######## nx_xrfb_fifo ########
### Power grid, nx_xrfb_fifo

The bar under the picture is 100 um long. Pins as bars on the die edge.
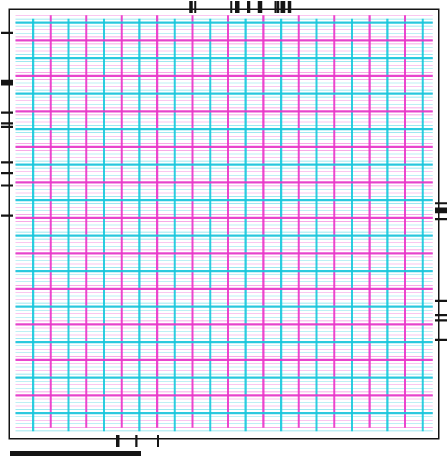

[config.mk]
export PLATFORM = sky130hd
export DESIGN_NAME = nx_xrfb_fifo
export DESIGN_NICKNAME = d
export VERILOG_FILES = /design/src/rtl/nx_xrfb_pkg.sv /design/src/rtl/nx_xrfb_fifo_mem.sv /design/src/rtl/nx_xrfb_fifo.sv
export SDC_FILE = /design/constraint.sdc
export NUM_CORES = 1
export LEC_CHECK = 0
export CAP_MARGIN = 20
export CORE_MARGIN = 4
export CORE_UTILIZATION = 45
export CTS_BUF_LIST = sky130_fd_sc_hd__clkbuf_8 sky130_fd_sc_hd__clkbuf_16
export DETAILED_ROUTE_END_ITERATION = 7
export HOLD_SLACK_MARGIN = 0.06
export PLACE_DENSITY = 0.58
export SLEW_MARGIN = 20
export SYNTH_ARGS = -nofsm -noshare
export SYNTH_HDL_FRONTEND = slang
export SYNTH_HIERARCHICAL = 1
export SYNTH_SLANG_ARGS = --single-unit
export TNS_END_PERCENT = 1
[constraint.sdc]
create_clock -name CK -period 4 [get_ports CK]
set_input_delay 0.6 -clock CK [delete_from_list [all_inputs] [get_ports CK]]
set_output_delay 0.6 -clock CK [all_outputs]
set_load 0.05 [all_outputs]
[src/rtl/nx_xrfb_pkg.sv]
// Shared constants and types for the NX_XRFB register-file FIFO.
package nx_xrfb_pkg;

  // Default geometry matches one NX_XRFB_64x18 register file.
  localparam int NX_XRFB_WIDTH = 18;
  localparam int NX_XRFB_AW    = 6;

  // Pointer and occupancy types at the default geometry.
  typedef logic [NX_XRFB_AW-1:0] xrfb_ptr_t;
  typedef logic [NX_XRFB_AW:0]   xrfb_occ_t;

endpackage

[src/rtl/nx_xrfb_fifo_mem.sv]
// Register-file storage: synchronous write port, asynchronous read port.
module nx_xrfb_fifo_mem
  import nx_xrfb_pkg::*;
#(
  parameter int WIDTH = NX_XRFB_WIDTH,
  parameter int AW    = NX_XRFB_AW
) (
  input  logic             clk,
  input  logic             we,
  input  logic [AW-1:0]    waddr,
  input  logic [WIDTH-1:0] wdata,
  input  logic [AW-1:0]    raddr,
  output logic [WIDTH-1:0] rdata
);

  logic [WIDTH-1:0] mem [2**AW];

  // Write port; contents are deliberately not reset.
  always_ff @(posedge clk) begin
    if (we) mem[waddr] <= wdata;
  end

  // Asynchronous read port.
  always_comb begin
    rdata = mem[raddr];
  end

endmodule

[src/rtl/nx_xrfb_fifo.sv]
// First-word-fall-through FIFO on a register file, capacity DEPTH+1.
// Optional occupancy port COUNT is enabled by defining NX_XRFB_FIFO_COUNT_EN.
module nx_xrfb_fifo
  import nx_xrfb_pkg::*;
#(
  parameter int WIDTH = NX_XRFB_WIDTH,
  parameter int AW    = NX_XRFB_AW
) (
  input  logic             CK,
  input  logic             RN,
  input  logic [WIDTH-1:0] I,
  input  logic             WE,
  output logic             FULL,
  input  logic             RE,
  output logic [WIDTH-1:0] O,
  output logic             OV
`ifdef NX_XRFB_FIFO_COUNT_EN
  ,
  output logic [AW:0]      COUNT
`endif
);

  localparam logic [AW:0] FULL_OCC = {1'b1, {AW{1'b0}}};

  logic [AW-1:0]    wptr;
  logic [AW-1:0]    rptr;
  logic [AW:0]      occ;
  logic [AW:0]      occ_next;
  logic             push;
  logic             pop;
  logic             load;
  logic             ov_next;
  logic [WIDTH-1:0] rdata;

  nx_xrfb_fifo_mem #(
    .WIDTH (WIDTH),
    .AW    (AW)
  ) u_mem (
    .clk   (CK),
    .we    (push),
    .waddr (wptr),
    .wdata (I),
    .raddr (rptr),
    .rdata (rdata)
  );

  // Handshake decode: load the output stage from storage when it is empty or being popped.
  always_comb begin
    push     = WE && !FULL;
    pop      = OV && RE;
    load     = (occ != '0) && (!OV || pop);
    ov_next  = load || (OV && !pop);
    occ_next = occ + (AW+1)'(push) - (AW+1)'(load);
  end

  // Pointers, occupancy and the registered full flag.
  always_ff @(posedge CK or negedge RN) begin
    if (!RN) begin
      wptr <= '0;
      rptr <= '0;
      occ  <= '0;
      FULL <= 1'b0;
    end else begin
      if (push) wptr <= wptr + AW'(1);
      if (load) rptr <= rptr + AW'(1);
      occ  <= occ_next;
      FULL <= (occ_next == FULL_OCC);
    end
  end

  // Output stage: O holds its last value when it drains empty.
  always_ff @(posedge CK or negedge RN) begin
    if (!RN) begin
      O  <= '0;
      OV <= 1'b0;
    end else begin
      OV <= ov_next;
      if (load) O <= rdata;
    end
  end

`ifdef NX_XRFB_FIFO_COUNT_EN
  // Total words held: storage plus the output stage.
  always_ff @(posedge CK or negedge RN) begin
    if (!RN) COUNT <= '0;
    else     COUNT <= occ_next + (AW+1)'(ov_next);
  end
`endif

endmodule

######## gcd_engine_flat ########
File: config.mk
export PLATFORM = sky130hd
export DESIGN_NAME = gcd_engine_flat
export DESIGN_NICKNAME = d
export VERILOG_FILES = /design/src/rtl/gcd_engine_if.sv /design/src/rtl/gcd_engine.sv /design/src/flat_wrapper.sv
export SDC_FILE = /design/constraint.sdc
export NUM_CORES = 1
export LEC_CHECK = 0
export ABC_AREA = 1
export CAP_MARGIN = 15
export CORE_MARGIN = 10
export CORE_UTILIZATION = 40
export CTS_BUF_LIST = sky130_fd_sc_hd__clkbuf_4
export CTS_CLUSTER_DIAMETER = 60
export DETAILED_ROUTE_END_ITERATION = 16
export HOLD_SLACK_MARGIN = 0.05
export PLACE_DENSITY_LB_ADDON = 0.12
export SETUP_SLACK_MARGIN = 0.15
export SLEW_MARGIN = 0
export SYNTH_ARGS = -nofsm -noshare
export SYNTH_HDL_FRONTEND = slang
export SYNTH_SLANG_ARGS = --single-unit
File: constraint.sdc
create_clock -name clk -period 3.26 [get_ports clk]
set_clock_uncertainty 0.2 [all_clocks]
set_input_delay 0.652 -clock clk [delete_from_list [all_inputs] [get_ports clk]]
set_output_delay 0.652 -clock clk [all_outputs]
set_load 0.1 [all_outputs]
File: src/rtl/gcd_engine_if.sv
// ============================================================================
// Module   : gcd_engine_if
// Brief    : Request/result bundle for the subtractive GCD engine.
// Revision : 1.0 - initial release
// ============================================================================
`default_nettype none

interface gcd_engine_if #(
    parameter int W = 8
);
    logic         start;
    logic [W-1:0] xin;
    logic [W-1:0] yin;
    logic         busy;
    logic         done;
    logic [W-1:0] gcd;
    logic         err;
    logic [W-1:0] iter;

    modport master (
        output start, xin, yin,
        input  busy, done, gcd, err, iter
    );

    modport slave (
        input  start, xin, yin,
        output busy, done, gcd, err, iter
    );
endinterface

`default_nettype wire

File: src/rtl/gcd_engine.sv
// ============================================================================
// Module   : gcd_engine
// Brief    : Iterative subtractive GCD with step count and zero-operand error.
// Revision : 1.0 - initial release
// ============================================================================
`default_nettype none

module gcd_engine #(
    parameter int W = 8
) (
    input  wire logic       clk,
    input  wire logic       clr,
    gcd_engine_if.slave     bus
);

    typedef enum logic [1:0] {
        S_IDLE = 2'd0,
        S_CALC = 2'd1,
        S_DONE = 2'd2
    } state_t;

    localparam logic [W-1:0] c_zero = '0;
    localparam logic [W-1:0] c_one  = {{(W-1){1'b0}}, 1'b1};

    state_t       r_state;
    logic [W-1:0] r_x;
    logic [W-1:0] r_y;
    logic [W-1:0] r_cnt;
    logic [W-1:0] r_gcd;
    logic [W-1:0] r_iter;
    logic         r_err;
    logic         r_busy;
    logic         r_done;

    always_ff @(posedge clk) begin
        if (clr) begin
            r_state <= S_IDLE;
            r_x     <= c_zero;
            r_y     <= c_zero;
            r_cnt   <= c_zero;
            r_gcd   <= c_zero;
            r_iter  <= c_zero;
            r_err   <= 1'b0;
            r_busy  <= 1'b0;
            r_done  <= 1'b0;
        end else begin
            case (r_state)
                S_IDLE: begin
                    r_done <= 1'b0;
                    if (bus.start) begin
                        r_busy <= 1'b1;
                        if ((bus.xin != c_zero) && (bus.yin != c_zero)) begin
                            r_x     <= bus.xin;
                            r_y     <= bus.yin;
                            r_cnt   <= c_zero;
                            r_state <= S_CALC;
                        end else begin
                            // A zero operand makes the other one the answer outright.
                            r_gcd   <= bus.xin | bus.yin;
                            r_iter  <= c_zero;
                            r_err   <= (bus.xin == c_zero) && (bus.yin == c_zero);
                            r_done  <= 1'b1;
                            r_state <= S_DONE;
                        end
                    end
                end

                S_CALC: begin
                    if (r_x == r_y) begin
                        r_gcd   <= r_x;
                        r_iter  <= r_cnt;
                        r_err   <= 1'b0;
                        r_done  <= 1'b1;
                        r_state <= S_DONE;
                    end else if (r_x > r_y) begin
                        r_x   <= r_x - r_y;
                        r_cnt <= r_cnt + c_one;
                    end else begin
                        r_y   <= r_y - r_x;
                        r_cnt <= r_cnt + c_one;
                    end
                end

                S_DONE: begin
                    r_done  <= 1'b0;
                    r_busy  <= 1'b0;
                    r_state <= S_IDLE;
                end

                default: begin
                    r_done  <= 1'b0;
                    r_busy  <= 1'b0;
                    r_state <= S_IDLE;
                end
            endcase
        end
    end

    assign bus.busy = r_busy;
    assign bus.done = r_done;
    assign bus.gcd  = r_gcd;
    assign bus.err  = r_err;
    assign bus.iter = r_iter;

endmodule

`default_nettype wire

File: src/flat_wrapper.sv
// flat-port wrapper written by rule: the top's interface ports become plain ports
module gcd_engine_flat 
#(
    parameter int W = 8
)
  (clk, clr, bus_start, bus_xin, bus_yin, bus_busy, bus_done, bus_gcd, bus_err, bus_iter);
  gcd_engine_if #(.W(W)) bus_i ();
  input  wire logic clk;
  input  wire logic clr;
  input wire logic [$bits(bus_i.start)-1:0] bus_start;
  input wire logic [$bits(bus_i.xin)-1:0] bus_xin;
  input wire logic [$bits(bus_i.yin)-1:0] bus_yin;
  output wire logic [$bits(bus_i.busy)-1:0] bus_busy;
  output wire logic [$bits(bus_i.done)-1:0] bus_done;
  output wire logic [$bits(bus_i.gcd)-1:0] bus_gcd;
  output wire logic [$bits(bus_i.err)-1:0] bus_err;
  output wire logic [$bits(bus_i.iter)-1:0] bus_iter;
  assign bus_i.start = bus_start;
  assign bus_i.xin = bus_xin;
  assign bus_i.yin = bus_yin;
  assign bus_busy = bus_i.busy;
  assign bus_done = bus_i.done;
  assign bus_gcd = bus_i.gcd;
  assign bus_err = bus_i.err;
  assign bus_iter = bus_i.iter;
  gcd_engine #(.W(W)) u_core (.clk(clk), .clr(clr), .bus(bus_i));
endmodule

==> gallery <==
Placed cells, one color a class.
(a)
The bar under the picture is 100 um long.
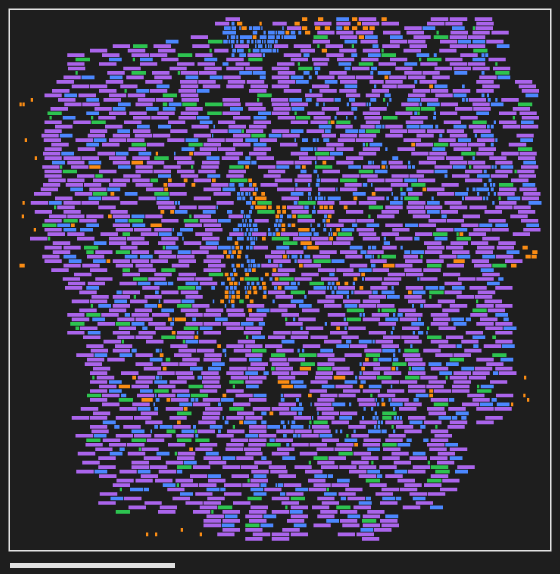
(b)
The bar under the picture is 20 um long.
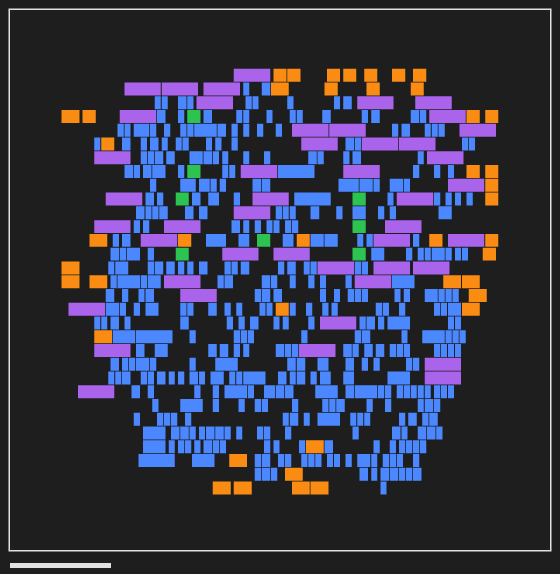
nx_xrfb_fifo -> (a)
gcd_engine_flat -> (b)
The one with the most sequential cells is (a).

### Metal layers overlaid, gcd_engine_flat

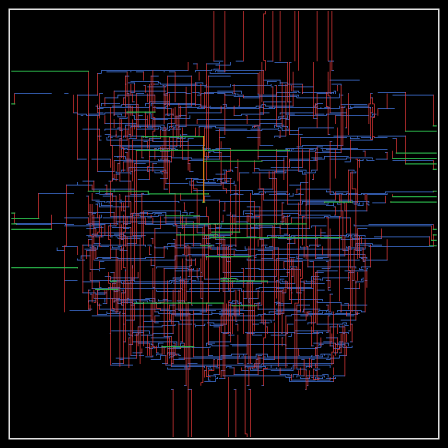
legend:
  met2:
    color: red
    wire_length: 3760 um
  met1:
    color: blue
    wire_length: 3890 um
  met4:
    color: orange
    wire_length: 16.3 um
  met3:
    color: green
    wire_length: 392 um

==> flow_summary.yaml, gcd_engine_flat <==
# yosys + openroad results
outcome:
  status: "completed"
power:
  cellLeakagePower_nw: 1.696
  seq_power_share_pct: 29.9
  power-per-cell-area_mw_per_mm2: 665.1
  combinationalPowerShare_pct: 58.2
  p_switching_mw: 1.159
  sw_frac_of_total_pct: 49.93
  internal_power_mw: 1.162
final_timing:
  rsz0062_at_grt: "false"
  timing_hold_violations_final: 0
  fin_crit_ns: 2.612
  slew_violations: 0
setup_path:
  path_max_fanout: 11
  crit_family: "simple AND/OR/NAND/NOR gates"
  worstPathCellList: "inv_1, ha_1, fa_1, inv_1, nand2_1, nand2_1, nand3_1, nand2_1, nand2_1, nand2_1, nand2_1, nand2_1, nand2_1, nor2_1"
  crit_top_cell: "nand2_1"
  worstPathArrival_ns: 2.70
synth:
  syn_nets: 521
  synthXorXnorAreaFrac_pct: 0.5821
  ys_sh_adder_pct: 7.983
  synthFlopType: "dfxtp_1"
  synth_cell_types: 27
  ys_sh_mux_pct: 0
  synthArstFlopShare_pct: 0
  aoi_share_pct: 9.231
grt:
  overflow: 0
placement:
  dpl_cell_area_mm2: 0.003430
  dp_hpwl_mm: 6.408
  pre_cts_slack_ns: 0.3498
  place_inst: 611
route:
  drtPass1Iterations: 4
  detail-route-antenna-nets: 0
  drt-initial-drc-count: 116
  met1_length_mm: 3.894
  viasPerCell: 4.806
clocking:
  clk_pin_slew_ns: 0.13
  cts_buffers: 5
  clock_path_buffers: 2
  cts_tree: "done"
  cts-resized-gates: 0
floorplan:
  die_width_um: 106.7
  die_h_um: 106.7
  coreArea_mm2: 0.007292
run:
  cap_violations: 0
finish:
  area_growth_pct: 15.97
## gcd_engine_flat: worst paths after layout
kind	endpoint	slack, ns	cells after the start
setup / recovery	u_core.r_x[6]	0.65	14
hold / removal	u_core.bus.done	0.28	2
setup reg to reg	u_core.r_x[6]	0.65	14
hold reg to reg	u_core.bus.done	0.28	2
## gcd_engine_flat: layout make-up
| cell class | count | area, um2 |
|---|---|---|
| multi-input combinational | 361 | 1802 |
| clock inverter | 1 | 7.507 |
| timing repair buffer | 42 | 360.3 |
| clock buffer | 7 | 52.55 |
| fill | 812 | 3802 |
| tap | 99 | 123.9 |
| sequential | 45 | 900.9 |
| inverter | 64 | 242.7 |
## gcd_engine_flat: power by group through the flow
| stage | Sequential [mW] | Combinational (mW) | Clock (mW) |
|---|---|---|---|
| 6_report | 0.693 | 1.35 | 0.276 |
| 5_1_grt | 0.706 | 1.55 | 0.313 |
| 4_1_cts | 0.693 | 1.35 | 0.291 |
| 3_5_place_dp | 0.706 | 1.35 | 0 |
| 3_3_place_gp | 0.704 | 1.33 | 0 |
| 2_1_floorplan | 0.834 | 0.909 | 0 |
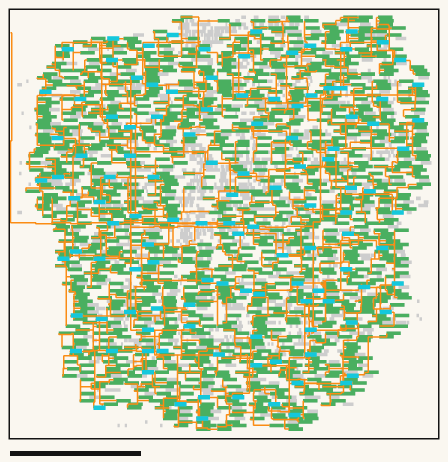
*Routed clock nets over the placement, nx_xrfb_fifo*
The bar under the picture is 100 um long.
legend:
  flip-flops:
    color: green
    count: 1191
  cells driving clock nets:
    color: cyan
    count: 118
  clock wires:
    color: orange
    length: 13500 um
flops lie: all over the die

## Picture notes: 'Power grid' of nx_xrfb_fifo
legend:
  VDD:
    color: magenta
  VSS:
    color: cyan
signal pins: 42
rows: 117
met4 straps: 23

==> flow_summary.yaml, nx_xrfb_fifo <==
# yosys + openroad results
power:
  p_switching_mw: 11.34
  clock_power_share_pct: 29.7
  seq_power_share_pct: 41.2
synth:
  synth_cell_types: 47
  syn_nets: 2110
  synth_warnings: 6
  synth.cell_area_mm2: 0.04605
  synth-edff-count: 1152
finish:
  buf_share_pct: 3.004
  logic_area_mm2: 0.009961
  clock_buffers: 124
  stdcell_count: 3735
  n_fill_cell: 7906
  area_growth_pct: 14.51
  layout_top_cells: "edfxtp_1 (1152), mux4_2 (300), buf_4 (123), clkbuf_16 (119), mux2i_1 (60)"
  nonClockInverterCount: 13
floorplan:
  die_h_um: 327.9
  rows: 117
  die-area_mm2: 0.1075
  taps: 1368
  coreArea_mm2: 0.1017
route:
  num_vias: 21960
  drt-initial-drc-count: 2484
  dr_wl_met2_mm: 53.60
  detail-route-antenna-nets: 0
grt:
  grt_usage_pct: 21.07
setup_path:
  crit_buf_inv: 2
  start_kind: "flip-flop"
  path_max_fanout: 23
  cp-end-kind: "flip-flop"
  cp_slowest_stage_delay_ns: 0.82
  rr_startpoint: "rptr[0]"
run:
  tool_warnings: 29
worst_hold_path:
  worstHoldPathCells: 1
  holdPathEnd: "u_mem/mem[18][6]"
  hold_start: "I[6]"
placement:
  gp_congestion: 0.8009
  place_inst: 3514
clocking:
  cts-resized-gates: 0
  cts_max_level: 3
  cts-root-buf: "clkbuf_16"
  cts_setup_buffers: 0
final_timing:
  hold-worst-slack_ns: 0.3775
  maxSlewHeadroom_pct: 25.85
outcome:
  status: "completed"
## nx_xrfb_fifo: registers in the layout (all words and copies together), names as in the netlist
signal	cells
rptr	6
FULL	1
u_mem/mem	1152
O	18
wptr	6
OV	1
occ	7
## nx_xrfb_fifo: synth_stat cells (10+ instances only)
master,n,share of area [%]
a211oi_1,18,0.29
a21oi_1,32,0.35
buf_2,35,0.38
buf_4,19,0.31
buf_6,13,0.32
clkbuf_1,42,0.34
dfrtp_1,39,2.1
edfxtp_1,1152,75
ha_1,11,0.30
inv_1,13,0.11
mux2_2,32,0.78
mux2i_1,60,1.3
mux4_2,300,15
nand2_1,26,0.21
nor2_1,95,0.77
nor2b_1,10,0.14
nor3_1,14,0.15
o21ai_0,37,0.40
o21ai_1,21,0.23
o22ai_1,26,0.35
or3_1,12,0.16
## nx_xrfb_fifo: kinds of logic after synthesis
kind of cell	after synthesis	share of synthesized area [%]
adders and majority gates	12	0.3423
muxes	392	16.76
AOI/OAI and AO/OA	152	1.956
DFF	1191	77.23
and+or+nand+nor	192	1.981
xor gates and xnor gates	14	0.2663
buffers and inverters	123	1.464

######## itwd_mul10_flat ########
### Routed clock nets over the placement, itwd_mul10_flat

The bar under the picture is 200 um long.
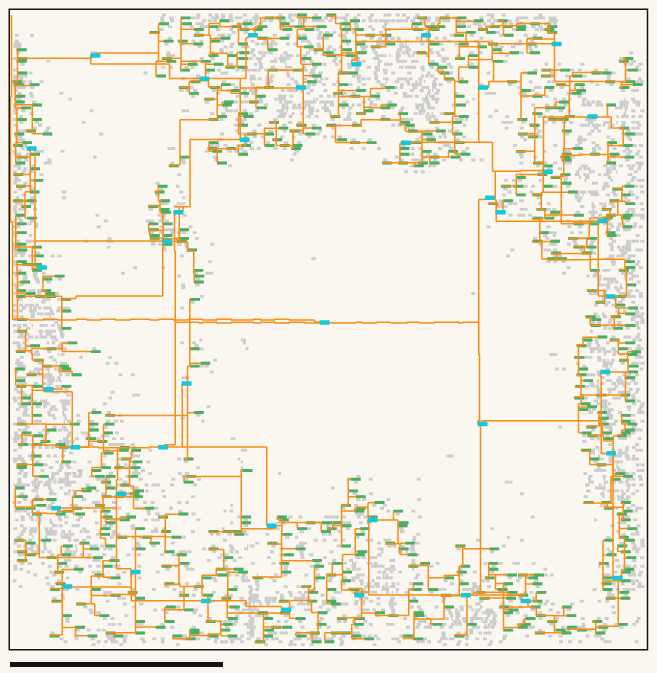

File: config.mk
export PLATFORM = sky130hd
export DESIGN_NAME = itwd_mul10_flat
export DESIGN_NICKNAME = d
export VERILOG_FILES = /design/src/rtl/fft_pkg.sv /design/src/rtl/itwd_mul10_if.sv /design/src/rtl/itwd_lane.sv /design/src/rtl/itwd_mul10.sv /design/src/flat_wrapper.sv
export SDC_FILE = /design/constraint.sdc
export NUM_CORES = 1
export LEC_CHECK = 0
export CAP_MARGIN = 10
export CORE_AREA = 2 2 595 597
export CTS_CLUSTER_DIAMETER = 200
export CTS_CLUSTER_SIZE = 25
export DETAILED_ROUTE_END_ITERATION = 10
export DIE_AREA = 0 0 597 599
export PLACE_DENSITY = 0.41
export SLEW_MARGIN = 20
export SYNTH_ARGS = -nofsm -noshare
export SYNTH_HDL_FRONTEND = slang
export SYNTH_HIERARCHICAL = 1
export SYNTH_SLANG_ARGS = --single-unit
File: constraint.sdc
create_clock -name clk -period 5.5 [get_ports clk]
set_input_delay 1.65 -clock clk [delete_from_list [all_inputs] [get_ports clk]]
set_output_delay 1.65 -clock clk [all_outputs]
set_load 0.02 [all_outputs]
File: src/rtl/fft_pkg.sv
// Shared FFT/IFFT datapath types: lane count, sample type and saturating negate.
package fft_pkg;

   localparam int LANES = 16;
   localparam int WIDTH = 12;

   typedef logic signed [WIDTH-1:0] sample_t;

   localparam sample_t SAT_MAX = sample_t'({1'b0, {(WIDTH-1){1'b1}}});
   localparam sample_t SAT_MIN = sample_t'({1'b1, {(WIDTH-1){1'b0}}});

   typedef struct packed {
      sample_t value;
      logic    sat;
   } neg_t;

   // The most negative code has no positive twin, so it clamps to SAT_MAX.
   function automatic neg_t sat_neg(sample_t x);
      neg_t r;
      if (x == SAT_MIN) begin
         r.value = SAT_MAX;
         r.sat   = 1'b1;
      end else begin
         r.value = -x;
         r.sat   = 1'b0;
      end
      return r;
   endfunction

endpackage

File: src/rtl/itwd_mul10_if.sv
// One beat of butterfly lanes: valid/sof framing plus 16 sum and 16 diff samples.
interface itwd_mul10_if;
   import fft_pkg::*;

   logic    valid;
   logic    sof;
   sample_t sum_re  [LANES];
   sample_t sum_im  [LANES];
   sample_t diff_re [LANES];
   sample_t diff_im [LANES];

   modport master (output valid, sof, sum_re, sum_im, diff_re, diff_im);
   modport slave  (input  valid, sof, sum_re, sum_im, diff_re, diff_im);

endinterface

File: src/rtl/itwd_lane.sv
// One diff lane: optional +j rotation (re' = -im, im' = re) with saturating negate.
module itwd_lane
   import fft_pkg::*;
(
   input  logic    rot,
   input  sample_t diff_re,
   input  sample_t diff_im,
   output sample_t rot_re,
   output sample_t rot_im,
   output logic    sat
);

   neg_t neg_im;

   assign neg_im = sat_neg(diff_im);

   always_comb begin
      rot_re = diff_re;
      rot_im = diff_im;
      sat    = 1'b0;
      if (rot) begin
         rot_re = neg_im.value;
         rot_im = diff_re;
         sat    = neg_im.sat;
      end
   end

endmodule

File: src/rtl/itwd_mul10.sv
// IFFT "10" stage twiddle: diff lanes rotated by +j on odd beats, one register stage,
// phase counter restarted by sof, sticky saturation flag.
module itwd_mul10
   import fft_pkg::*;
#(
   parameter int CLK_CNT = 4
) (
   input  logic               clk,
   input  logic               rstn,
   itwd_mul10_if.slave        i_beat,
   itwd_mul10_if.master       o_beat,
   output logic               o_blk_done,
   output logic               o_sat
);

   localparam logic [CLK_CNT-1:0] PHASE_LAST = '1;

   logic [CLK_CNT-1:0] phase_reg;
   logic [CLK_CNT-1:0] phase_next;
   logic [CLK_CNT-1:0] beat_phase;
   logic [LANES-1:0]   lane_sat;
   logic               valid_reg;
   logic               sof_reg;
   logic               blk_done_reg;
   logic               sat_reg;

   // A sof beat is phase 0 regardless of where the counter was, abandoning any open block.
   always_comb begin
      beat_phase = i_beat.sof ? '0 : phase_reg;
      phase_next = phase_reg;
      if (i_beat.valid) begin
         phase_next = beat_phase + 1'b1;
      end
   end

   always_ff @(posedge clk or negedge rstn) begin
      if (!rstn) begin
         phase_reg    <= '0;
         valid_reg    <= 1'b0;
         sof_reg      <= 1'b0;
         blk_done_reg <= 1'b0;
         sat_reg      <= 1'b0;
      end else begin
         phase_reg    <= phase_next;
         valid_reg    <= i_beat.valid;
         sof_reg      <= i_beat.valid & i_beat.sof;
         blk_done_reg <= i_beat.valid && (beat_phase == PHASE_LAST);
         if (i_beat.valid && (|lane_sat)) begin
            sat_reg <= 1'b1;
         end
      end
   end

   assign o_beat.valid = valid_reg;
   assign o_beat.sof   = sof_reg;
   assign o_blk_done   = blk_done_reg;
   assign o_sat        = sat_reg;

   genvar gi;
   generate
      for (gi = 0; gi < LANES; gi++) begin : g_lane
         sample_t rot_re;
         sample_t rot_im;
         sample_t sum_re_reg;
         sample_t sum_im_reg;
         sample_t diff_re_reg;
         sample_t diff_im_reg;

         itwd_lane u_lane (
            .rot     (beat_phase[0]),
            .diff_re (i_beat.diff_re[gi]),
            .diff_im (i_beat.diff_im[gi]),
            .rot_re  (rot_re),
            .rot_im  (rot_im),
            .sat     (lane_sat[gi])
         );

         // Data registers only load on valid beats so outputs hold across gaps.
         always_ff @(posedge clk or negedge rstn) begin
            if (!rstn) begin
               sum_re_reg  <= '0;
               sum_im_reg  <= '0;
               diff_re_reg <= '0;
               diff_im_reg <= '0;
            end else if (i_beat.valid) begin
               sum_re_reg  <= i_beat.sum_re[gi];
               sum_im_reg  <= i_beat.sum_im[gi];
               diff_re_reg <= rot_re;
               diff_im_reg <= rot_im;
            end
         end

         assign o_beat.sum_re[gi]  = sum_re_reg;
         assign o_beat.sum_im[gi]  = sum_im_reg;
         assign o_beat.diff_re[gi] = diff_re_reg;
         assign o_beat.diff_im[gi] = diff_im_reg;
      end
   endgenerate

endmodule

File: src/flat_wrapper.sv
// flat-port wrapper written by rule: the top's interface ports become plain ports
module itwd_mul10_flat import fft_pkg::*;
#(
   parameter int CLK_CNT = 4
)
  (clk, rstn, o_blk_done, o_sat, i_beat_valid, i_beat_sof, i_beat_sum_re, i_beat_sum_im, i_beat_diff_re, i_beat_diff_im, o_beat_valid, o_beat_sof, o_beat_sum_re, o_beat_sum_im, o_beat_diff_re, o_beat_diff_im);
  itwd_mul10_if i_beat_i ();
  itwd_mul10_if o_beat_i ();
  input  logic clk;
  input  logic rstn;
  output logic o_blk_done;
  output logic o_sat;
  input wire logic [$bits(i_beat_i.valid)-1:0] i_beat_valid;
  input wire logic [$bits(i_beat_i.sof)-1:0] i_beat_sof;
  input wire logic [$bits(i_beat_i.sum_re)-1:0] i_beat_sum_re;
  input wire logic [$bits(i_beat_i.sum_im)-1:0] i_beat_sum_im;
  input wire logic [$bits(i_beat_i.diff_re)-1:0] i_beat_diff_re;
  input wire logic [$bits(i_beat_i.diff_im)-1:0] i_beat_diff_im;
  output wire logic [$bits(o_beat_i.valid)-1:0] o_beat_valid;
  output wire logic [$bits(o_beat_i.sof)-1:0] o_beat_sof;
  output wire logic [$bits(o_beat_i.sum_re)-1:0] o_beat_sum_re;
  output wire logic [$bits(o_beat_i.sum_im)-1:0] o_beat_sum_im;
  output wire logic [$bits(o_beat_i.diff_re)-1:0] o_beat_diff_re;
  output wire logic [$bits(o_beat_i.diff_im)-1:0] o_beat_diff_im;
  assign i_beat_i.valid = i_beat_valid;
  assign i_beat_i.sof = i_beat_sof;
  assign i_beat_i.sum_re = {>>{i_beat_sum_re}};
  assign i_beat_i.sum_im = {>>{i_beat_sum_im}};
  assign i_beat_i.diff_re = {>>{i_beat_diff_re}};
  assign i_beat_i.diff_im = {>>{i_beat_diff_im}};
  assign o_beat_valid = o_beat_i.valid;
  assign o_beat_sof = o_beat_i.sof;
  assign o_beat_sum_re = {>>{o_beat_i.sum_re}};
  assign o_beat_sum_im = {>>{o_beat_i.sum_im}};
  assign o_beat_diff_re = {>>{o_beat_i.diff_re}};
  assign o_beat_diff_im = {>>{o_beat_i.diff_im}};
  itwd_mul10 #(.CLK_CNT(CLK_CNT)) u_core (.clk(clk), .rstn(rstn), .i_beat(i_beat_i), .o_beat(o_beat_i), .o_blk_done(o_blk_done), .o_sat(o_sat));
endmodule
######## multiplier_unit ########
`src/rtl/multiplier_unit.sv`:
```
// Shift-and-add 32x32 MULT/MULTU with HI/LO registers; product lands 32 cycles after start is accepted.
// No queueing: start is ignored while busy, and the control unit must stall the PC while busy is high.
module multiplier_unit #(
   parameter int WIDTH = 32
) (
   input  logic             clk,
   input  logic             rst,
   input  logic             start,
   input  logic             signed_op,
   input  logic [WIDTH-1:0] dataA,
   input  logic [WIDTH-1:0] dataB,
   input  logic             hi_we,
   input  logic             lo_we,
   input  logic [WIDTH-1:0] wdata,
   output logic             busy,
   output logic             done,
   output logic [WIDTH-1:0] hi,
   output logic [WIDTH-1:0] lo
);

   localparam int CW = $clog2(WIDTH);
   localparam logic [CW-1:0] LAST = CW'(WIDTH - 1);

   typedef enum logic [1:0] {IDLE, RUN, DONE} state_t;

   state_t             state;
   logic [WIDTH-1:0]   mcand;
   logic [WIDTH-1:0]   mplier;
   logic [2*WIDTH-1:0] acc;
   logic [CW-1:0]      count;
   logic               neg;

   logic [WIDTH-1:0]   mag_a;
   logic [WIDTH-1:0]   mag_b;
   logic [WIDTH:0]     sum;
   logic [2*WIDTH-1:0] acc_next;
   logic [2*WIDTH-1:0] prod;

   // The most negative operand keeps its magnitude as an unsigned value, so no overflow.
   assign mag_a    = (signed_op && dataA[WIDTH-1]) ? -dataA : dataA;
   assign mag_b    = (signed_op && dataB[WIDTH-1]) ? -dataB : dataB;
   assign sum      = {1'b0, acc[2*WIDTH-1:WIDTH]} + (mplier[0] ? {1'b0, mcand} : '0);
   assign acc_next = {sum, acc[WIDTH-1:1]};
   assign prod     = neg ? -acc_next : acc_next;

   assign busy = (state == RUN);
   assign done = (state == DONE);

   always_ff @(posedge clk) begin
      if (rst) begin
         state  <= IDLE;
         mcand  <= '0;
         mplier <= '0;
         acc    <= '0;
         count  <= '0;
         neg    <= 1'b0;
         hi     <= '0;
         lo     <= '0;
      end else if (state == RUN) begin
         acc    <= acc_next;
         mplier <= mplier >> 1;
         count  <= count + CW'(1);
         if (count == LAST) begin
            hi    <= prod[2*WIDTH-1:WIDTH];
            lo    <= prod[WIDTH-1:0];
            state <= DONE;
         end
      end else begin
         // IDLE and DONE behave alike: MTHI/MTLO allowed, start accepted back-to-back.
         if (hi_we) hi <= wdata;
         if (lo_we) lo <= wdata;
         if (start) begin
            mcand  <= mag_a;
            mplier <= mag_b;
            neg    <= signed_op & (dataA[WIDTH-1] ^ dataB[WIDTH-1]);
            acc    <= '0;
            count  <= '0;
            state  <= RUN;
         end else begin
            state  <= IDLE;
         end
      end
   end

endmodule

```
`config.mk`:
```
export PLATFORM = sky130hd
export DESIGN_NAME = multiplier_unit
export DESIGN_NICKNAME = d
export VERILOG_FILES = /design/src/rtl/multiplier_unit.sv
export SDC_FILE = /design/constraint.sdc
export NUM_CORES = 1
export LEC_CHECK = 0
export ABC_CLOCK_PERIOD_IN_PS = 5700
export CAP_MARGIN = 0
export CORE_ASPECT_RATIO = 1.75
export CORE_MARGIN = 2
export CORE_UTILIZATION = 58
export CTS_BUF_LIST = sky130_fd_sc_hd__clkbuf_4
export CTS_CLUSTER_DIAMETER = 100
export DETAILED_ROUTE_END_ITERATION = 12
export PLACE_DENSITY = 0.82
export SLEW_MARGIN = 20
export SYNTH_ARGS = -nofsm -noshare
export SYNTH_HDL_FRONTEND = slang
export SYNTH_SLANG_ARGS = --single-unit
```
`constraint.sdc`:
```
create_clock -name clk -period 5.7 [get_ports clk]
set_clock_uncertainty 0.2 [all_clocks]
set_input_delay 0.57 -clock clk [delete_from_list [all_inputs] [get_ports clk]]
set_output_delay 0.57 -clock clk [all_outputs]
set_load 0.005 [all_outputs]
```
######## datapath_sequencer ########
===== src/rtl/datapath_sequencer.sv =====
// Multi-cycle control sequencer for the ALU/register-file/RAM datapath.
// Decodes one instruction per handshake and walks EXEC/MEM/WB, driving datapath controls.
module datapath_sequencer (
  input  logic        clock,
  input  logic        reset,
  input  logic [31:0] instr,
  input  logic        instr_valid,
  output logic        instr_ready,
  output logic [4:0]  readA,
  output logic [4:0]  readB,
  output logic [4:0]  writeReg,
  output logic [4:0]  sel,
  output logic        cin,
  output logic        muxSel,
  output logic        write,
  output logic        writeRam,
  input  logic [3:0]  status,
  input  logic        Cout,
  output logic [4:0]  flags,
  output logic [15:0] retired,
  output logic        illegal,
  output logic        halted
);

  typedef enum logic [2:0] {
    S_IDLE = 3'd0,
    S_EXEC = 3'd1,
    S_MEM  = 3'd2,
    S_WB   = 3'd3,
    S_HALT = 3'd4
  } state_e;

  localparam logic [3:0] OP_NOP   = 4'd0;
  localparam logic [3:0] OP_ALU   = 4'd1;
  localparam logic [3:0] OP_STORE = 4'd2;
  localparam logic [3:0] OP_LOAD  = 4'd3;
  localparam logic [3:0] OP_HALT  = 4'd15;

  state_e      state_q, state_d;
  logic [3:0]  op_q, op_d;
  logic [4:0]  read_a_q, read_a_d;
  logic [4:0]  read_b_q, read_b_d;
  logic [4:0]  write_reg_q, write_reg_d;
  logic [4:0]  sel_q, sel_d;
  logic        cin_q, cin_d;
  logic        mux_sel_q, mux_sel_d;
  logic [4:0]  flags_q, flags_d;
  logic [15:0] retired_q, retired_d;
  logic        illegal_q, illegal_d;
  logic        accept;
  logic        unused_low_bits;

  assign unused_low_bits = ^instr[6:0];

  // Handshake: an instruction transfers on a rising edge where instr_valid && instr_ready;
  // upstream must hold instr stable until then. Ready is only offered in IDLE, never under reset.
  assign instr_ready = (state_q == S_IDLE) && !reset;
  assign accept      = (state_q == S_IDLE) && instr_valid;

  always_comb begin
    state_d     = state_q;
    op_d        = op_q;
    read_a_d    = read_a_q;
    read_b_d    = read_b_q;
    write_reg_d = write_reg_q;
    sel_d       = sel_q;
    cin_d       = cin_q;
    mux_sel_d   = mux_sel_q;
    flags_d     = flags_q;
    retired_d   = retired_q;
    illegal_d   = illegal_q;
    unique case (state_q)
      S_IDLE: begin
        if (accept) begin
          op_d = instr[31:28];
          unique case (instr[31:28])
            OP_ALU, OP_STORE, OP_LOAD: begin
              state_d     = S_EXEC;
              write_reg_d = instr[27:23];
              read_a_d    = instr[22:18];
              read_b_d    = instr[17:13];
              sel_d       = instr[12:8];
              cin_d       = instr[7];
              mux_sel_d   = (instr[31:28] == OP_LOAD);
            end
            OP_HALT: state_d = S_HALT;
            OP_NOP:  retired_d = retired_q + 16'd1;
            default: begin
              retired_d = retired_q + 16'd1;
              illegal_d = 1'b1;
            end
          endcase
        end
      end
      S_EXEC: begin
        flags_d = {Cout, status};
        state_d = (op_q == OP_ALU) ? S_WB : S_MEM;
      end
      S_MEM: begin
        if (op_q == OP_STORE) begin
          retired_d = retired_q + 16'd1;
          state_d   = S_IDLE;
        end else begin
          state_d = S_WB;
        end
      end
      S_WB: begin
        retired_d = retired_q + 16'd1;
        state_d   = S_IDLE;
      end
      S_HALT: state_d = S_HALT;
      default: state_d = S_IDLE;
    endcase
  end

  always_ff @(posedge clock) begin
    if (reset) begin
      state_q     <= S_IDLE;
      op_q        <= 4'd0;
      read_a_q    <= 5'd0;
      read_b_q    <= 5'd0;
      write_reg_q <= 5'd0;
      sel_q       <= 5'd0;
      cin_q       <= 1'b0;
      mux_sel_q   <= 1'b0;
      flags_q     <= 5'd0;
      retired_q   <= 16'd0;
      illegal_q   <= 1'b0;
    end else begin
      state_q     <= state_d;
      op_q        <= op_d;
      read_a_q    <= read_a_d;
      read_b_q    <= read_b_d;
      write_reg_q <= write_reg_d;
      sel_q       <= sel_d;
      cin_q       <= cin_d;
      mux_sel_q   <= mux_sel_d;
      flags_q     <= flags_d;
      retired_q   <= retired_d;
      illegal_q   <= illegal_d;
    end
  end

  // Strobes decode straight from the state register, so each is a clean one-cycle pulse.
  assign write    = (state_q == S_WB);
  assign writeRam = (state_q == S_MEM) && (op_q == OP_STORE);
  assign halted   = (state_q == S_HALT);
  assign readA    = read_a_q;
  assign readB    = read_b_q;
  assign writeReg = write_reg_q;
  assign sel      = sel_q;
  assign cin      = cin_q;
  assign muxSel   = mux_sel_q;
  assign flags    = flags_q;
  assign retired  = retired_q;
  assign illegal  = illegal_q;

endmodule

===== config.mk =====
export PLATFORM = sky130hd
export DESIGN_NAME = datapath_sequencer
export DESIGN_NICKNAME = d
export VERILOG_FILES = /design/src/rtl/datapath_sequencer.sv
export SDC_FILE = /design/constraint.sdc
export NUM_CORES = 1
export LEC_CHECK = 0
export CORE_UTILIZATION = 50
export CTS_BUF_LIST = sky130_fd_sc_hd__clkbuf_4 sky130_fd_sc_hd__clkbuf_8
export DETAILED_ROUTE_END_ITERATION = 16
export PLACE_DENSITY = 0.95
export SYNTH_ARGS = -nofsm -noshare
export SYNTH_HDL_FRONTEND = slang
export SYNTH_SLANG_ARGS = --single-unit

===== constraint.sdc =====
create_clock -name clock -period 2.75 [get_ports clock]
set_input_delay 0.6875 -clock clock [delete_from_list [all_inputs] [get_ports clock]]
set_output_delay 0.6875 -clock clock [all_outputs]
set_load 0.05 [all_outputs]

######## wishbone_arbiter ########
<file path="src/rtl/wb_arb_pkg.sv">
// Shared types and widths for the two-master Wishbone arbiter.
// The state encoding is also exported on the arbiter's state_o debug port.
package wb_arb_pkg;

    localparam int ADR_W = 16;
    localparam int DAT_W = 8;

    typedef enum logic [1:0] {
        ST_IDLE  = 2'd0,
        ST_GNT0  = 2'd1,
        ST_GNT1  = 2'd2,
        ST_ABORT = 2'd3
    } wb_arb_state_e;

    function automatic logic [1:0] state_gnt(wb_arb_state_e s);
        case (s)
            ST_GNT0: return 2'b01;
            ST_GNT1: return 2'b10;
            default: return 2'b00;
        endcase
    endfunction

endpackage

</file>
<file path="src/rtl/wb_arb_watchdog.sv">
// Ack-wait watchdog: counts unacknowledged strobe cycles of the granted master.
// expire_o is combinational on the strobe cycle that would bring the count to TIMEOUT_CYCLES.
module wb_arb_watchdog #(
    parameter int TIMEOUT_CYCLES = 255
) (
    input  logic clk_i,
    input  logic rst_ni,
    input  logic inc_i,
    input  logic clr_i,
    output logic expire_o
);

    localparam logic [15:0] LIMIT = 16'(TIMEOUT_CYCLES - 1);

    logic [15:0] cnt_q;
    logic [15:0] cnt_d;

    // expire_o must not depend on clr_i: the arbiter derives clr_i from the grant it steers with expire_o.
    assign expire_o = inc_i && (cnt_q == LIMIT);

    always_comb begin
        cnt_d = cnt_q;
        if (clr_i) begin
            cnt_d = 16'd0;
        end else if (inc_i) begin
            cnt_d = cnt_q + 16'd1;
        end
    end

    always_ff @(posedge clk_i or negedge rst_ni) begin
        if (!rst_ni) begin
            cnt_q <= 16'd0;
        end else begin
            cnt_q <= cnt_d;
        end
    end

endmodule

</file>
<file path="src/rtl/wishbone_arbiter.sv">
// Two-master Wishbone arbiter with alternating priority on ties and no preemption.
// Define WB_ARB_TIMEOUT_EN to add the ack-wait watchdog, err termination and the ABORT state.
module wishbone_arbiter
    import wb_arb_pkg::*;
#(
    parameter int TIMEOUT_CYCLES = 255
) (
    input  logic             clk_i,
    input  logic             rst_ni,
    input  logic             m0_cyc_i,
    input  logic             m0_stb_i,
    input  logic             m0_we_i,
    input  logic [ADR_W-1:0] m0_adr_i,
    input  logic [DAT_W-1:0] m0_dat_i,
    output logic [DAT_W-1:0] m0_dat_o,
    output logic             m0_ack_o,
    output logic             m0_err_o,
    input  logic             m1_cyc_i,
    input  logic             m1_stb_i,
    input  logic             m1_we_i,
    input  logic [ADR_W-1:0] m1_adr_i,
    input  logic [DAT_W-1:0] m1_dat_i,
    output logic [DAT_W-1:0] m1_dat_o,
    output logic             m1_ack_o,
    output logic             m1_err_o,
    output logic             s_cyc_o,
    output logic             s_stb_o,
    output logic             s_we_o,
    output logic [ADR_W-1:0] s_adr_o,
    output logic [DAT_W-1:0] s_dat_o,
    input  logic [DAT_W-1:0] s_dat_i,
    input  logic             s_ack_i,
    output logic [1:0]       gnt_o,
    output logic [1:0]       state_o
);

    // Handshake: a master owns a cycle while cyc is high; each stb beat completes in the cycle
    // the slave returns ack (or the watchdog returns err). The arbiter only steers, never buffers.

    wb_arb_state_e state_q, state_d;
    logic [1:0]    gnt_q, gnt_d;
    logic          last_q, last_d;   // 1: m1 was granted most recently
    logic          timeout;

`ifdef WB_ARB_TIMEOUT_EN
    logic wd_inc;
    logic wd_clr;

    assign wd_inc = s_stb_o & ~s_ack_i;
    assign wd_clr = s_ack_i | (gnt_d != gnt_q);

    wb_arb_watchdog #(
        .TIMEOUT_CYCLES(TIMEOUT_CYCLES)
    ) u_watchdog (
        .clk_i   (clk_i),
        .rst_ni  (rst_ni),
        .inc_i   (wd_inc),
        .clr_i   (wd_clr),
        .expire_o(timeout)
    );
`else
    assign timeout = 1'b0;
`endif

    always_comb begin
        state_d = state_q;
        last_d  = last_q;
        case (state_q)
            ST_IDLE: begin
                if (m0_cyc_i && (!m1_cyc_i || last_q)) state_d = ST_GNT0;
                else if (m1_cyc_i)                     state_d = ST_GNT1;
            end
            ST_GNT0: begin
                if (m0_cyc_i) begin
                    if (timeout) state_d = ST_ABORT;
                end else if (m1_cyc_i) begin
                    state_d = ST_GNT1;
                end else begin
                    state_d = ST_IDLE;
                end
            end
            ST_GNT1: begin
                if (m1_cyc_i) begin
                    if (timeout) state_d = ST_ABORT;
                end else if (m0_cyc_i) begin
                    state_d = ST_GNT0;
                end else begin
                    state_d = ST_IDLE;
                end
            end
`ifdef WB_ARB_TIMEOUT_EN
            // last_q still names the aborted master; wait for it to close its cycle.
            ST_ABORT: begin
                if (!(last_q ? m1_cyc_i : m0_cyc_i)) state_d = ST_IDLE;
            end
`endif
            default: state_d = ST_IDLE;
        endcase
        if (state_d == ST_GNT0) last_d = 1'b0;
        if (state_d == ST_GNT1) last_d = 1'b1;
        gnt_d = state_gnt(state_d);
    end

    always_ff @(posedge clk_i or negedge rst_ni) begin
        if (!rst_ni) begin
            state_q <= ST_IDLE;
            gnt_q   <= 2'b00;
            last_q  <= 1'b1;
        end else begin
            state_q <= state_d;
            gnt_q   <= gnt_d;
            last_q  <= last_d;
        end
    end

    always_comb begin
        s_cyc_o = (m0_cyc_i & gnt_q[0]) | (m1_cyc_i & gnt_q[1]);
        s_stb_o = (m0_stb_i & gnt_q[0]) | (m1_stb_i & gnt_q[1]);
        s_we_o  = (m0_we_i  & gnt_q[0]) | (m1_we_i  & gnt_q[1]);
        s_adr_o = '0;
        s_dat_o = '0;
        if (gnt_q[0]) begin
            s_adr_o = m0_adr_i;
            s_dat_o = m0_dat_i;
        end else if (gnt_q[1]) begin
            s_adr_o = m1_adr_i;
            s_dat_o = m1_dat_i;
        end
    end

    assign m0_ack_o = s_ack_i & gnt_q[0];
    assign m1_ack_o = s_ack_i & gnt_q[1];
    assign m0_err_o = timeout & gnt_q[0];
    assign m1_err_o = timeout & gnt_q[1];
    assign m0_dat_o = s_dat_i;
    assign m1_dat_o = s_dat_i;
    assign gnt_o    = gnt_q;
    assign state_o  = state_q;

endmodule

</file>
<file path="config.mk">
export PLATFORM = sky130hd
export DESIGN_NAME = wishbone_arbiter
export DESIGN_NICKNAME = d
export VERILOG_FILES = /design/src/rtl/wb_arb_pkg.sv /design/src/rtl/wb_arb_watchdog.sv /design/src/rtl/wishbone_arbiter.sv
export SDC_FILE = /design/constraint.sdc
export NUM_CORES = 1
export LEC_CHECK = 0
export ABC_CLOCK_PERIOD_IN_PS = 1900
export CELL_PAD_IN_SITES_DETAIL_PLACEMENT = 0
export CELL_PAD_IN_SITES_GLOBAL_PLACEMENT = 1
export CORE_MARGIN = 3
export CORE_UTILIZATION = 13
export CTS_BUF_LIST = sky130_fd_sc_hd__clkbuf_4
export DETAILED_ROUTE_END_ITERATION = 12
export PLACE_DENSITY_LB_ADDON = 0.12
export RECOVER_POWER = 100
export SYNTH_ARGS = -nofsm -noshare
export SYNTH_HDL_FRONTEND = slang
export SYNTH_SLANG_ARGS = --single-unit
</file>
<file path="constraint.sdc">
create_clock -name clk_i -period 1.9 [get_ports clk_i]
set_clock_uncertainty 0.05 [all_clocks]
set_input_delay 0.38 -clock clk_i [delete_from_list [all_inputs] [get_ports clk_i]]
set_output_delay 0.38 -clock clk_i [all_outputs]
set_load 0.01 [all_outputs]
</file>
######## gray_updown_cnt ########
File: src/rtl/gray_updown_cnt_pkg.sv
// rtl/gray_updown_cnt_pkg.sv - shared mode encodings for the gray up/down counter
package gray_updown_cnt_pkg;

  localparam int MODE_WRAP = 0;
  localparam int MODE_SAT  = 1;

endpackage

File: src/rtl/bin_to_gray.sv
// rtl/bin_to_gray.sv - binary to Gray code conversion, one XOR stage
module bin_to_gray #(
  parameter int SIZE = 4
) (
  input  logic [SIZE-1:0] bin,
  output logic [SIZE-1:0] gray
);

  assign gray = bin ^ (bin >> 1);

endmodule

File: src/rtl/gray_updown_cnt.sv
// rtl/gray_updown_cnt.sv - up/down Gray counter with clear, load, wrap/saturate
module gray_updown_cnt
  import gray_updown_cnt_pkg::*;
#(
  parameter int SIZE = 4,
  parameter int MODE = MODE_WRAP
) (
  input  logic            clk,
  input  logic            rst_n,
  input  logic            en,
  input  logic            up,
  input  logic            clr,
  input  logic            load,
  input  logic [SIZE-1:0] load_bin,
  output logic [SIZE-1:0] cnt_gray,
  output logic [SIZE-1:0] cnt_bin,
  output logic [SIZE-1:0] cnt_gray_nxt,
  output logic            at_max,
  output logic            at_min,
  output logic            wrap
);

  localparam logic [SIZE-1:0] MAX_VAL = '1;
  localparam logic [SIZE-1:0] ONE     = SIZE'(1);

  logic [SIZE-1:0] nxt_bin;
  logic [SIZE-1:0] nxt_gray;
  logic            nxt_wrap;

  // Step arithmetic runs on the binary shadow so Gray never needs decoding.
  always_comb begin
    nxt_bin  = cnt_bin;
    nxt_wrap = 1'b0;
    if (clr) begin
      nxt_bin = '0;
    end else if (load) begin
      nxt_bin = load_bin;
    end else if (en) begin
      if (up) begin
        if (cnt_bin == MAX_VAL) begin
          if (MODE != MODE_SAT) begin
            nxt_bin  = '0;
            nxt_wrap = 1'b1;
          end
        end else begin
          nxt_bin = cnt_bin + ONE;
        end
      end else begin
        if (cnt_bin == '0) begin
          if (MODE != MODE_SAT) begin
            nxt_bin  = MAX_VAL;
            nxt_wrap = 1'b1;
          end
        end else begin
          nxt_bin = cnt_bin - ONE;
        end
      end
    end
  end

  bin_to_gray #(.SIZE(SIZE)) u_b2g (
    .bin  (nxt_bin),
    .gray (nxt_gray)
  );

  assign cnt_gray_nxt = nxt_gray;

  always_ff @(posedge clk or negedge rst_n) begin
    if (!rst_n) begin
      cnt_bin  <= '0;
      cnt_gray <= '0;
      at_max   <= 1'b0;
      at_min   <= 1'b1;
      wrap     <= 1'b0;
    end else begin
      cnt_bin  <= nxt_bin;
      cnt_gray <= nxt_gray;
      at_max   <= (nxt_bin == MAX_VAL);
      at_min   <= (nxt_bin == '0);
      wrap     <= nxt_wrap;
    end
  end

endmodule

File: config.mk
export PLATFORM = sky130hd
export DESIGN_NAME = gray_updown_cnt
export DESIGN_NICKNAME = d
export VERILOG_FILES = /design/src/rtl/gray_updown_cnt_pkg.sv /design/src/rtl/bin_to_gray.sv /design/src/rtl/gray_updown_cnt.sv
export SDC_FILE = /design/constraint.sdc
export NUM_CORES = 1
export LEC_CHECK = 0
export ABC_CLOCK_PERIOD_IN_PS = 2800
export CAP_MARGIN = 20
export CORE_MARGIN = 8
export CORE_UTILIZATION = 43
export DETAILED_ROUTE_END_ITERATION = 12
export GPL_TIMING_DRIVEN = 0
export PLACE_DENSITY_LB_ADDON = 0.08
export SYNTH_ARGS = -nofsm -noshare
export SYNTH_HDL_FRONTEND = slang
export SYNTH_SLANG_ARGS = --single-unit
File: constraint.sdc
create_clock -name clk -period 2.8 [get_ports clk]
set_clock_uncertainty 0.05 [all_clocks]
set_input_delay 0.56 -clock clk [delete_from_list [all_inputs] [get_ports clk]]
set_output_delay 0.56 -clock clk [all_outputs]
set_load 0.1 [all_outputs]
### Routing congestion, multiplier_unit

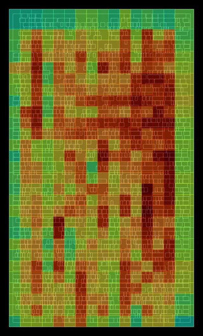
fin util: 68.32%
Total GRT Usage: 33.85%
routed len/inst: 18.57 um
met3 usage: 5.271%
busiest grt layer: met2

==> flow_summary.yaml, multiplier_unit <==
# yosys + openroad results
outcome:
  status: "completed"
power:
  sw_frac_of_total_pct: 33.36
  ir_worst_vdd_mv: 0.2227
synth:
  yosys-top-cells-count: "nor2_1 (301), a21oi_1 (215), dfxtp_1 (199)"
  netlist_logic_family_top: "AND-OR/OR-AND gates"
  synthArstFlopShare_pct: 0
  avgSynthCellArea_um2: 7.484
  synthXorXnorAreaFrac_pct: 8.782
  syn_nets: 1819
floorplan:
  rows: 71
  ios: 168
clocking:
  cts-root-buf: "clkbuf_4"
finish:
  n_fill_cell: 1910
setup_path:
  cp.required_ns: 6.10
  crit_path_top_delay_cell: "nor4_1"
  worstPathArrival_ns: 5.29
[multiplier_unit: area by class of cell]
cell class                      count  share of cell area [%]
Multi-Input combinational cell   1342                   55.35
Sequential cell                   199                   27.26
Timing Repair Buffer              182                   12.39
Tap cell                          292                   2.498
Clock inverter                     15                   1.086
Clock buffer                       17                  0.8725
Inverter                           19                  0.5218
Antenna cell                        1                 0.01711
[multiplier_unit: worst paths after layout]
check | startpoint | to | slack, ns
max | mplier[0] | hi[30] | 0.81
min | rst | mplier[18] | 0.04
max reg2reg | mplier[0] | hi[30] | 0.81
min reg2reg | hi[23] | hi[23] | 0.27
[multiplier_unit: state kept, by name, indices dropped and copies added, names as in the netlist]
| register | cells |
|---|---|
| state | 2 |
| mplier | 32 |
| mcand | 32 |
| neg | 1 |
| hi | 32 |
| lo | 32 |
| count | 5 |
| acc | 63 |
[multiplier_unit: per-stage QoR]
stage                     area [um2]  hold slack (ns)
after floorplan                12570           0.2317
after global routing           14630          0.02388
final                          14630          0.03844
after CTS                      14600           0.2724
after detailed placement       14310           0.2515
after global placement         14290           0.2411
[multiplier_unit: metal layers]
metal,up-vias,routed length [um]
met5,-,0
met4,0,2619
met3,120,1994
met2,442,19270
met1,5921,14490
li1,6231,-
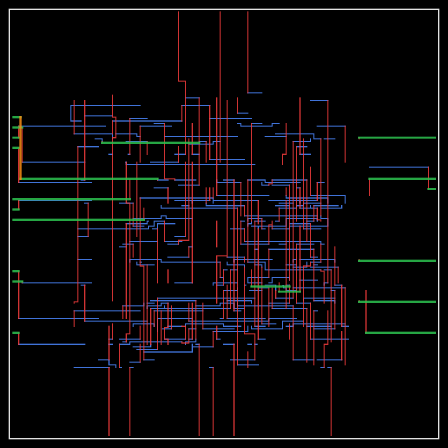
*Metal layers overlaid, gray_updown_cnt*
legend:
  met1:
    color: blue
    wire_length: 784 um
  met2:
    color: red
    wire_length: 970 um
  met3:
    color: green
    wire_length: 127 um
  met4:
    color: orange
    wire_length: 8.20 um

==> flow_summary.yaml, gray_updown_cnt <==
# yosys + openroad results
route:
  routed_wl_mm: 1.888
  wl_per_cell_um: 15.23
  num_vias: 693
  detail-route-antenna-nets: 0
finish:
  fin_area_mm2: 0.001170
  utilization_pct: 76.77
  clock_buffers: 4
synth:
  synth-edff-count: 0
  yosys.area.top_type: "dfrtp_1"
  yosysChipArea_um2: 711.9
  most_common_cell: "dfrtp_1"
final_timing:
  setup_ws_ns: -0.02639
  finalSetupViolCount: 1
  timing_hold_violations_final: 0
power:
  clock_power_share_pct: 19.4
  comb-power_mw: 0.366
clocking:
  clkSinkCount: 10
outcome:
  status: "finished with violations"
  violations: "negative setup slack"
setup_path:
  reg2reg_depth: 8
  worstPathCellList: "buf_8, a21boi_1, o22ai_1, nand2_1, a2111o_1, ha_4, buf_12"
floorplan:
  coreArea_mm2: 0.001524
  die_width_um: 56.69
-- gray_updown_cnt: cells by family (layout without fill, tap and decap cells) --
logic type,Yosys count,after routing,share of synthesized area [%]
flip-flops,10,10,35.33
adder cells (fa/ha/maj),6,6,10.54
buffers and inverters,11,46,9.137
XOR/XNOR,2,2,2.461
multiplexers,1,1,1.406
AND-OR/OR-AND,16,16,17.57
AND/OR/NAND/NOR,27,27,23.55
-- gray_updown_cnt: repair_timing --
action,in CTS,in global routing
gates resized,41,8
pin swaps,4,4
buffers inserted,4,4
endpoints found under the setup margin,4,4
endpoints found under the hold margin,0,0
hold buffers,0,0
-- gray_updown_cnt: through the flow --
stage / cells / hold WS (ns) / power, mW / worst slack, ns
floorplan: 73 / 0.2144 / 0.4232 / -0.1447
global placement: 112 / 0.6605 / 0.4917 / -1.112
detailed placement: 112 / 0.6652 / 0.4944 / -1.151
CTS: 120 / 0.5671 / 0.6511 / 0.001476
global route: 124 / 0.5905 / 0.6986 / -0.09873
finish: 124 / 0.5510 / 0.6691 / -0.02639
-- gray_updown_cnt: sequential cells by signal, summed over array words and instances (netlist names) --
name	cells
cnt_gray	3
wrap	1
at_min	1
at_max	1
cnt_bin	4
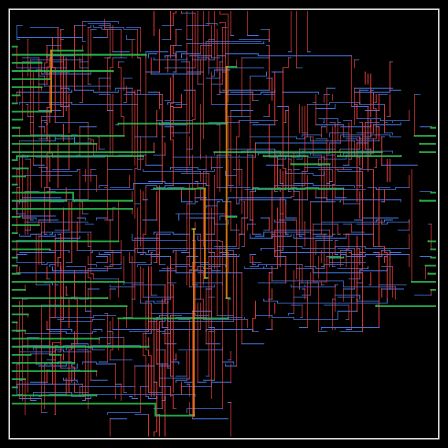
*Metal layers overlaid, datapath_sequencer*
legend:
  met4:
    color: orange
    wire_length: 95.2 um
  met3:
    color: green
    wire_length: 567 um
  met2:
    color: red
    wire_length: 2860 um
  met1:
    color: blue
    wire_length: 2210 um

==> flow_summary.yaml, datapath_sequencer <==
# yosys + openroad results
floorplan:
  fp_util_pct: 51.87
  coreArea_mm2: 0.004692
grt:
  use_met3_pct: 9.986
  antenna_found_initial: 0
  grt_busiest_layer: "met2"
finish:
  clock_buffers: 5
  logic_area_mm2: 0.001321
  fin_area_mm2: 0.003436
  n_fill_cell: 342
  combAreaFraction_pct: 38.46
  stdcell_count: 411
  utilization_pct: 73.23
  nonClockInverterCount: 2
  buf_share_pct: 26.26
outcome:
  status: "completed"
clocking:
  holdBufCountCts: 0
  cts_setup_buffers: 0
  clk_latency_ns: 0.31
synth:
  synth_warnings: 0
  aoi_share_pct: 16.30
  synthFlopType: "dfxtp_1"
route:
  routed_wl_mm: 5.736
  wl_per_cell_um: 13.96
  drc: 0
final_timing:
  fin_crit_ns: 2.495
  rsz0062_at_grt: "false"
  setup_ws_ns: 0.2550
  skew_ns: 0.005718
placement:
  dp_hpwl_mm: 4.099
run:
  cap_violations: 0
[datapath_sequencer: flip-flops by register name (all words and copies together) (netlist names)]
signal	flops
retired	16
flags	5
readA	5
readB	5
sel	5
writeReg	5
op_q	4
state_q	3
cin	1
illegal	1
muxSel	1
[datapath_sequencer: where the power goes]
| part | internal (mW) | switching [mW] | total (mW) |
|---|---|---|---|
| sequential | 0.772 | 0.0284 | 0.800 |
| clock | 0.276 | 0.264 | 0.540 |
| combinational | 0.173 | 0.233 | 0.406 |
| total | 1.22 | 0.525 | 1.75 |
[datapath_sequencer: worst paths after layout]
path | cells past startpoint | end | startpoint | slack [ns]
min | 2 | readB[4] | readB[4] | 0.46
max | 2 | write | state_q[0] | 0.26
max reg2reg | 4 | retired[13] | retired[2] | 0.84
min reg2reg | 2 | readB[4] | readB[4] | 0.46
[datapath_sequencer: worst max-delay path, cell delays in order (launching register included)]
cell and delay [ns]:
dfxtp_1 0.46, and3b_1 0.20, clkdlybuf4s50_1 0.83
[datapath_sequencer: layer usage]
layer / routed length, um / vias to the layer above
li1: - / 1112
met1: 2211 / 1046
met2: 2862 / 82
met3: 566 / 10
met4: 95 / 0
met5: 0 / -
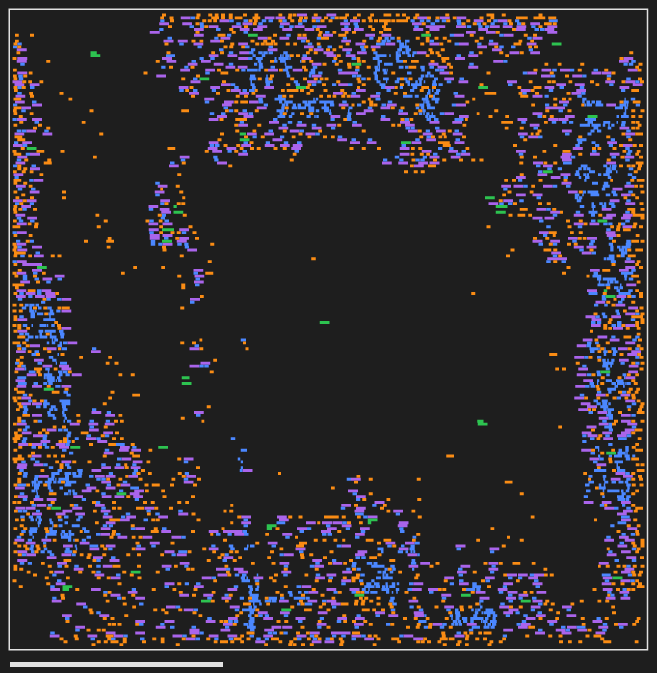
*Placed cells, one color a class, itwd_mul10_flat*
The bar under the picture is 200 um long.
legend:
  other buffers and delay cells:
    color: orange
    cells: 1608
    share_of_their_area: 30%
  all other logic:
    color: blue
    cells: 1753
    share_of_their_area: 31%
  clock drivers and dummy loads:
    color: green
    cells: 51
    share_of_their_area: 2.2%
  flip-flops:
    color: purple
    cells: 776
    share_of_their_area: 36%

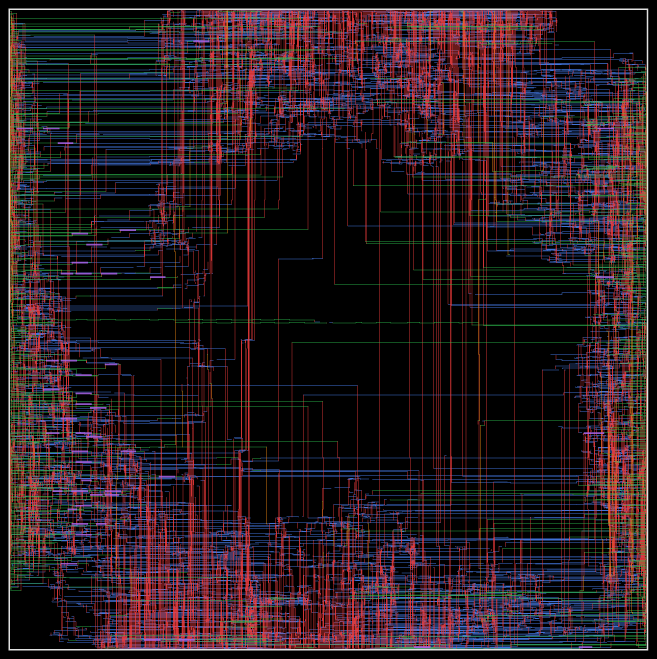
*Metal layers overlaid, itwd_mul10_flat*
legend:
  met1:
    color: blue
    wire_length: 113 mm
  met2:
    color: red
    wire_length: 128 mm
  met3:
    color: green
    wire_length: 33.5 mm
  met5:
    color: purple
    wire_length: 606 um
  met4:
    color: orange
    wire_length: 5120 um

## Picture notes: 'Routed clock nets over the placement' of itwd_mul10_flat
legend:
  clock wires:
    color: orange
    length: 15400 um
  flip-flops:
    color: green
    count: 776
  cells driving clock nets:
    color: cyan
    count: 40
flops lie: all over the die

==> flow_summary.yaml, itwd_mul10_flat <==
# yosys + openroad results
outcome:
  status: "completed"
route:
  drtPass1Iterations: 5
  detail-route-antenna-nets: 0
  wl_per_cell_um: 31.77
  num_vias: 29442
placement:
  gp_congestion: 0.9051
synth:
  avgSynthCellArea_um2: 13.98
  syn_nets: 3468
  ys_ff: 776
  yosys.area.top_type: "dfrtp_1"
  synth.cell_area_mm2: 0.03746
final_timing:
  rsz0062_at_grt: "false"
  worstMarginPinSlew_ns: 0.9181
grt:
  antenna_found_initial: 125
  overflow: 0
  met2_usage_pct: 24.45
  use_met3_pct: 7.938
setup_path:
  crit_buf_inv: 1
  reg2reg_depth: 6
  worstSetupPathType: "flip-flop to output pin"
  r2r_slack_ns: 2.87
  worstPathArrival_ns: 2.22
  worstPathCellList: "clkdlybuf4s50_1"
  crit_path_top_delay_cell: "clkdlybuf4s50_1"
  r2r_end: "u_core/g_lane[8].diff_im_reg[6]"
  rr_startpoint: "u_core/phase_reg[0]"
floorplan:
  die_width_um: 597
  taps: 4620
finish:
  largestClassByArea: "flip-flops and latches"
  nonClockInverterCount: 65
  stdcell_count: 8835
  logic_area_mm2: 0.01661
  clock_buffers: 41
clocking:
  cts-root-buf: "clkbuf_16"
  cts_buffers: 40
  clk_latency_ns: 0.74
power:
  power-per-cell-area_mw_per_mm2: 283.0
==> itwd_mul10_flat: cell usage in the layout (no fill, tap or decap), types with 16 or more instances in the layout <==
cell,n
clkdlybuf4s50_1,1533
mux2_2,945
dfrtp_1,776
o22a_1,112
nor2_1,98
xnor2_1,96
inv_1,65
buf_4,53
clkbuf_16,40
nor4_1,34
nand2_1,33
or4_4,32
o31ai_1,32
a21oi_2,32
nor2_2,32
o21ai_0,32
diode_2,27
buf_12,19
mux2i_1,18
o22ai_1,17
ha_1,17
or4b_4,16
nor3_2,16
nand2b_1,16
o41ai_4,16
nor3_1,16
o22a_2,16
and4b_1,16
nor4b_1,16
xor2_1,16
==> itwd_mul10_flat: cell families (layout without fill, tap and decap cells) <==
family          count (synthesis)  count (layout)  share of synthesized area [%]
other cells                     0              27                              0
fa+ha+maj                      17              17                         0.5678
flops                         776             776                          51.84
mux                           963             963                          28.89
compound gates                261             261                          6.383
buf+inv                       215            1724                          3.871
simple gates                  335             335                          5.835
xor+xnor                      112             112                          2.619
==> itwd_mul10_flat: report_power, final <==
group / internal (mW) / switching [mW]
combinational: 2.65 / 3.42
clock: 1.43 / 2.40
sequential: 6.42 / 0.499
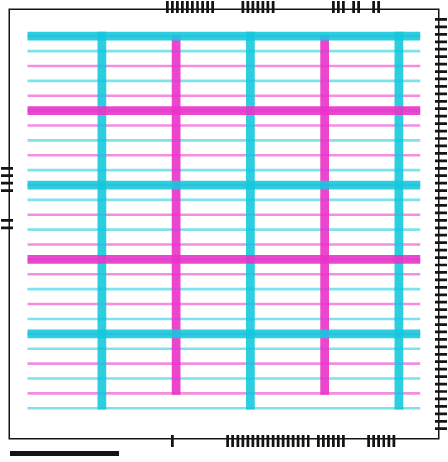
*Power grid, wishbone_arbiter*
The bar under the picture is 20 um long. Pins as bars on the die edge.
legend:
  VSS:
    color: cyan
  VDD:
    color: magenta
rows: 25
met5 straps: 5
signal pins: 116
met1 rails: 26

==> flow_summary.yaml, wishbone_arbiter <==
# yosys + openroad results
power:
  comb-power_mw: 0.766
  p_total_mw: 1.076
  clock_power_mw: 0.139
route:
  drc: 0
synth:
  synth_warnings: 0
  most_common_cell: "a22o_1"
grt:
  overflow: 0
  grt_busiest_layer: "met2"
  grt_usage_pct: 9.376
placement:
  dp_hpwl_mm: 2.630
run:
  cap_violations: 0
setup_path:
  rr_startpoint: "last_q"
clocking:
  clk_pin_slew_ns: 0.04
  cts_setup_buffers: 0
  clkSinkCount: 5
outcome:
  status: "completed"
finish:
  combAreaFraction_pct: 24.38
  nonClockInverterCount: 0
final_timing:
  period_used_pct: 97.86
[wishbone_arbiter: worst max-delay path, delay by kind of cell (launching register included)]
family / cells / cell delay, ns
flip-flops: 1 / 0.43
buffers and inverters: 2 / 0.74
[wishbone_arbiter: flip-flops by register name, summed over array words and instances, names as in the netlist]
register,count
state_o,2
last_q,1
gnt_o,2
[wishbone_arbiter: through the flow]
step | utilization (%) | hold slack, ns
5_1_grt | 31.13 | 0.3698
2_1_floorplan | - | 0.03441
3_5_place_dp | 31.18 | 0.5648
3_3_place_gp | 31.18 | 0.5615
4_1_cts | 31.13 | 0.3013
6_report | 31.13 | 0.3739
[wishbone_arbiter: logic make-up (layout without fill, tap and decap cells)]
| kind of cell | after synthesis | after routing | share of synthesized area [%] |
|---|---|---|---|
| other | 1 | 2 | 0.5530 |
| buffers and inverters | 23 | 98 | 27.31 |
| flip-flops | 5 | 5 | 18.64 |
| multiplexers | 1 | 1 | 1.660 |
| adder cells (fa/ha/maj) | 2 | 2 | 3.689 |
| AND-OR/OR-AND | 32 | 32 | 39.48 |
| AND/OR/NAND/NOR | 9 | 9 | 8.674 |

######## prog_clock_divider_flat ########
### Routed clock nets over the placement, prog_clock_divider_flat

The bar under the picture is 20 um long.
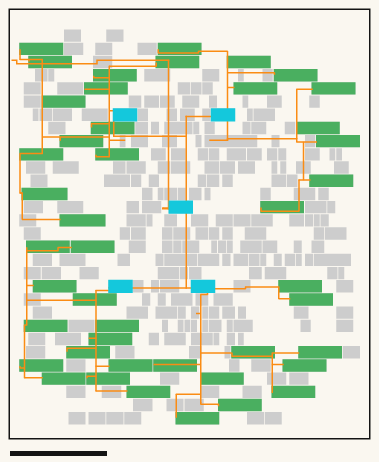

--- src/rtl/prog_clock_divider_if.sv ---
// Control and status bundle for prog_clock_divider.
// The master side (host) drives the run enable, settings strobe and sync
// strobe. The slave side (divider) returns the divided clock and status flags.
interface prog_clock_divider_if #(
  parameter int BITS = 8
);
  logic            en;       // run enable; low parks out low
  logic            load;     // one-cycle strobe that captures div_in/high_in
  logic [BITS-1:0] div_in;   // requested period in clk cycles
  logic [BITS-1:0] high_in;  // requested high time in clk cycles, 0 = half period
  logic            sync;     // phase-realign strobe
  logic            out;      // registered divided clock
  logic            tick;     // one-cycle pulse at each period start
  logic            pending;  // captured settings not yet applied

  modport master (
    output en, load, div_in, high_in, sync,
    input  out, tick, pending
  );

  modport slave (
    input  en, load, div_in, high_in, sync,
    output out, tick, pending
  );
endinterface

--- src/rtl/prog_clock_divider.sv ---
// Programmable clock divider with glitch-free registered output.
// New period/high-time settings are captured into a shadow register and
// become active only when a period restarts, so a running period is never
// cut short or stretched by a settings change.
module prog_clock_divider #(
  parameter int BITS         = 8,
  parameter int DEFAULT_DIV  = 32,
  parameter int DEFAULT_HIGH = 0
) (
  input  logic                   clk,
  input  logic                   rst,
  prog_clock_divider_if.slave    bus
);

  localparam logic [BITS-1:0] DEF_DIV  = BITS'(DEFAULT_DIV);
  localparam logic [BITS-1:0] DEF_HIGH = BITS'(DEFAULT_HIGH);
  localparam logic [BITS-1:0] MIN_DIV  = BITS'(2);

  typedef enum logic [0:0] {
    IDLE = 1'b0,
    RUN  = 1'b1
  } state_t;

  state_t          state_q, state_d;
  logic [BITS-1:0] cnt_q, cnt_d;
  logic            out_q, out_d;
  logic            tick_q, tick_d;

  logic [BITS-1:0] act_div_q, act_div_d;
  logic [BITS-1:0] act_high_q, act_high_d;
  logic [BITS-1:0] sh_div_q, sh_div_d;
  logic [BITS-1:0] sh_high_q, sh_high_d;
  logic            pending_q, pending_d;

  logic [BITS-1:0] d_eff;
  logic [BITS-1:0] d_last;
  logic [BITS-1:0] h_eff;
  logic [BITS:0]   cnt_inc;
  logic            terminal;
  logic            restart;
  logic            apply;

  // Effective period/high time from the active settings. Periods below 2
  // cannot toggle, so they are clamped to 2; the high time is clamped into
  // 1..d_eff-1 so the output always has both a high and a low phase.
  always_comb begin
    d_eff    = (act_div_q < MIN_DIV) ? MIN_DIV : act_div_q;
    d_last   = d_eff - BITS'(1);
    if (act_high_q == '0) begin
      h_eff = d_eff >> 1;
    end else if (act_high_q > d_last) begin
      h_eff = d_last;
    end else begin
      h_eff = act_high_q;
    end
    // One extra bit so the compare against h_eff cannot wrap.
    cnt_inc  = {1'b0, cnt_q} + {{BITS{1'b0}}, 1'b1};
    terminal = (cnt_q == d_last);
  end

  // Next state, counter and output bits. Priority: disable, then sync, then
  // terminal count, then plain increment. out_d is the level for the cycle
  // after the edge, so out itself is purely a flop output.
  always_comb begin
    state_d = state_q;
    cnt_d   = cnt_q;
    out_d   = out_q;
    tick_d  = 1'b0;
    restart = 1'b0;

    if (!bus.en) begin
      state_d = IDLE;
      cnt_d   = '0;
      out_d   = 1'b0;
      tick_d  = 1'b0;
    end else begin
      unique case (state_q)
        IDLE: begin
          state_d = RUN;
          cnt_d   = '0;
          out_d   = 1'b1;
          tick_d  = 1'b1;
          restart = 1'b1;
        end
        RUN: begin
          if (bus.sync || terminal) begin
            cnt_d   = '0;
            out_d   = 1'b1;
            tick_d  = 1'b1;
            restart = 1'b1;
          end else begin
            cnt_d   = cnt_inc[BITS-1:0];
            out_d   = (cnt_inc < {1'b0, h_eff});
            tick_d  = 1'b0;
          end
        end
        default: begin
          state_d = IDLE;
          cnt_d   = '0;
          out_d   = 1'b0;
          tick_d  = 1'b0;
        end
      endcase
    end
  end

  // Settings path. The shadow is pushed to the active registers only at a
  // period restart or while idle. A load on the same edge goes into the
  // shadow and waits for the next restart, so pending stays set.
  always_comb begin
    apply      = (state_q == IDLE) || restart;
    act_div_d  = apply ? sh_div_q  : act_div_q;
    act_high_d = apply ? sh_high_q : act_high_q;
    sh_div_d   = bus.load ? bus.div_in  : sh_div_q;
    sh_high_d  = bus.load ? bus.high_in : sh_high_q;
    if (bus.load) begin
      pending_d = 1'b1;
    end else if (apply) begin
      pending_d = 1'b0;
    end else begin
      pending_d = pending_q;
    end
  end

  // FSM/counter/output registers. Reset clears out asynchronously.
  always_ff @(posedge clk or posedge rst) begin
    if (rst) begin
      state_q <= IDLE;
      cnt_q   <= '0;
      out_q   <= 1'b0;
      tick_q  <= 1'b0;
    end else begin
      state_q <= state_d;
      cnt_q   <= cnt_d;
      out_q   <= out_d;
      tick_q  <= tick_d;
    end
  end

  // Active/shadow settings registers. Reset restores the defaults.
  always_ff @(posedge clk or posedge rst) begin
    if (rst) begin
      act_div_q  <= DEF_DIV;
      act_high_q <= DEF_HIGH;
      sh_div_q   <= DEF_DIV;
      sh_high_q  <= DEF_HIGH;
      pending_q  <= 1'b0;
    end else begin
      act_div_q  <= act_div_d;
      act_high_q <= act_high_d;
      sh_div_q   <= sh_div_d;
      sh_high_q  <= sh_high_d;
      pending_q  <= pending_d;
    end
  end

  assign bus.out     = out_q;
  assign bus.tick    = tick_q;
  assign bus.pending = pending_q;

endmodule

--- src/flat_wrapper.sv ---
// flat-port wrapper written by rule: the top's interface ports become plain ports
module prog_clock_divider_flat 
#(
  parameter int BITS         = 8,
  parameter int DEFAULT_DIV  = 32,
  parameter int DEFAULT_HIGH = 0
)
  (clk, rst, bus_en, bus_load, bus_div_in, bus_high_in, bus_sync, bus_out, bus_tick, bus_pending);
  prog_clock_divider_if #(.BITS(BITS)) bus_i ();
  input  logic clk;
  input  logic rst;
  input wire logic [$bits(bus_i.en)-1:0] bus_en;
  input wire logic [$bits(bus_i.load)-1:0] bus_load;
  input wire logic [$bits(bus_i.div_in)-1:0] bus_div_in;
  input wire logic [$bits(bus_i.high_in)-1:0] bus_high_in;
  input wire logic [$bits(bus_i.sync)-1:0] bus_sync;
  output wire logic [$bits(bus_i.out)-1:0] bus_out;
  output wire logic [$bits(bus_i.tick)-1:0] bus_tick;
  output wire logic [$bits(bus_i.pending)-1:0] bus_pending;
  assign bus_i.en = bus_en;
  assign bus_i.load = bus_load;
  assign bus_i.div_in = bus_div_in;
  assign bus_i.high_in = bus_high_in;
  assign bus_i.sync = bus_sync;
  assign bus_out = bus_i.out;
  assign bus_tick = bus_i.tick;
  assign bus_pending = bus_i.pending;
  prog_clock_divider #(.BITS(BITS), .DEFAULT_DIV(DEFAULT_DIV), .DEFAULT_HIGH(DEFAULT_HIGH)) u_core (.clk(clk), .rst(rst), .bus(bus_i));
endmodule
--- config.mk ---
export PLATFORM = sky130hd
export DESIGN_NAME = prog_clock_divider_flat
export DESIGN_NICKNAME = d
export VERILOG_FILES = /design/src/rtl/prog_clock_divider_if.sv /design/src/rtl/prog_clock_divider.sv /design/src/flat_wrapper.sv
export SDC_FILE = /design/constraint.sdc
export NUM_CORES = 1
export LEC_CHECK = 0
export CORE_ASPECT_RATIO = 1.2
export CORE_MARGIN = 1.5
export CORE_UTILIZATION = 45
export DETAILED_ROUTE_END_ITERATION = 8
export HOLD_SLACK_MARGIN = 0.05
export SLEW_MARGIN = 25
export SYNTH_ARGS = -nofsm -noshare
export SYNTH_HDL_FRONTEND = slang
export SYNTH_SLANG_ARGS = --single-unit
--- constraint.sdc ---
create_clock -name clk -period 5 [get_ports clk]
set_clock_uncertainty 0.15 [all_clocks]
set_input_delay 1 -clock clk [delete_from_list [all_inputs] [get_ports clk]]
set_output_delay 1 -clock clk [all_outputs]
set_load 0.02 [all_outputs]
######## ext_pipe ########
--- src/rtl/ext_pipe_pkg.sv ---
// Shared types and defaults for the operand extender pipeline.
// Latency: n/a (declarations only).
// Backpressure: n/a.
// Contents: ext_mode_t mode encoding (ZERO/SIGN/UPPER/BIT), default field widths.
package ext_pipe_pkg;

    localparam int DEF_IN_W  = 16;
    localparam int DEF_OUT_W = 32;

    typedef enum logic [1:0] {
        ZERO  = 2'b00,  // {zeros, field}
        SIGN  = 2'b01,  // {sign bits, field}
        UPPER = 2'b10,  // field in the top bits, zeros below (LUI style)
        BIT   = 2'b11   // {zeros, field[0]} for SLT/flag results
    } ext_mode_t;

endpackage

--- src/rtl/ext_pipe_core.sv ---
// Purely combinational IN_W -> OUT_W extender, shared with the branch-offset path.
// Latency: 0 cycles (combinational).
// Backpressure: none; no state.
// Ports: in_data (IN_W field), in_mode (ext_mode_t) -> out_data (OUT_W result).
module ext_core
    import ext_pipe_pkg::*;
#(
    parameter int IN_W  = DEF_IN_W,
    parameter int OUT_W = DEF_OUT_W
) (
    input  logic [IN_W-1:0]  in_data,
    input  ext_mode_t        in_mode,
    output logic [OUT_W-1:0] out_data
);

    always_comb begin
        out_data = '0;
        case (in_mode)
            ZERO:    out_data = {{(OUT_W-IN_W){1'b0}}, in_data};
            SIGN:    out_data = {{(OUT_W-IN_W){in_data[IN_W-1]}}, in_data};
            UPPER:   out_data = {in_data, {(OUT_W-IN_W){1'b0}}};
            BIT:     out_data = {{(OUT_W-1){1'b0}}, in_data[0]};
            default: out_data = '0;
        endcase
    end

endmodule

--- src/rtl/ext_pipe.sv ---
// Pipelined immediate/flag extender between decode and the ALU operand mux.
// Latency: 1 cycle from input accept to out_valid; 1 item/cycle with out_ready high.
// Backpressure: main + skid register (2 items); in_ready = !skid_valid, no out_ready->in_ready path.
// Ports: clk, rst (sync, active-high); in_valid/in_ready/in_data/in_mode upstream;
//        out_valid/out_ready/out_data downstream; xfer_cnt (saturating accept count)
//        exists only when the EXT_STATS_EN macro is defined.
module ext_pipe
    import ext_pipe_pkg::*;
#(
    parameter int IN_W  = DEF_IN_W,
    parameter int OUT_W = DEF_OUT_W,
    parameter int CNT_W = 16
) (
    input  logic             clk,
    input  logic             rst,
    input  logic             in_valid,
    output logic             in_ready,
    input  logic [IN_W-1:0]  in_data,
    input  logic [1:0]       in_mode,
    output logic             out_valid,
    input  logic             out_ready,
    output logic [OUT_W-1:0] out_data
`ifdef EXT_STATS_EN
    ,
    output logic [CNT_W-1:0] xfer_cnt
`endif
);

    if (IN_W < 1 || IN_W >= OUT_W) begin : g_bad_width
        $error("ext_pipe: IN_W must satisfy 1 <= IN_W < OUT_W");
    end
    if (CNT_W < 1) begin : g_bad_cnt
        $error("ext_pipe: CNT_W must be at least 1");
    end

    logic [OUT_W-1:0] ext_res;
    logic             skid_valid;
    logic [OUT_W-1:0] skid_data;
    logic             accept;
    logic             main_free;

    ext_core #(
        .IN_W  (IN_W),
        .OUT_W (OUT_W)
    ) u_core (
        .in_data  (in_data),
        .in_mode  (ext_mode_t'(in_mode)),
        .out_data (ext_res)
    );

    // Skid only fills while main is stalled, so an empty skid always has room.
    assign in_ready  = !skid_valid;
    assign accept    = in_valid && in_ready;
    // Main can take a new item when it is empty or being consumed this cycle.
    assign main_free = !out_valid || out_ready;

    always_ff @(posedge clk) begin
        if (rst) begin
            out_valid  <= 1'b0;
            out_data   <= '0;
            skid_valid <= 1'b0;
            skid_data  <= '0;
        end else if (main_free) begin
            // Skid holds the older item, so it refills main ahead of any new input
            // (an accept cannot coincide with a full skid anyway).
            if (skid_valid) begin
                out_data   <= skid_data;
                out_valid  <= 1'b1;
                skid_valid <= 1'b0;
            end else if (accept) begin
                out_data  <= ext_res;
                out_valid <= 1'b1;
            end else begin
                out_valid <= 1'b0;
            end
        end else if (accept) begin
            // Main stalled: park the new item so out_data stays stable.
            skid_data  <= ext_res;
            skid_valid <= 1'b1;
        end
    end

`ifdef EXT_STATS_EN
    always_ff @(posedge clk) begin
        if (rst) begin
            xfer_cnt <= '0;
        end else if (accept && (xfer_cnt != {CNT_W{1'b1}})) begin
            xfer_cnt <= xfer_cnt + 1'b1;
        end
    end
`endif

endmodule

--- config.mk ---
export PLATFORM = sky130hd
export DESIGN_NAME = ext_pipe
export DESIGN_NICKNAME = d
export VERILOG_FILES = /design/src/rtl/ext_pipe_pkg.sv /design/src/rtl/ext_pipe_core.sv /design/src/rtl/ext_pipe.sv
export SDC_FILE = /design/constraint.sdc
export NUM_CORES = 1
export LEC_CHECK = 0
export CAP_MARGIN = 10
export CORE_ASPECT_RATIO = 0.8
export CORE_UTILIZATION = 52
export CTS_CLUSTER_SIZE = 12
export DETAILED_ROUTE_END_ITERATION = 6
export PLACE_DENSITY = 0.81
export SLEW_MARGIN = 5
export SYNTH_ARGS = -nofsm -noshare
export SYNTH_HDL_FRONTEND = slang
export SYNTH_HIERARCHICAL = 1
export SYNTH_SLANG_ARGS = --single-unit
--- constraint.sdc ---
create_clock -name clk -period 1.93 [get_ports clk]
set_input_delay 0.4825 -clock clk [delete_from_list [all_inputs] [get_ports clk]]
set_output_delay 0.4825 -clock clk [all_outputs]
set_load 0.05 [all_outputs]
######## input_event_ctrl ########
$ cat config.mk
export PLATFORM = sky130hd
export DESIGN_NAME = input_event_ctrl
export DESIGN_NICKNAME = d
export VERILOG_FILES = /design/src/rtl/input_ctrl_pkg.sv /design/src/rtl/debounce_cell.sv /design/src/rtl/input_event_ctrl.sv
export SDC_FILE = /design/constraint.sdc
export NUM_CORES = 1
export LEC_CHECK = 0
export CAP_MARGIN = 20
export CORE_ASPECT_RATIO = 0.6
export CORE_UTILIZATION = 56
export DETAILED_ROUTE_END_ITERATION = 12
export PLACE_DENSITY = 0.77
export SYNTH_ARGS = -nofsm -noshare
export SYNTH_HDL_FRONTEND = slang
export SYNTH_HIERARCHICAL = 1
export SYNTH_SLANG_ARGS = --single-unit
$ cat constraint.sdc
create_clock -name clk -period 2.7 [get_ports clk]
set_input_delay 0.54 -clock clk [delete_from_list [all_inputs] [get_ports clk]]
set_output_delay 0.54 -clock clk [all_outputs]
set_load 0.01 [all_outputs]
$ cat src/rtl/input_ctrl_pkg.sv
// input_ctrl_pkg: shared widths and ev_data field layout for input_event_ctrl
package input_ctrl_pkg;
   localparam int BTN_N       = 4;
   localparam int SW_N        = 8;
   localparam int EV_EDGE_BIT = 10;
   localparam int EV_ID_LSB   = 8;
   localparam int EV_SW_LSB   = 0;
   localparam int EV_W        = 11;

   function automatic logic [EV_W-1:0] pack_ev(input logic lvl, input logic [1:0] id, input logic [SW_N-1:0] sw);
      logic [EV_W-1:0] ev;
      ev = '0;
      ev[EV_EDGE_BIT] = lvl;
      ev[EV_ID_LSB +: 2] = id;
      ev[EV_SW_LSB +: SW_N] = sw;
      return ev;
   endfunction
endpackage

$ cat src/rtl/debounce_cell.sv
// debounce_cell: synchronizes one raw button, debounces it and pulses on each accepted level change
module debounce_cell
   import input_ctrl_pkg::*;
#(
   parameter int DEBOUNCE_CYCLES = 50000
) (
   input  logic clk,
   input  logic rst,
   input  logic raw,
   output logic state,
   output logic pulse
);
   logic [1:0]  sync;
   logic [15:0] cnt;
   logic        mismatch;

   assign mismatch = sync[1] != state;
   assign pulse    = mismatch && cnt == 16'(DEBOUNCE_CYCLES - 1);

   // two-flop synchronizer for the asynchronous button
   always_ff @(posedge clk or posedge rst)
      if (rst) sync <= '0;
      else sync <= {sync[0], raw};

   // count consecutive mismatch cycles; flip the level once the input has been stable long enough
   always_ff @(posedge clk or posedge rst)
      if (rst) begin
         cnt   <= '0;
         state <= 1'b0;
      end else if (pulse) begin
         cnt   <= '0;
         state <= ~state;
      end else cnt <= mismatch ? cnt + 16'd1 : '0;
endmodule

$ cat src/rtl/input_event_ctrl.sv
// input_event_ctrl: debounced buttons -> prioritized event FIFO with switch snapshot; INPUT_IRQ_EN adds irq output
module input_event_ctrl
   import input_ctrl_pkg::*;
#(
   parameter int DEBOUNCE_CYCLES = 50000,
   parameter int FIFO_DEPTH      = 4
) (
   input  logic             clk,
   input  logic             rst,
   input  logic [BTN_N-1:0] btn_in,
   input  logic [SW_N-1:0]  sw_in,
   output logic [BTN_N-1:0] btn_state,
   output logic             ev_valid,
   input  logic             ev_ready,
   output logic [EV_W-1:0]  ev_data,
   output logic             ev_overflow,
   input  logic             ovf_clr
`ifdef INPUT_IRQ_EN
   ,
   output logic             irq
`endif
);
   localparam int AW = $clog2(FIFO_DEPTH);

   logic [BTN_N-1:0] pulse, pend, pend_edge, grant, taken;
   logic [SW_N-1:0]  sw_s1, sw_s2;
   logic [EV_W-1:0]  mem [FIFO_DEPTH];
   logic [AW:0]      wptr, rptr;
   logic [1:0]       sel;
   logic             full, pop, push, ovf_set;

   genvar i;
   for (i = 0; i < BTN_N; i++) begin : g_cell
      debounce_cell #(.DEBOUNCE_CYCLES(DEBOUNCE_CYCLES)) u_cell (
         .clk  (clk),
         .rst  (rst),
         .raw  (btn_in[i]),
         .state(btn_state[i]),
         .pulse(pulse[i])
      );
   end

   // lowest pending button wins; a pushed button's pend bit is released this cycle
   always_comb begin
      grant   = pend & (~pend + BTN_N'(1));
      sel     = grant[1] ? 2'd1 : grant[2] ? 2'd2 : grant[3] ? 2'd3 : 2'd0;
      full    = wptr[AW] != rptr[AW] && wptr[AW-1:0] == rptr[AW-1:0];
      ev_valid = wptr != rptr;
      pop     = ev_valid & ev_ready;
      push    = |pend && (!full || pop);
      taken   = push ? grant : '0;
      ovf_set = |(pulse & pend & ~taken);
      ev_data = mem[rptr[AW-1:0]];
   end

   // two-flop synchronizer for the switches, sampled into each pushed event
   always_ff @(posedge clk or posedge rst)
      if (rst) {sw_s2, sw_s1} <= '0;
      else {sw_s2, sw_s1} <= {sw_s1, sw_in};

   // event FIFO storage and wrap-bit pointers
   always_ff @(posedge clk or posedge rst)
      if (rst) begin
         wptr <= '0;
         rptr <= '0;
         for (int k = 0; k < FIFO_DEPTH; k++) mem[k] <= '0;
      end else begin
         if (push) begin
            mem[wptr[AW-1:0]] <= pack_ev(pend_edge[sel], sel, sw_s2);
            wptr <= wptr + (AW+1)'(1);
         end
         rptr <= rptr + {{AW{1'b0}}, pop};
      end

   // pending edges; a new edge overwrites the recorded level of a still-pending button
   always_ff @(posedge clk or posedge rst)
      if (rst) begin
         pend      <= '0;
         pend_edge <= '0;
      end else begin
         pend      <= (pend & ~taken) | pulse;
         pend_edge <= (pend_edge & ~pulse) | (pulse & ~btn_state);
      end

   // sticky loss flag; a new loss wins over a simultaneous clear
   always_ff @(posedge clk or posedge rst)
      if (rst) ev_overflow <= 1'b0;
      else ev_overflow <= ovf_set | (ev_overflow & ~ovf_clr);

`ifdef INPUT_IRQ_EN
   // registered interrupt request, one cycle behind its sources
   always_ff @(posedge clk or posedge rst)
      if (rst) irq <= 1'b0;
      else irq <= ev_valid | ev_overflow;
`endif
endmodule
######## fetch_decode_fifo ########
<file path="config.mk">
export PLATFORM = sky130hd
export DESIGN_NAME = fetch_decode_fifo
export DESIGN_NICKNAME = d
export VERILOG_FILES = /design/src/rtl/riscv_defs.sv /design/src/rtl/fifo_ram.sv /design/src/rtl/fetch_decode_fifo.sv
export SDC_FILE = /design/constraint.sdc
export NUM_CORES = 1
export LEC_CHECK = 0
export ABC_AREA = 1
export ABC_CLOCK_PERIOD_IN_PS = 6100
export CORE_ASPECT_RATIO = 1.5
export CORE_MARGIN = 2
export CORE_UTILIZATION = 30
export CTS_CLUSTER_SIZE = 10
export DETAILED_ROUTE_END_ITERATION = 10
export HOLD_SLACK_MARGIN = 0.08
export SKIP_CTS_REPAIR_TIMING = 1
export SLEW_MARGIN = 5
export SYNTH_ARGS = -nofsm -noshare
export SYNTH_HDL_FRONTEND = slang
export SYNTH_SLANG_ARGS = --single-unit
</file>
<file path="constraint.sdc">
create_clock -name clk_i -period 6.1 [get_ports clk_i]
set_clock_uncertainty 0.2 [all_clocks]
set_input_delay 0.61 -clock clk_i [delete_from_list [all_inputs] [get_ports clk_i]]
set_output_delay 0.61 -clock clk_i [all_outputs]
set_load 0.02 [all_outputs]
</file>
<file path="src/rtl/riscv_defs.sv">
// Shared fetch/decode definitions: pre-decoded class bit positions and the
// fetch-queue entry layout.
package riscv_defs;

    localparam int CLASS_EXEC     = 0;
    localparam int CLASS_LSU      = 1;
    localparam int CLASS_BRANCH   = 2;
    localparam int CLASS_MUL      = 3;
    localparam int CLASS_DIV      = 4;
    localparam int CLASS_CSR      = 5;
    localparam int CLASS_RD_VALID = 6;
    localparam int CLASS_INVALID  = 7;

    localparam int ENTRY_W = 74;

    // MSB-first packing: instr, pc, fault_fetch, fault_page, class
    typedef struct packed {
        logic [31:0] instr;
        logic [31:0] pc;
        logic        fault_fetch;
        logic        fault_page;
        logic [7:0]  cls;
    } fetch_entry_t;

endpackage

</file>
<file path="src/rtl/fifo_ram.sv">
// Entry storage for the fetch queue: synchronous write, asynchronous read.
// Contents are deliberately not reset; pointers alone define validity.
module fifo_ram
    import riscv_defs::*;
#(
    parameter int DEPTH = 2,
    parameter int AW    = $clog2(DEPTH)
) (
    input  logic         clk_i,
    input  logic         we,
    input  logic [AW-1:0] waddr,
    input  fetch_entry_t wdata,
    input  logic [AW-1:0] raddr,
    output fetch_entry_t rdata
);

    fetch_entry_t mem [DEPTH];

    always_ff @(posedge clk_i) begin
        if (we) mem[waddr] <= wdata;
    end

    assign rdata = mem[raddr];

endmodule

</file>
<file path="src/rtl/fetch_decode_fifo.sv">
// Registered fetch-to-decode queue with valid/accept handshakes on both
// sides and a squash that drops every in-flight entry.
module fetch_decode_fifo
    import riscv_defs::*;
#(
    parameter int DEPTH = 2,
    localparam int AW   = $clog2(DEPTH)
) (
    input  logic          clk_i,
    input  logic          rst_i,
    input  logic          fetch_in_valid_i,
    input  logic [31:0]   fetch_in_instr_i,
    input  logic [31:0]   fetch_in_pc_i,
    input  logic          fetch_in_fault_fetch_i,
    input  logic          fetch_in_fault_page_i,
    input  logic [7:0]    fetch_in_class_i,
    output logic          fetch_in_accept_o,
    input  logic          squash_i,
    output logic          fetch_out_valid_o,
    output logic [31:0]   fetch_out_instr_o,
    output logic [31:0]   fetch_out_pc_o,
    output logic          fetch_out_fault_fetch_o,
    output logic          fetch_out_fault_page_o,
    output logic [7:0]    fetch_out_class_o,
    input  logic          fetch_out_accept_i,
    output logic [AW:0]   level_o
);

    logic [AW:0]  wr_ptr, rd_ptr;
    logic         full, empty, push, pop;
    fetch_entry_t wr_entry, rd_entry;

    // Extra pointer MSB distinguishes full from empty when indices match.
    assign empty = (wr_ptr == rd_ptr);
    assign full  = (wr_ptr[AW-1:0] == rd_ptr[AW-1:0]) && (wr_ptr[AW] != rd_ptr[AW]);

    // Accept depends on registered state only, so a full queue refuses
    // input even when decode drains it in the same cycle.
    assign fetch_in_accept_o = !full;
    assign fetch_out_valid_o = !empty;
    assign level_o           = wr_ptr - rd_ptr;

    assign push = fetch_in_valid_i && !full && !squash_i;
    assign pop  = !empty && fetch_out_accept_i && !squash_i;

    always_ff @(posedge clk_i or negedge rst_i) begin
        if (!rst_i) begin
            wr_ptr <= '0;
            rd_ptr <= '0;
        end else if (squash_i) begin
            rd_ptr <= wr_ptr;
        end else begin
            if (push) wr_ptr <= wr_ptr + 1'b1;
            if (pop)  rd_ptr <= rd_ptr + 1'b1;
        end
    end

    assign wr_entry = '{instr:       fetch_in_instr_i,
                        pc:          fetch_in_pc_i,
                        fault_fetch: fetch_in_fault_fetch_i,
                        fault_page:  fetch_in_fault_page_i,
                        cls:         fetch_in_class_i};

    fifo_ram #(.DEPTH(DEPTH), .AW(AW)) u_ram (
        .clk_i (clk_i),
        .we    (push),
        .waddr (wr_ptr[AW-1:0]),
        .wdata (wr_entry),
        .raddr (rd_ptr[AW-1:0]),
        .rdata (rd_entry)
    );

    assign fetch_out_instr_o       = rd_entry.instr;
    assign fetch_out_pc_o          = rd_entry.pc;
    assign fetch_out_fault_fetch_o = rd_entry.fault_fetch;
    assign fetch_out_fault_page_o  = rd_entry.fault_page;
    assign fetch_out_class_o       = rd_entry.cls;

endmodule

</file>
### Placed cells, one color a class, input_event_ctrl

The bar under the picture is 50 um long.
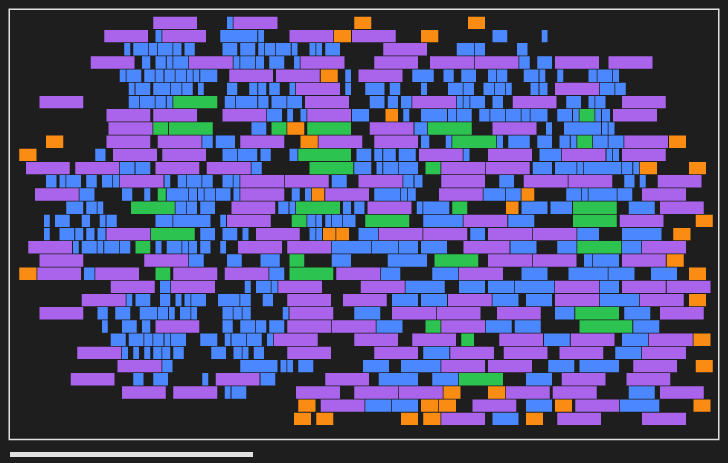
legend:
  clock drivers and dummy loads:
    color: green
    cells: 32
    share_of_their_area: 7.7%
  flip-flops:
    color: purple
    cells: 151
    share_of_their_area: 49%
  all other logic:
    color: blue
    cells: 371
    share_of_their_area: 39%
  other buffers and delay cells:
    color: orange
    cells: 38
    share_of_their_area: 4.7%

==> flow_summary.yaml, input_event_ctrl <==
# yosys + openroad results
outcome:
  status: "completed"
power:
  power-per-cell-area_mw_per_mm2: 643.4
finish:
  utilization_pct: 65.90
  fin_area_mm2: 0.007975
  drive_gt1_share_pct: 21.62
clocking:
  cts-root-buf: "clkbuf_16"
  clock_path_buffers: 2
floorplan:
  die_h_um: 88.34
synth:
  yosysChipArea_mm2: 0.006958
  ys_sh_simple_pct: 16.71
  syn_inst: 534
placement:
  place_inst: 725
route:
  detail-route-antenna-nets: 0
  routed_wl_mm: 12.75
  highest_layer: "met4"
grt:
  grt_usage_pct: 21.95
worst_hold_path:
  hp-class: "flip-flop to flip-flop"
final_timing:
  setup_tns_ns: 0
setup_path:
  start_kind: "flip-flop"
## input_event_ctrl: kinds of logic after synthesis
group | after synthesis
flip-flops | 151
buffers and inverters | 31
multiplexers | 61
AND/OR/NAND/NOR | 200
AND-OR/OR-AND | 15
adder cells (fa/ha/maj) | 10
XOR/XNOR | 66
## input_event_ctrl: critical path, cell delays in order, from the launching register on
cell             delay, ns
dfrtp_1               0.35
buf_4                 0.19
mux4_2                0.56
clkdlybuf4s50_1       0.50
## input_event_ctrl: final cells by class
cell class	count	area [um2]	area share [%]
sequential	151	3780	47.40
multi-input combinational	352	2958	37.09
clock buffer	17	425.4	5.334
timing repair buffer	38	365.4	4.581
tap	165	206.4	2.589
clock inverter	15	168.9	2.118
inverter	19	71.32	0.8943
## input_event_ctrl: report_power, final
group | switching, mW | total, mW | internal [mW]
clock | 0.980 | 2.36 | 1.38
sequential | 0.0868 | 2.41 | 2.32
combinational | 0.196 | 0.361 | 0.165
## input_event_ctrl: final timing paths
check	endpoint
max in group asynchronous	g_cell[3].u_cell/cnt[15]
min reg2reg	sw_s2[4]
max	ev_data[10]
min in group asynchronous	mem[21]
max reg2reg	ev_overflow
min	sw_s2[4]
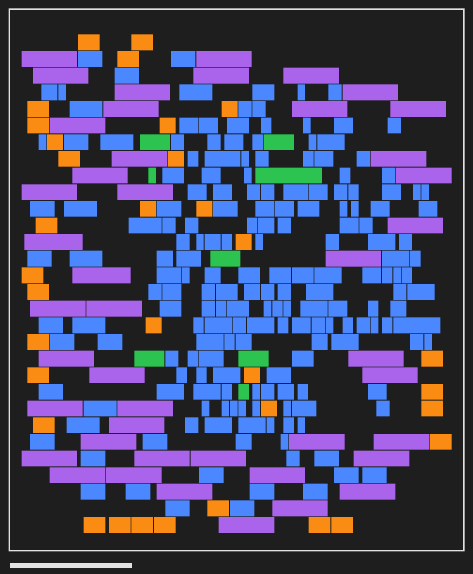
*Placed cells, one color a class, prog_clock_divider_flat*
The bar under the picture is 20 um long.
legend:
  clock drivers and dummy loads:
    color: green
    cells: 8
    share_of_their_area: 3.5%
  other buffers and delay cells:
    color: orange
    cells: 33
    share_of_their_area: 10%
  all other logic:
    color: blue
    cells: 189
    share_of_their_area: 50%
  flip-flops:
    color: purple
    cells: 44
    share_of_their_area: 36%

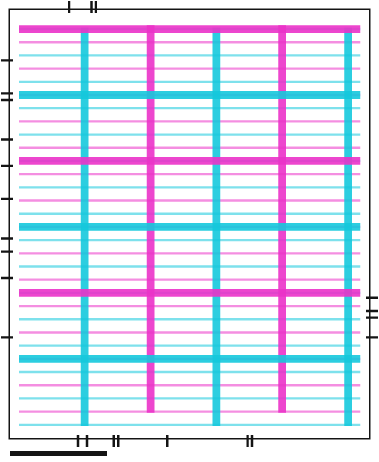
*Power grid, prog_clock_divider_flat*
The bar under the picture is 20 um long. Pins as bars on the die edge.
legend:
  VDD:
    color: magenta
  VSS:
    color: cyan
met4 straps: 5
met5 straps: 6
signal pins: 24
rows: 30
met1 rails: 31

About 'Routed clock nets over the placement' of prog_clock_divider_flat:
legend:
  cells driving clock nets:
    color: cyan
    count: 5
  clock wires:
    color: orange
    length: 585 um
  flip-flops:
    color: green
    count: 44
routed clock nets: 6
flops lie: all over the die

==> flow_summary.yaml, prog_clock_divider_flat <==
# yosys + openroad results
worst_hold_path:
  worstHoldPathCells: 1
placement:
  dpl_cell_area_mm2: 0.003049
  place_inst: 346
  pre_cts_slack_ns: 0.4463
grt:
  grt_usage_pct: 19.58
  grt_busiest_layer: "met2"
  antenna_found_initial: 0
synth:
  netlist_logic_family_top: "multiplexers"
  yosys.area.top_type: "dfrtp_1"
  yosys-top-cells-count: "dfrtp_1 (42), mux2_2 (25), ha_1 (16)"
  synthArstFlopShare_pct: 100.0
  ys_cells: 246
  aoi_share_pct: 13.04
  synthXorXnorAreaFrac_pct: 3.535
setup_path:
  worstSetupPathType: "flip-flop to flip-flop"
  cp_slowest_stage_delay_ns: 0.50
  rr_startpoint: "u_core.act_div_q[2]"
  crit_top_cell: "ha_1"
  worstPathArrival_ns: 4.69
  crit_path_top_delay_cell: "or4_4"
  reg2reg_depth: 17
final_timing:
  setup_tns_ns: 0
  hold-worst-slack_ns: 0.3564
outcome:
  status: "completed"
finish:
  diodes: 0
run:
  tool_warnings: 26
floorplan:
  die_h_um: 88.25
route:
  highest_layer: "met4"
power:
  p_total_mw: 1.016
  clock_power_share_pct: 26.6
## prog_clock_divider_flat: power by group through the flow
stage | clock (mW) | sequential (mW) | combinational (mW)
finish | 0.270 | 0.424 | 0.322
global route | 0.291 | 0.430 | 0.361
CTS | 0.279 | 0.424 | 0.323
detailed placement | 0 | 0.431 | 0.320
global placement | 0 | 0.431 | 0.317
floorplan | 0 | 0.424 | 0.235
## prog_clock_divider_flat: cells in the final DEF (no fill, tap or decap), types with 3 or more instances in the layout
master / count
xor2_1: 6
nor2b_1: 13
clkbuf_8: 5
clkdlybuf4s50_1: 23
dfrtp_1: 42
buf_4: 10
mux2_4: 9
a31oi_1: 8
nand3_1: 8
inv_1: 9
xnor2_1: 5
and2_1: 3
mux2i_1: 8
or4_4: 3
nor4_1: 4
o21ai_0: 6
a21oi_1: 10
mux2_2: 25
nor2_1: 9
nand2_1: 11
ha_1: 16
## prog_clock_divider_flat: cell type report
class	count	area, um2	share of cell area, %
multi-input cells	179	1503	47.60
flip-flops and latches	44	1104	34.96
repair buffers	33	305.3	9.671
well taps	80	100.1	3.171
clock buffers	6	72.57	2.299
inverters	10	37.54	1.189
clock inverters	2	35.03	1.110
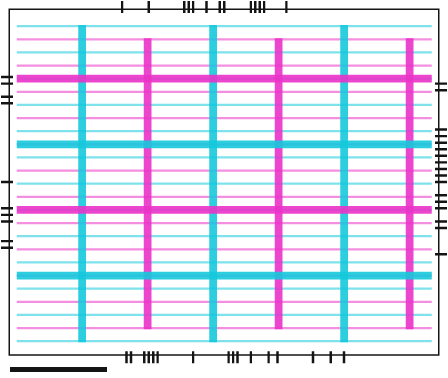
*Power grid, ext_pipe*
The bar under the picture is 20 um long. Pins as bars on the die edge.
legend:
  VDD:
    color: magenta
  VSS:
    color: cyan
met4 straps: 6
signal pins: 56
rows: 24
met5 straps: 4
met1 rails: 25

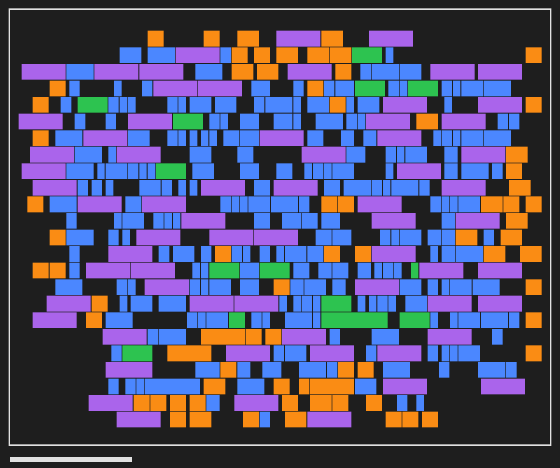
*Placed cells, one color a class, ext_pipe*
The bar under the picture is 20 um long.
legend:
  flip-flops:
    color: purple
    cells: 66
    share_of_their_area: 35%
  other buffers and delay cells:
    color: orange
    cells: 72
    share_of_their_area: 17%
  all other logic:
    color: blue
    cells: 236
    share_of_their_area: 43%
  clock drivers and dummy loads:
    color: green
    cells: 14
    share_of_their_area: 5.1%

==> flow_summary.yaml, ext_pipe <==
# yosys + openroad results
floorplan:
  coreArea_mm2: 0.005615
grt:
  grt_usage_pct: 25.21
  grt_pass1_vias: 2438
final_timing:
  maxSlewHeadroom_pct: 63.31
  setup_ws_ns: 0.1418
  setup_tns_ns: 0
  timing_hold_violations_final: 0
setup_path:
  startpoint: "in_mode[1]"
  rr_startpoint: "skid_valid"
  r2r_slack_ns: 0.46
  worstSetupPathType: "primary input to flip-flop"
  cp.required_ns: 2.19
route:
  num_vias: 2573
  highest_layer: "met4"
run:
  cap_violations: 0
clocking:
  clk_pin_slew_ns: 0.07
  clock_path_buffers: 2
  clk_latency_ns: 0.34
power:
  comb-power_mw: 0.682
  internal_power_mw: 2.329
finish:
  utilization_pct: 68.52
synth:
  avgSynthCellArea_um2: 9.251
outcome:
  status: "completed"
ext_pipe: cell type report:
| cell class | instances | area [um2] | area share [%] |
|---|---|---|---|
| inverter | 1 | 3.754 | 0.09756 |
| multi-input combinational | 235 | 1605 | 41.72 |
| sequential | 66 | 1323 | 34.37 |
| timing repair buffer | 72 | 625.6 | 16.26 |
| clock buffer | 12 | 155.1 | 4.033 |
| clock inverter | 2 | 37.54 | 0.9756 |
| tap | 78 | 97.59 | 2.537 |
ext_pipe: critical path: stages:
cell	delay, ns
clkdlybuf4s50_1	0.48
and3b_1	0.58
a21o_2	0.18
mux2i_1	0.08
a211oi_1	0.24
ext_pipe: layout by cell type (no fill, tap or decap), drive strengths merged:
| cell type | count |
|---|---|
| nor3 | 1 |
| nand2b | 1 |
| nand2 | 64 |
| clkinvlp | 1 |
| nor2 | 1 |
| clkbuf | 12 |
| nor2b | 12 |
| and3b | 1 |
| a21oi | 65 |
| mux2i | 32 |
| a21o | 15 |
| nor4bb | 1 |
| nand4bb | 1 |
| and2b | 6 |
| dfxtp | 66 |
| o21a | 1 |
| and2 | 1 |
| inv | 1 |
| clkdlybuf4s50 | 20 |
| or2 | 1 |
| a211oi | 32 |
| buf | 52 |
| bufinv | 1 |
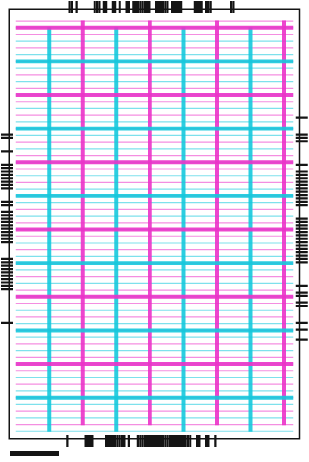
*Power grid, fetch_decode_fifo*
The bar under the picture is 20 um long. Pins as bars on the die edge.
legend:
  VDD:
    color: magenta
  VSS:
    color: cyan
signal pins: 157
met4 straps: 8
met1 rails: 62
rows: 61

==> flow_summary.yaml, fetch_decode_fifo <==
# yosys + openroad results
power:
  cellLeakagePower_nw: 3.082
  ir_worst_vdd_mv: 0.1642
  power_leader: "combinational logic"
  sw_frac_of_total_pct: 34.82
  clock_power_share_pct: 26.5
synth:
  synth.cell_area_mm2: 0.005719
  avgSynthCellArea_um2: 13.33
  ys_ff: 152
  synth_warnings: 0
  ys_cells: 429
  synth_cell_types: 19
  synth_seq_share_pct: 79.46
clocking:
  cts_buffers: 17
  clkSinkCount: 152
  clk_pin_slew_ns: 0.06
placement:
  port_buffers: 156
  gp_congestion: 0.7333
route:
  drt-initial-drc-count: 193
  highest_layer: "met4"
  viasPerCell: 4.208
  num_vias: 3606
run:
  tool_warnings: 26
final_timing:
  finalSetupViolCount: 0
  fmax_mhz: 241.9
  slew_violations: 0
  timing_hold_violations_final: 0
setup_path:
  worstPathArrival_ns: 3.32
  cp.required_ns: 5.29
  r2r_end: "u_ram.mem[1][73]"
  path_max_fanout: 56
  cp-end-kind: "output pin"
  start_kind: "flip-flop"
  reg2reg_depth: 5
grt:
  grt_busiest_layer: "met2"
  grt_max_degree: 57
  use_met3_pct: 3.470
  grt_util_met1_pct: 14.34
  overflow: 0
  antenna_found_initial: 0
finish:
  n_fill_cell: 1763
  flops: 152
  largest_register: "u_ram.mem"
  area_growth_pct: 41.28
  mostFrequentLayoutCell: "nand2_1"
  layout_top_cells: "nand2_1 (233), clkdlybuf4s50_1 (156), edfxtp_1 (148), clkbuf_16 (17), inv_1 (5)"
  seq_area_share_pct: 56.26
  buf_share_pct: 19.70
floorplan:
  die_width_um: 116.7
  fp_util_pct: 30.71
outcome:
  status: "completed"
-- fetch_decode_fifo: cells in the mapped netlist, drive strengths merged --
cell,n,area (um2)
ha,1,12.51
dfrtp,4,100.1
o21ai,3,18.77
nand3,5,30.03
clkbuf,1,3.750
inv,8,30.03
buf,16,132.6
edfxtp,148,4444
nor2,2,7.510
xor2,1,8.760
nand2,239,922.1
xnor2,1,8.760
-- fetch_decode_fifo: worst max-delay path: cells and delay by family, from the launching register on --
| family | cells | cell delay, ns |
|---|---|---|
| buf+inv | 4 | 2.03 |
| flops | 1 | 0.58 |
| simple gates | 2 | 0.20 |
-- fetch_decode_fifo: logic make-up after synthesis --
| group | synth area share [%] |
|---|---|
| and+or+nand+nor | 16.78 |
| DFF | 79.46 |
| buffers and inverters | 2.910 |
| AOI/OAI and AO/OA | 0.3282 |
| xor gates and xnor gates | 0.3063 |
| adders and majority gates | 0.2187 |
-- fetch_decode_fifo: stage by stage --
step                cell area, um2  total power, mW  hold slack [ns]  instances
CTS                           8078            3.940           0.1955        856
global route                  8078            4.086           0.2048        856
floorplan                     5719            2.244           0.1144        429
global placement              7500            2.890           0.3266        824
detailed placement            7500            2.905           0.3328        824
finish                        8080            3.882           0.2048        857

==> layout pictures side by side <==
Routing congestion.
image #1
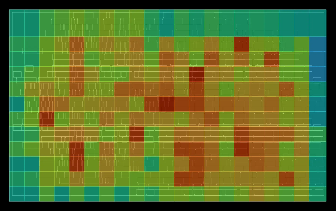
image #2
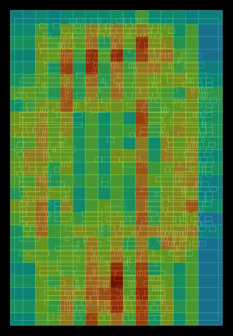
image #3
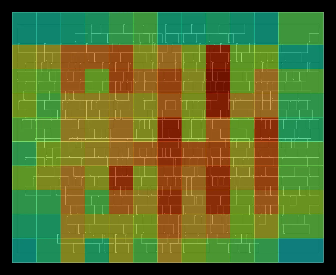
image #4
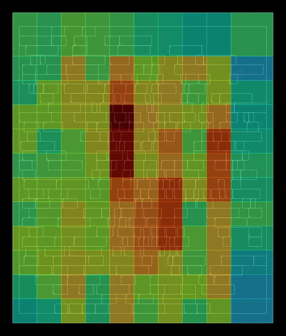
Of these, lowest utilization: image #2
Of these, lowest track usage: image #2
image #4 -> prog_clock_divider_flat
image #3 -> ext_pipe
image #1 -> input_event_ctrl
image #2 -> fetch_decode_fifo



==> layout pictures side by side <==
Placed cells, one color a class.
The bar under the picture is 20 um long.
picture 1
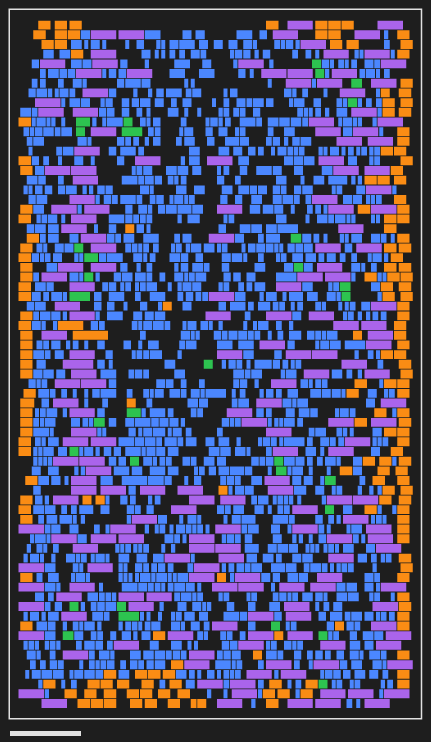
picture 2
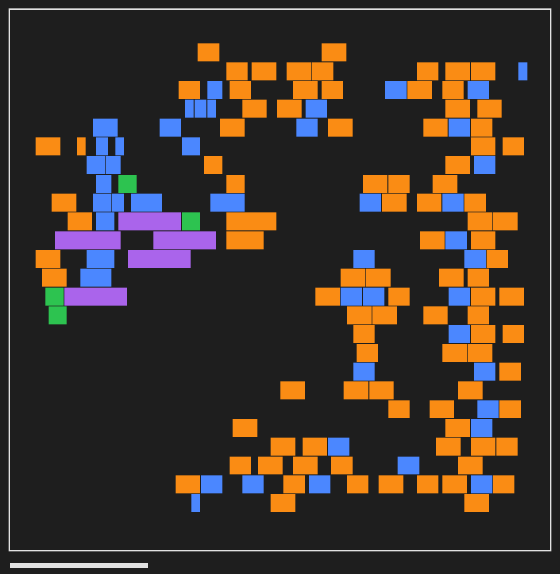
picture 3
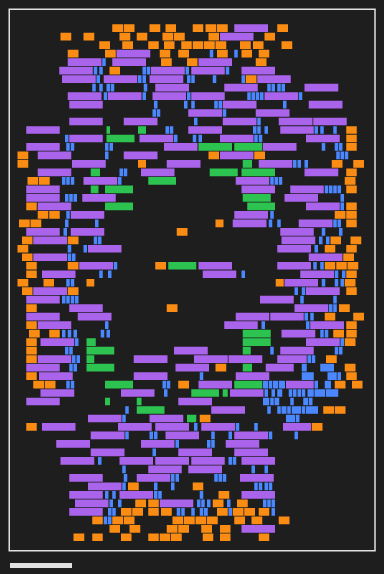
picture 4
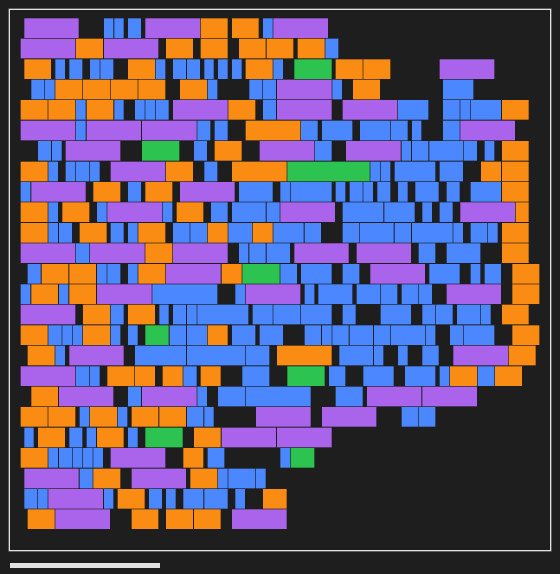
picture 5
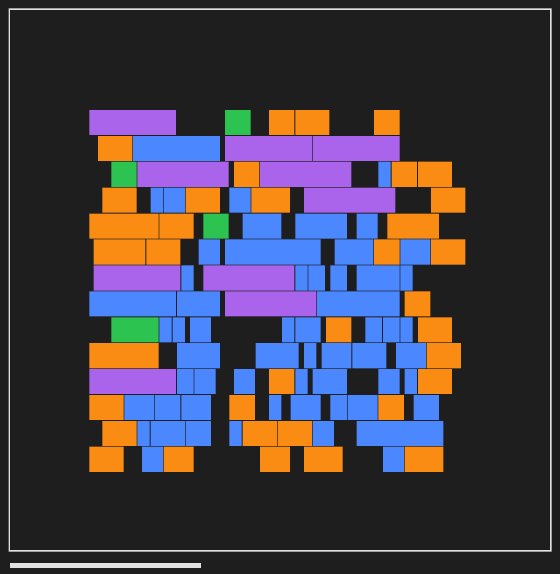
The one with the most sequential cells is picture 1.
The one with the fewest cells is picture 5.
For wishbone_arbiter, see picture 2.
For gray_updown_cnt, see picture 5.
For fetch_decode_fifo, see picture 3.
For datapath_sequencer, see picture 4.
For multiplier_unit, see picture 1.


## Gallery

Routing congestion.
panel A
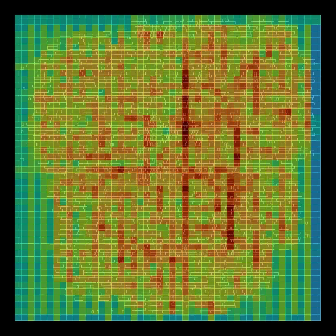
panel B
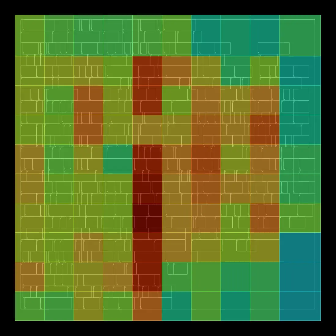
panel C
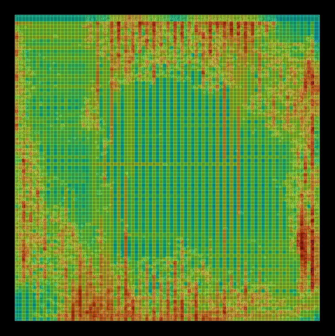
panel D
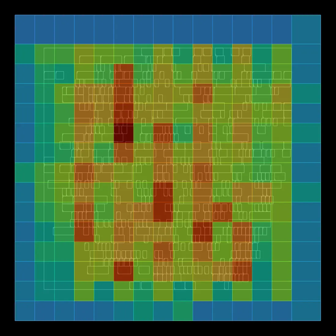
panel E
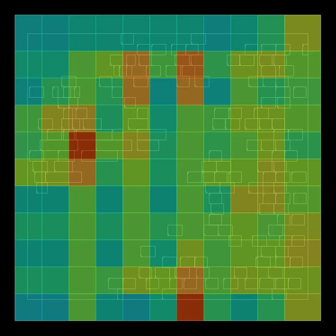
panel F
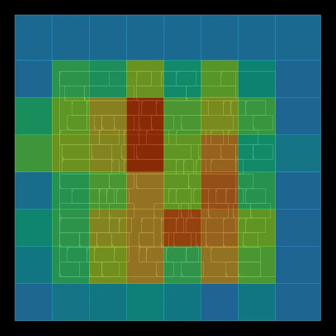
Of these, lowest utilization: panel C
- datapath_sequencer = panel B
- wishbone_arbiter = panel E
- gray_updown_cnt = panel F
- gcd_engine_flat = panel D
- itwd_mul10_flat = panel C
- nx_xrfb_fifo = panel A

Power and IR drop assume default switching activity.
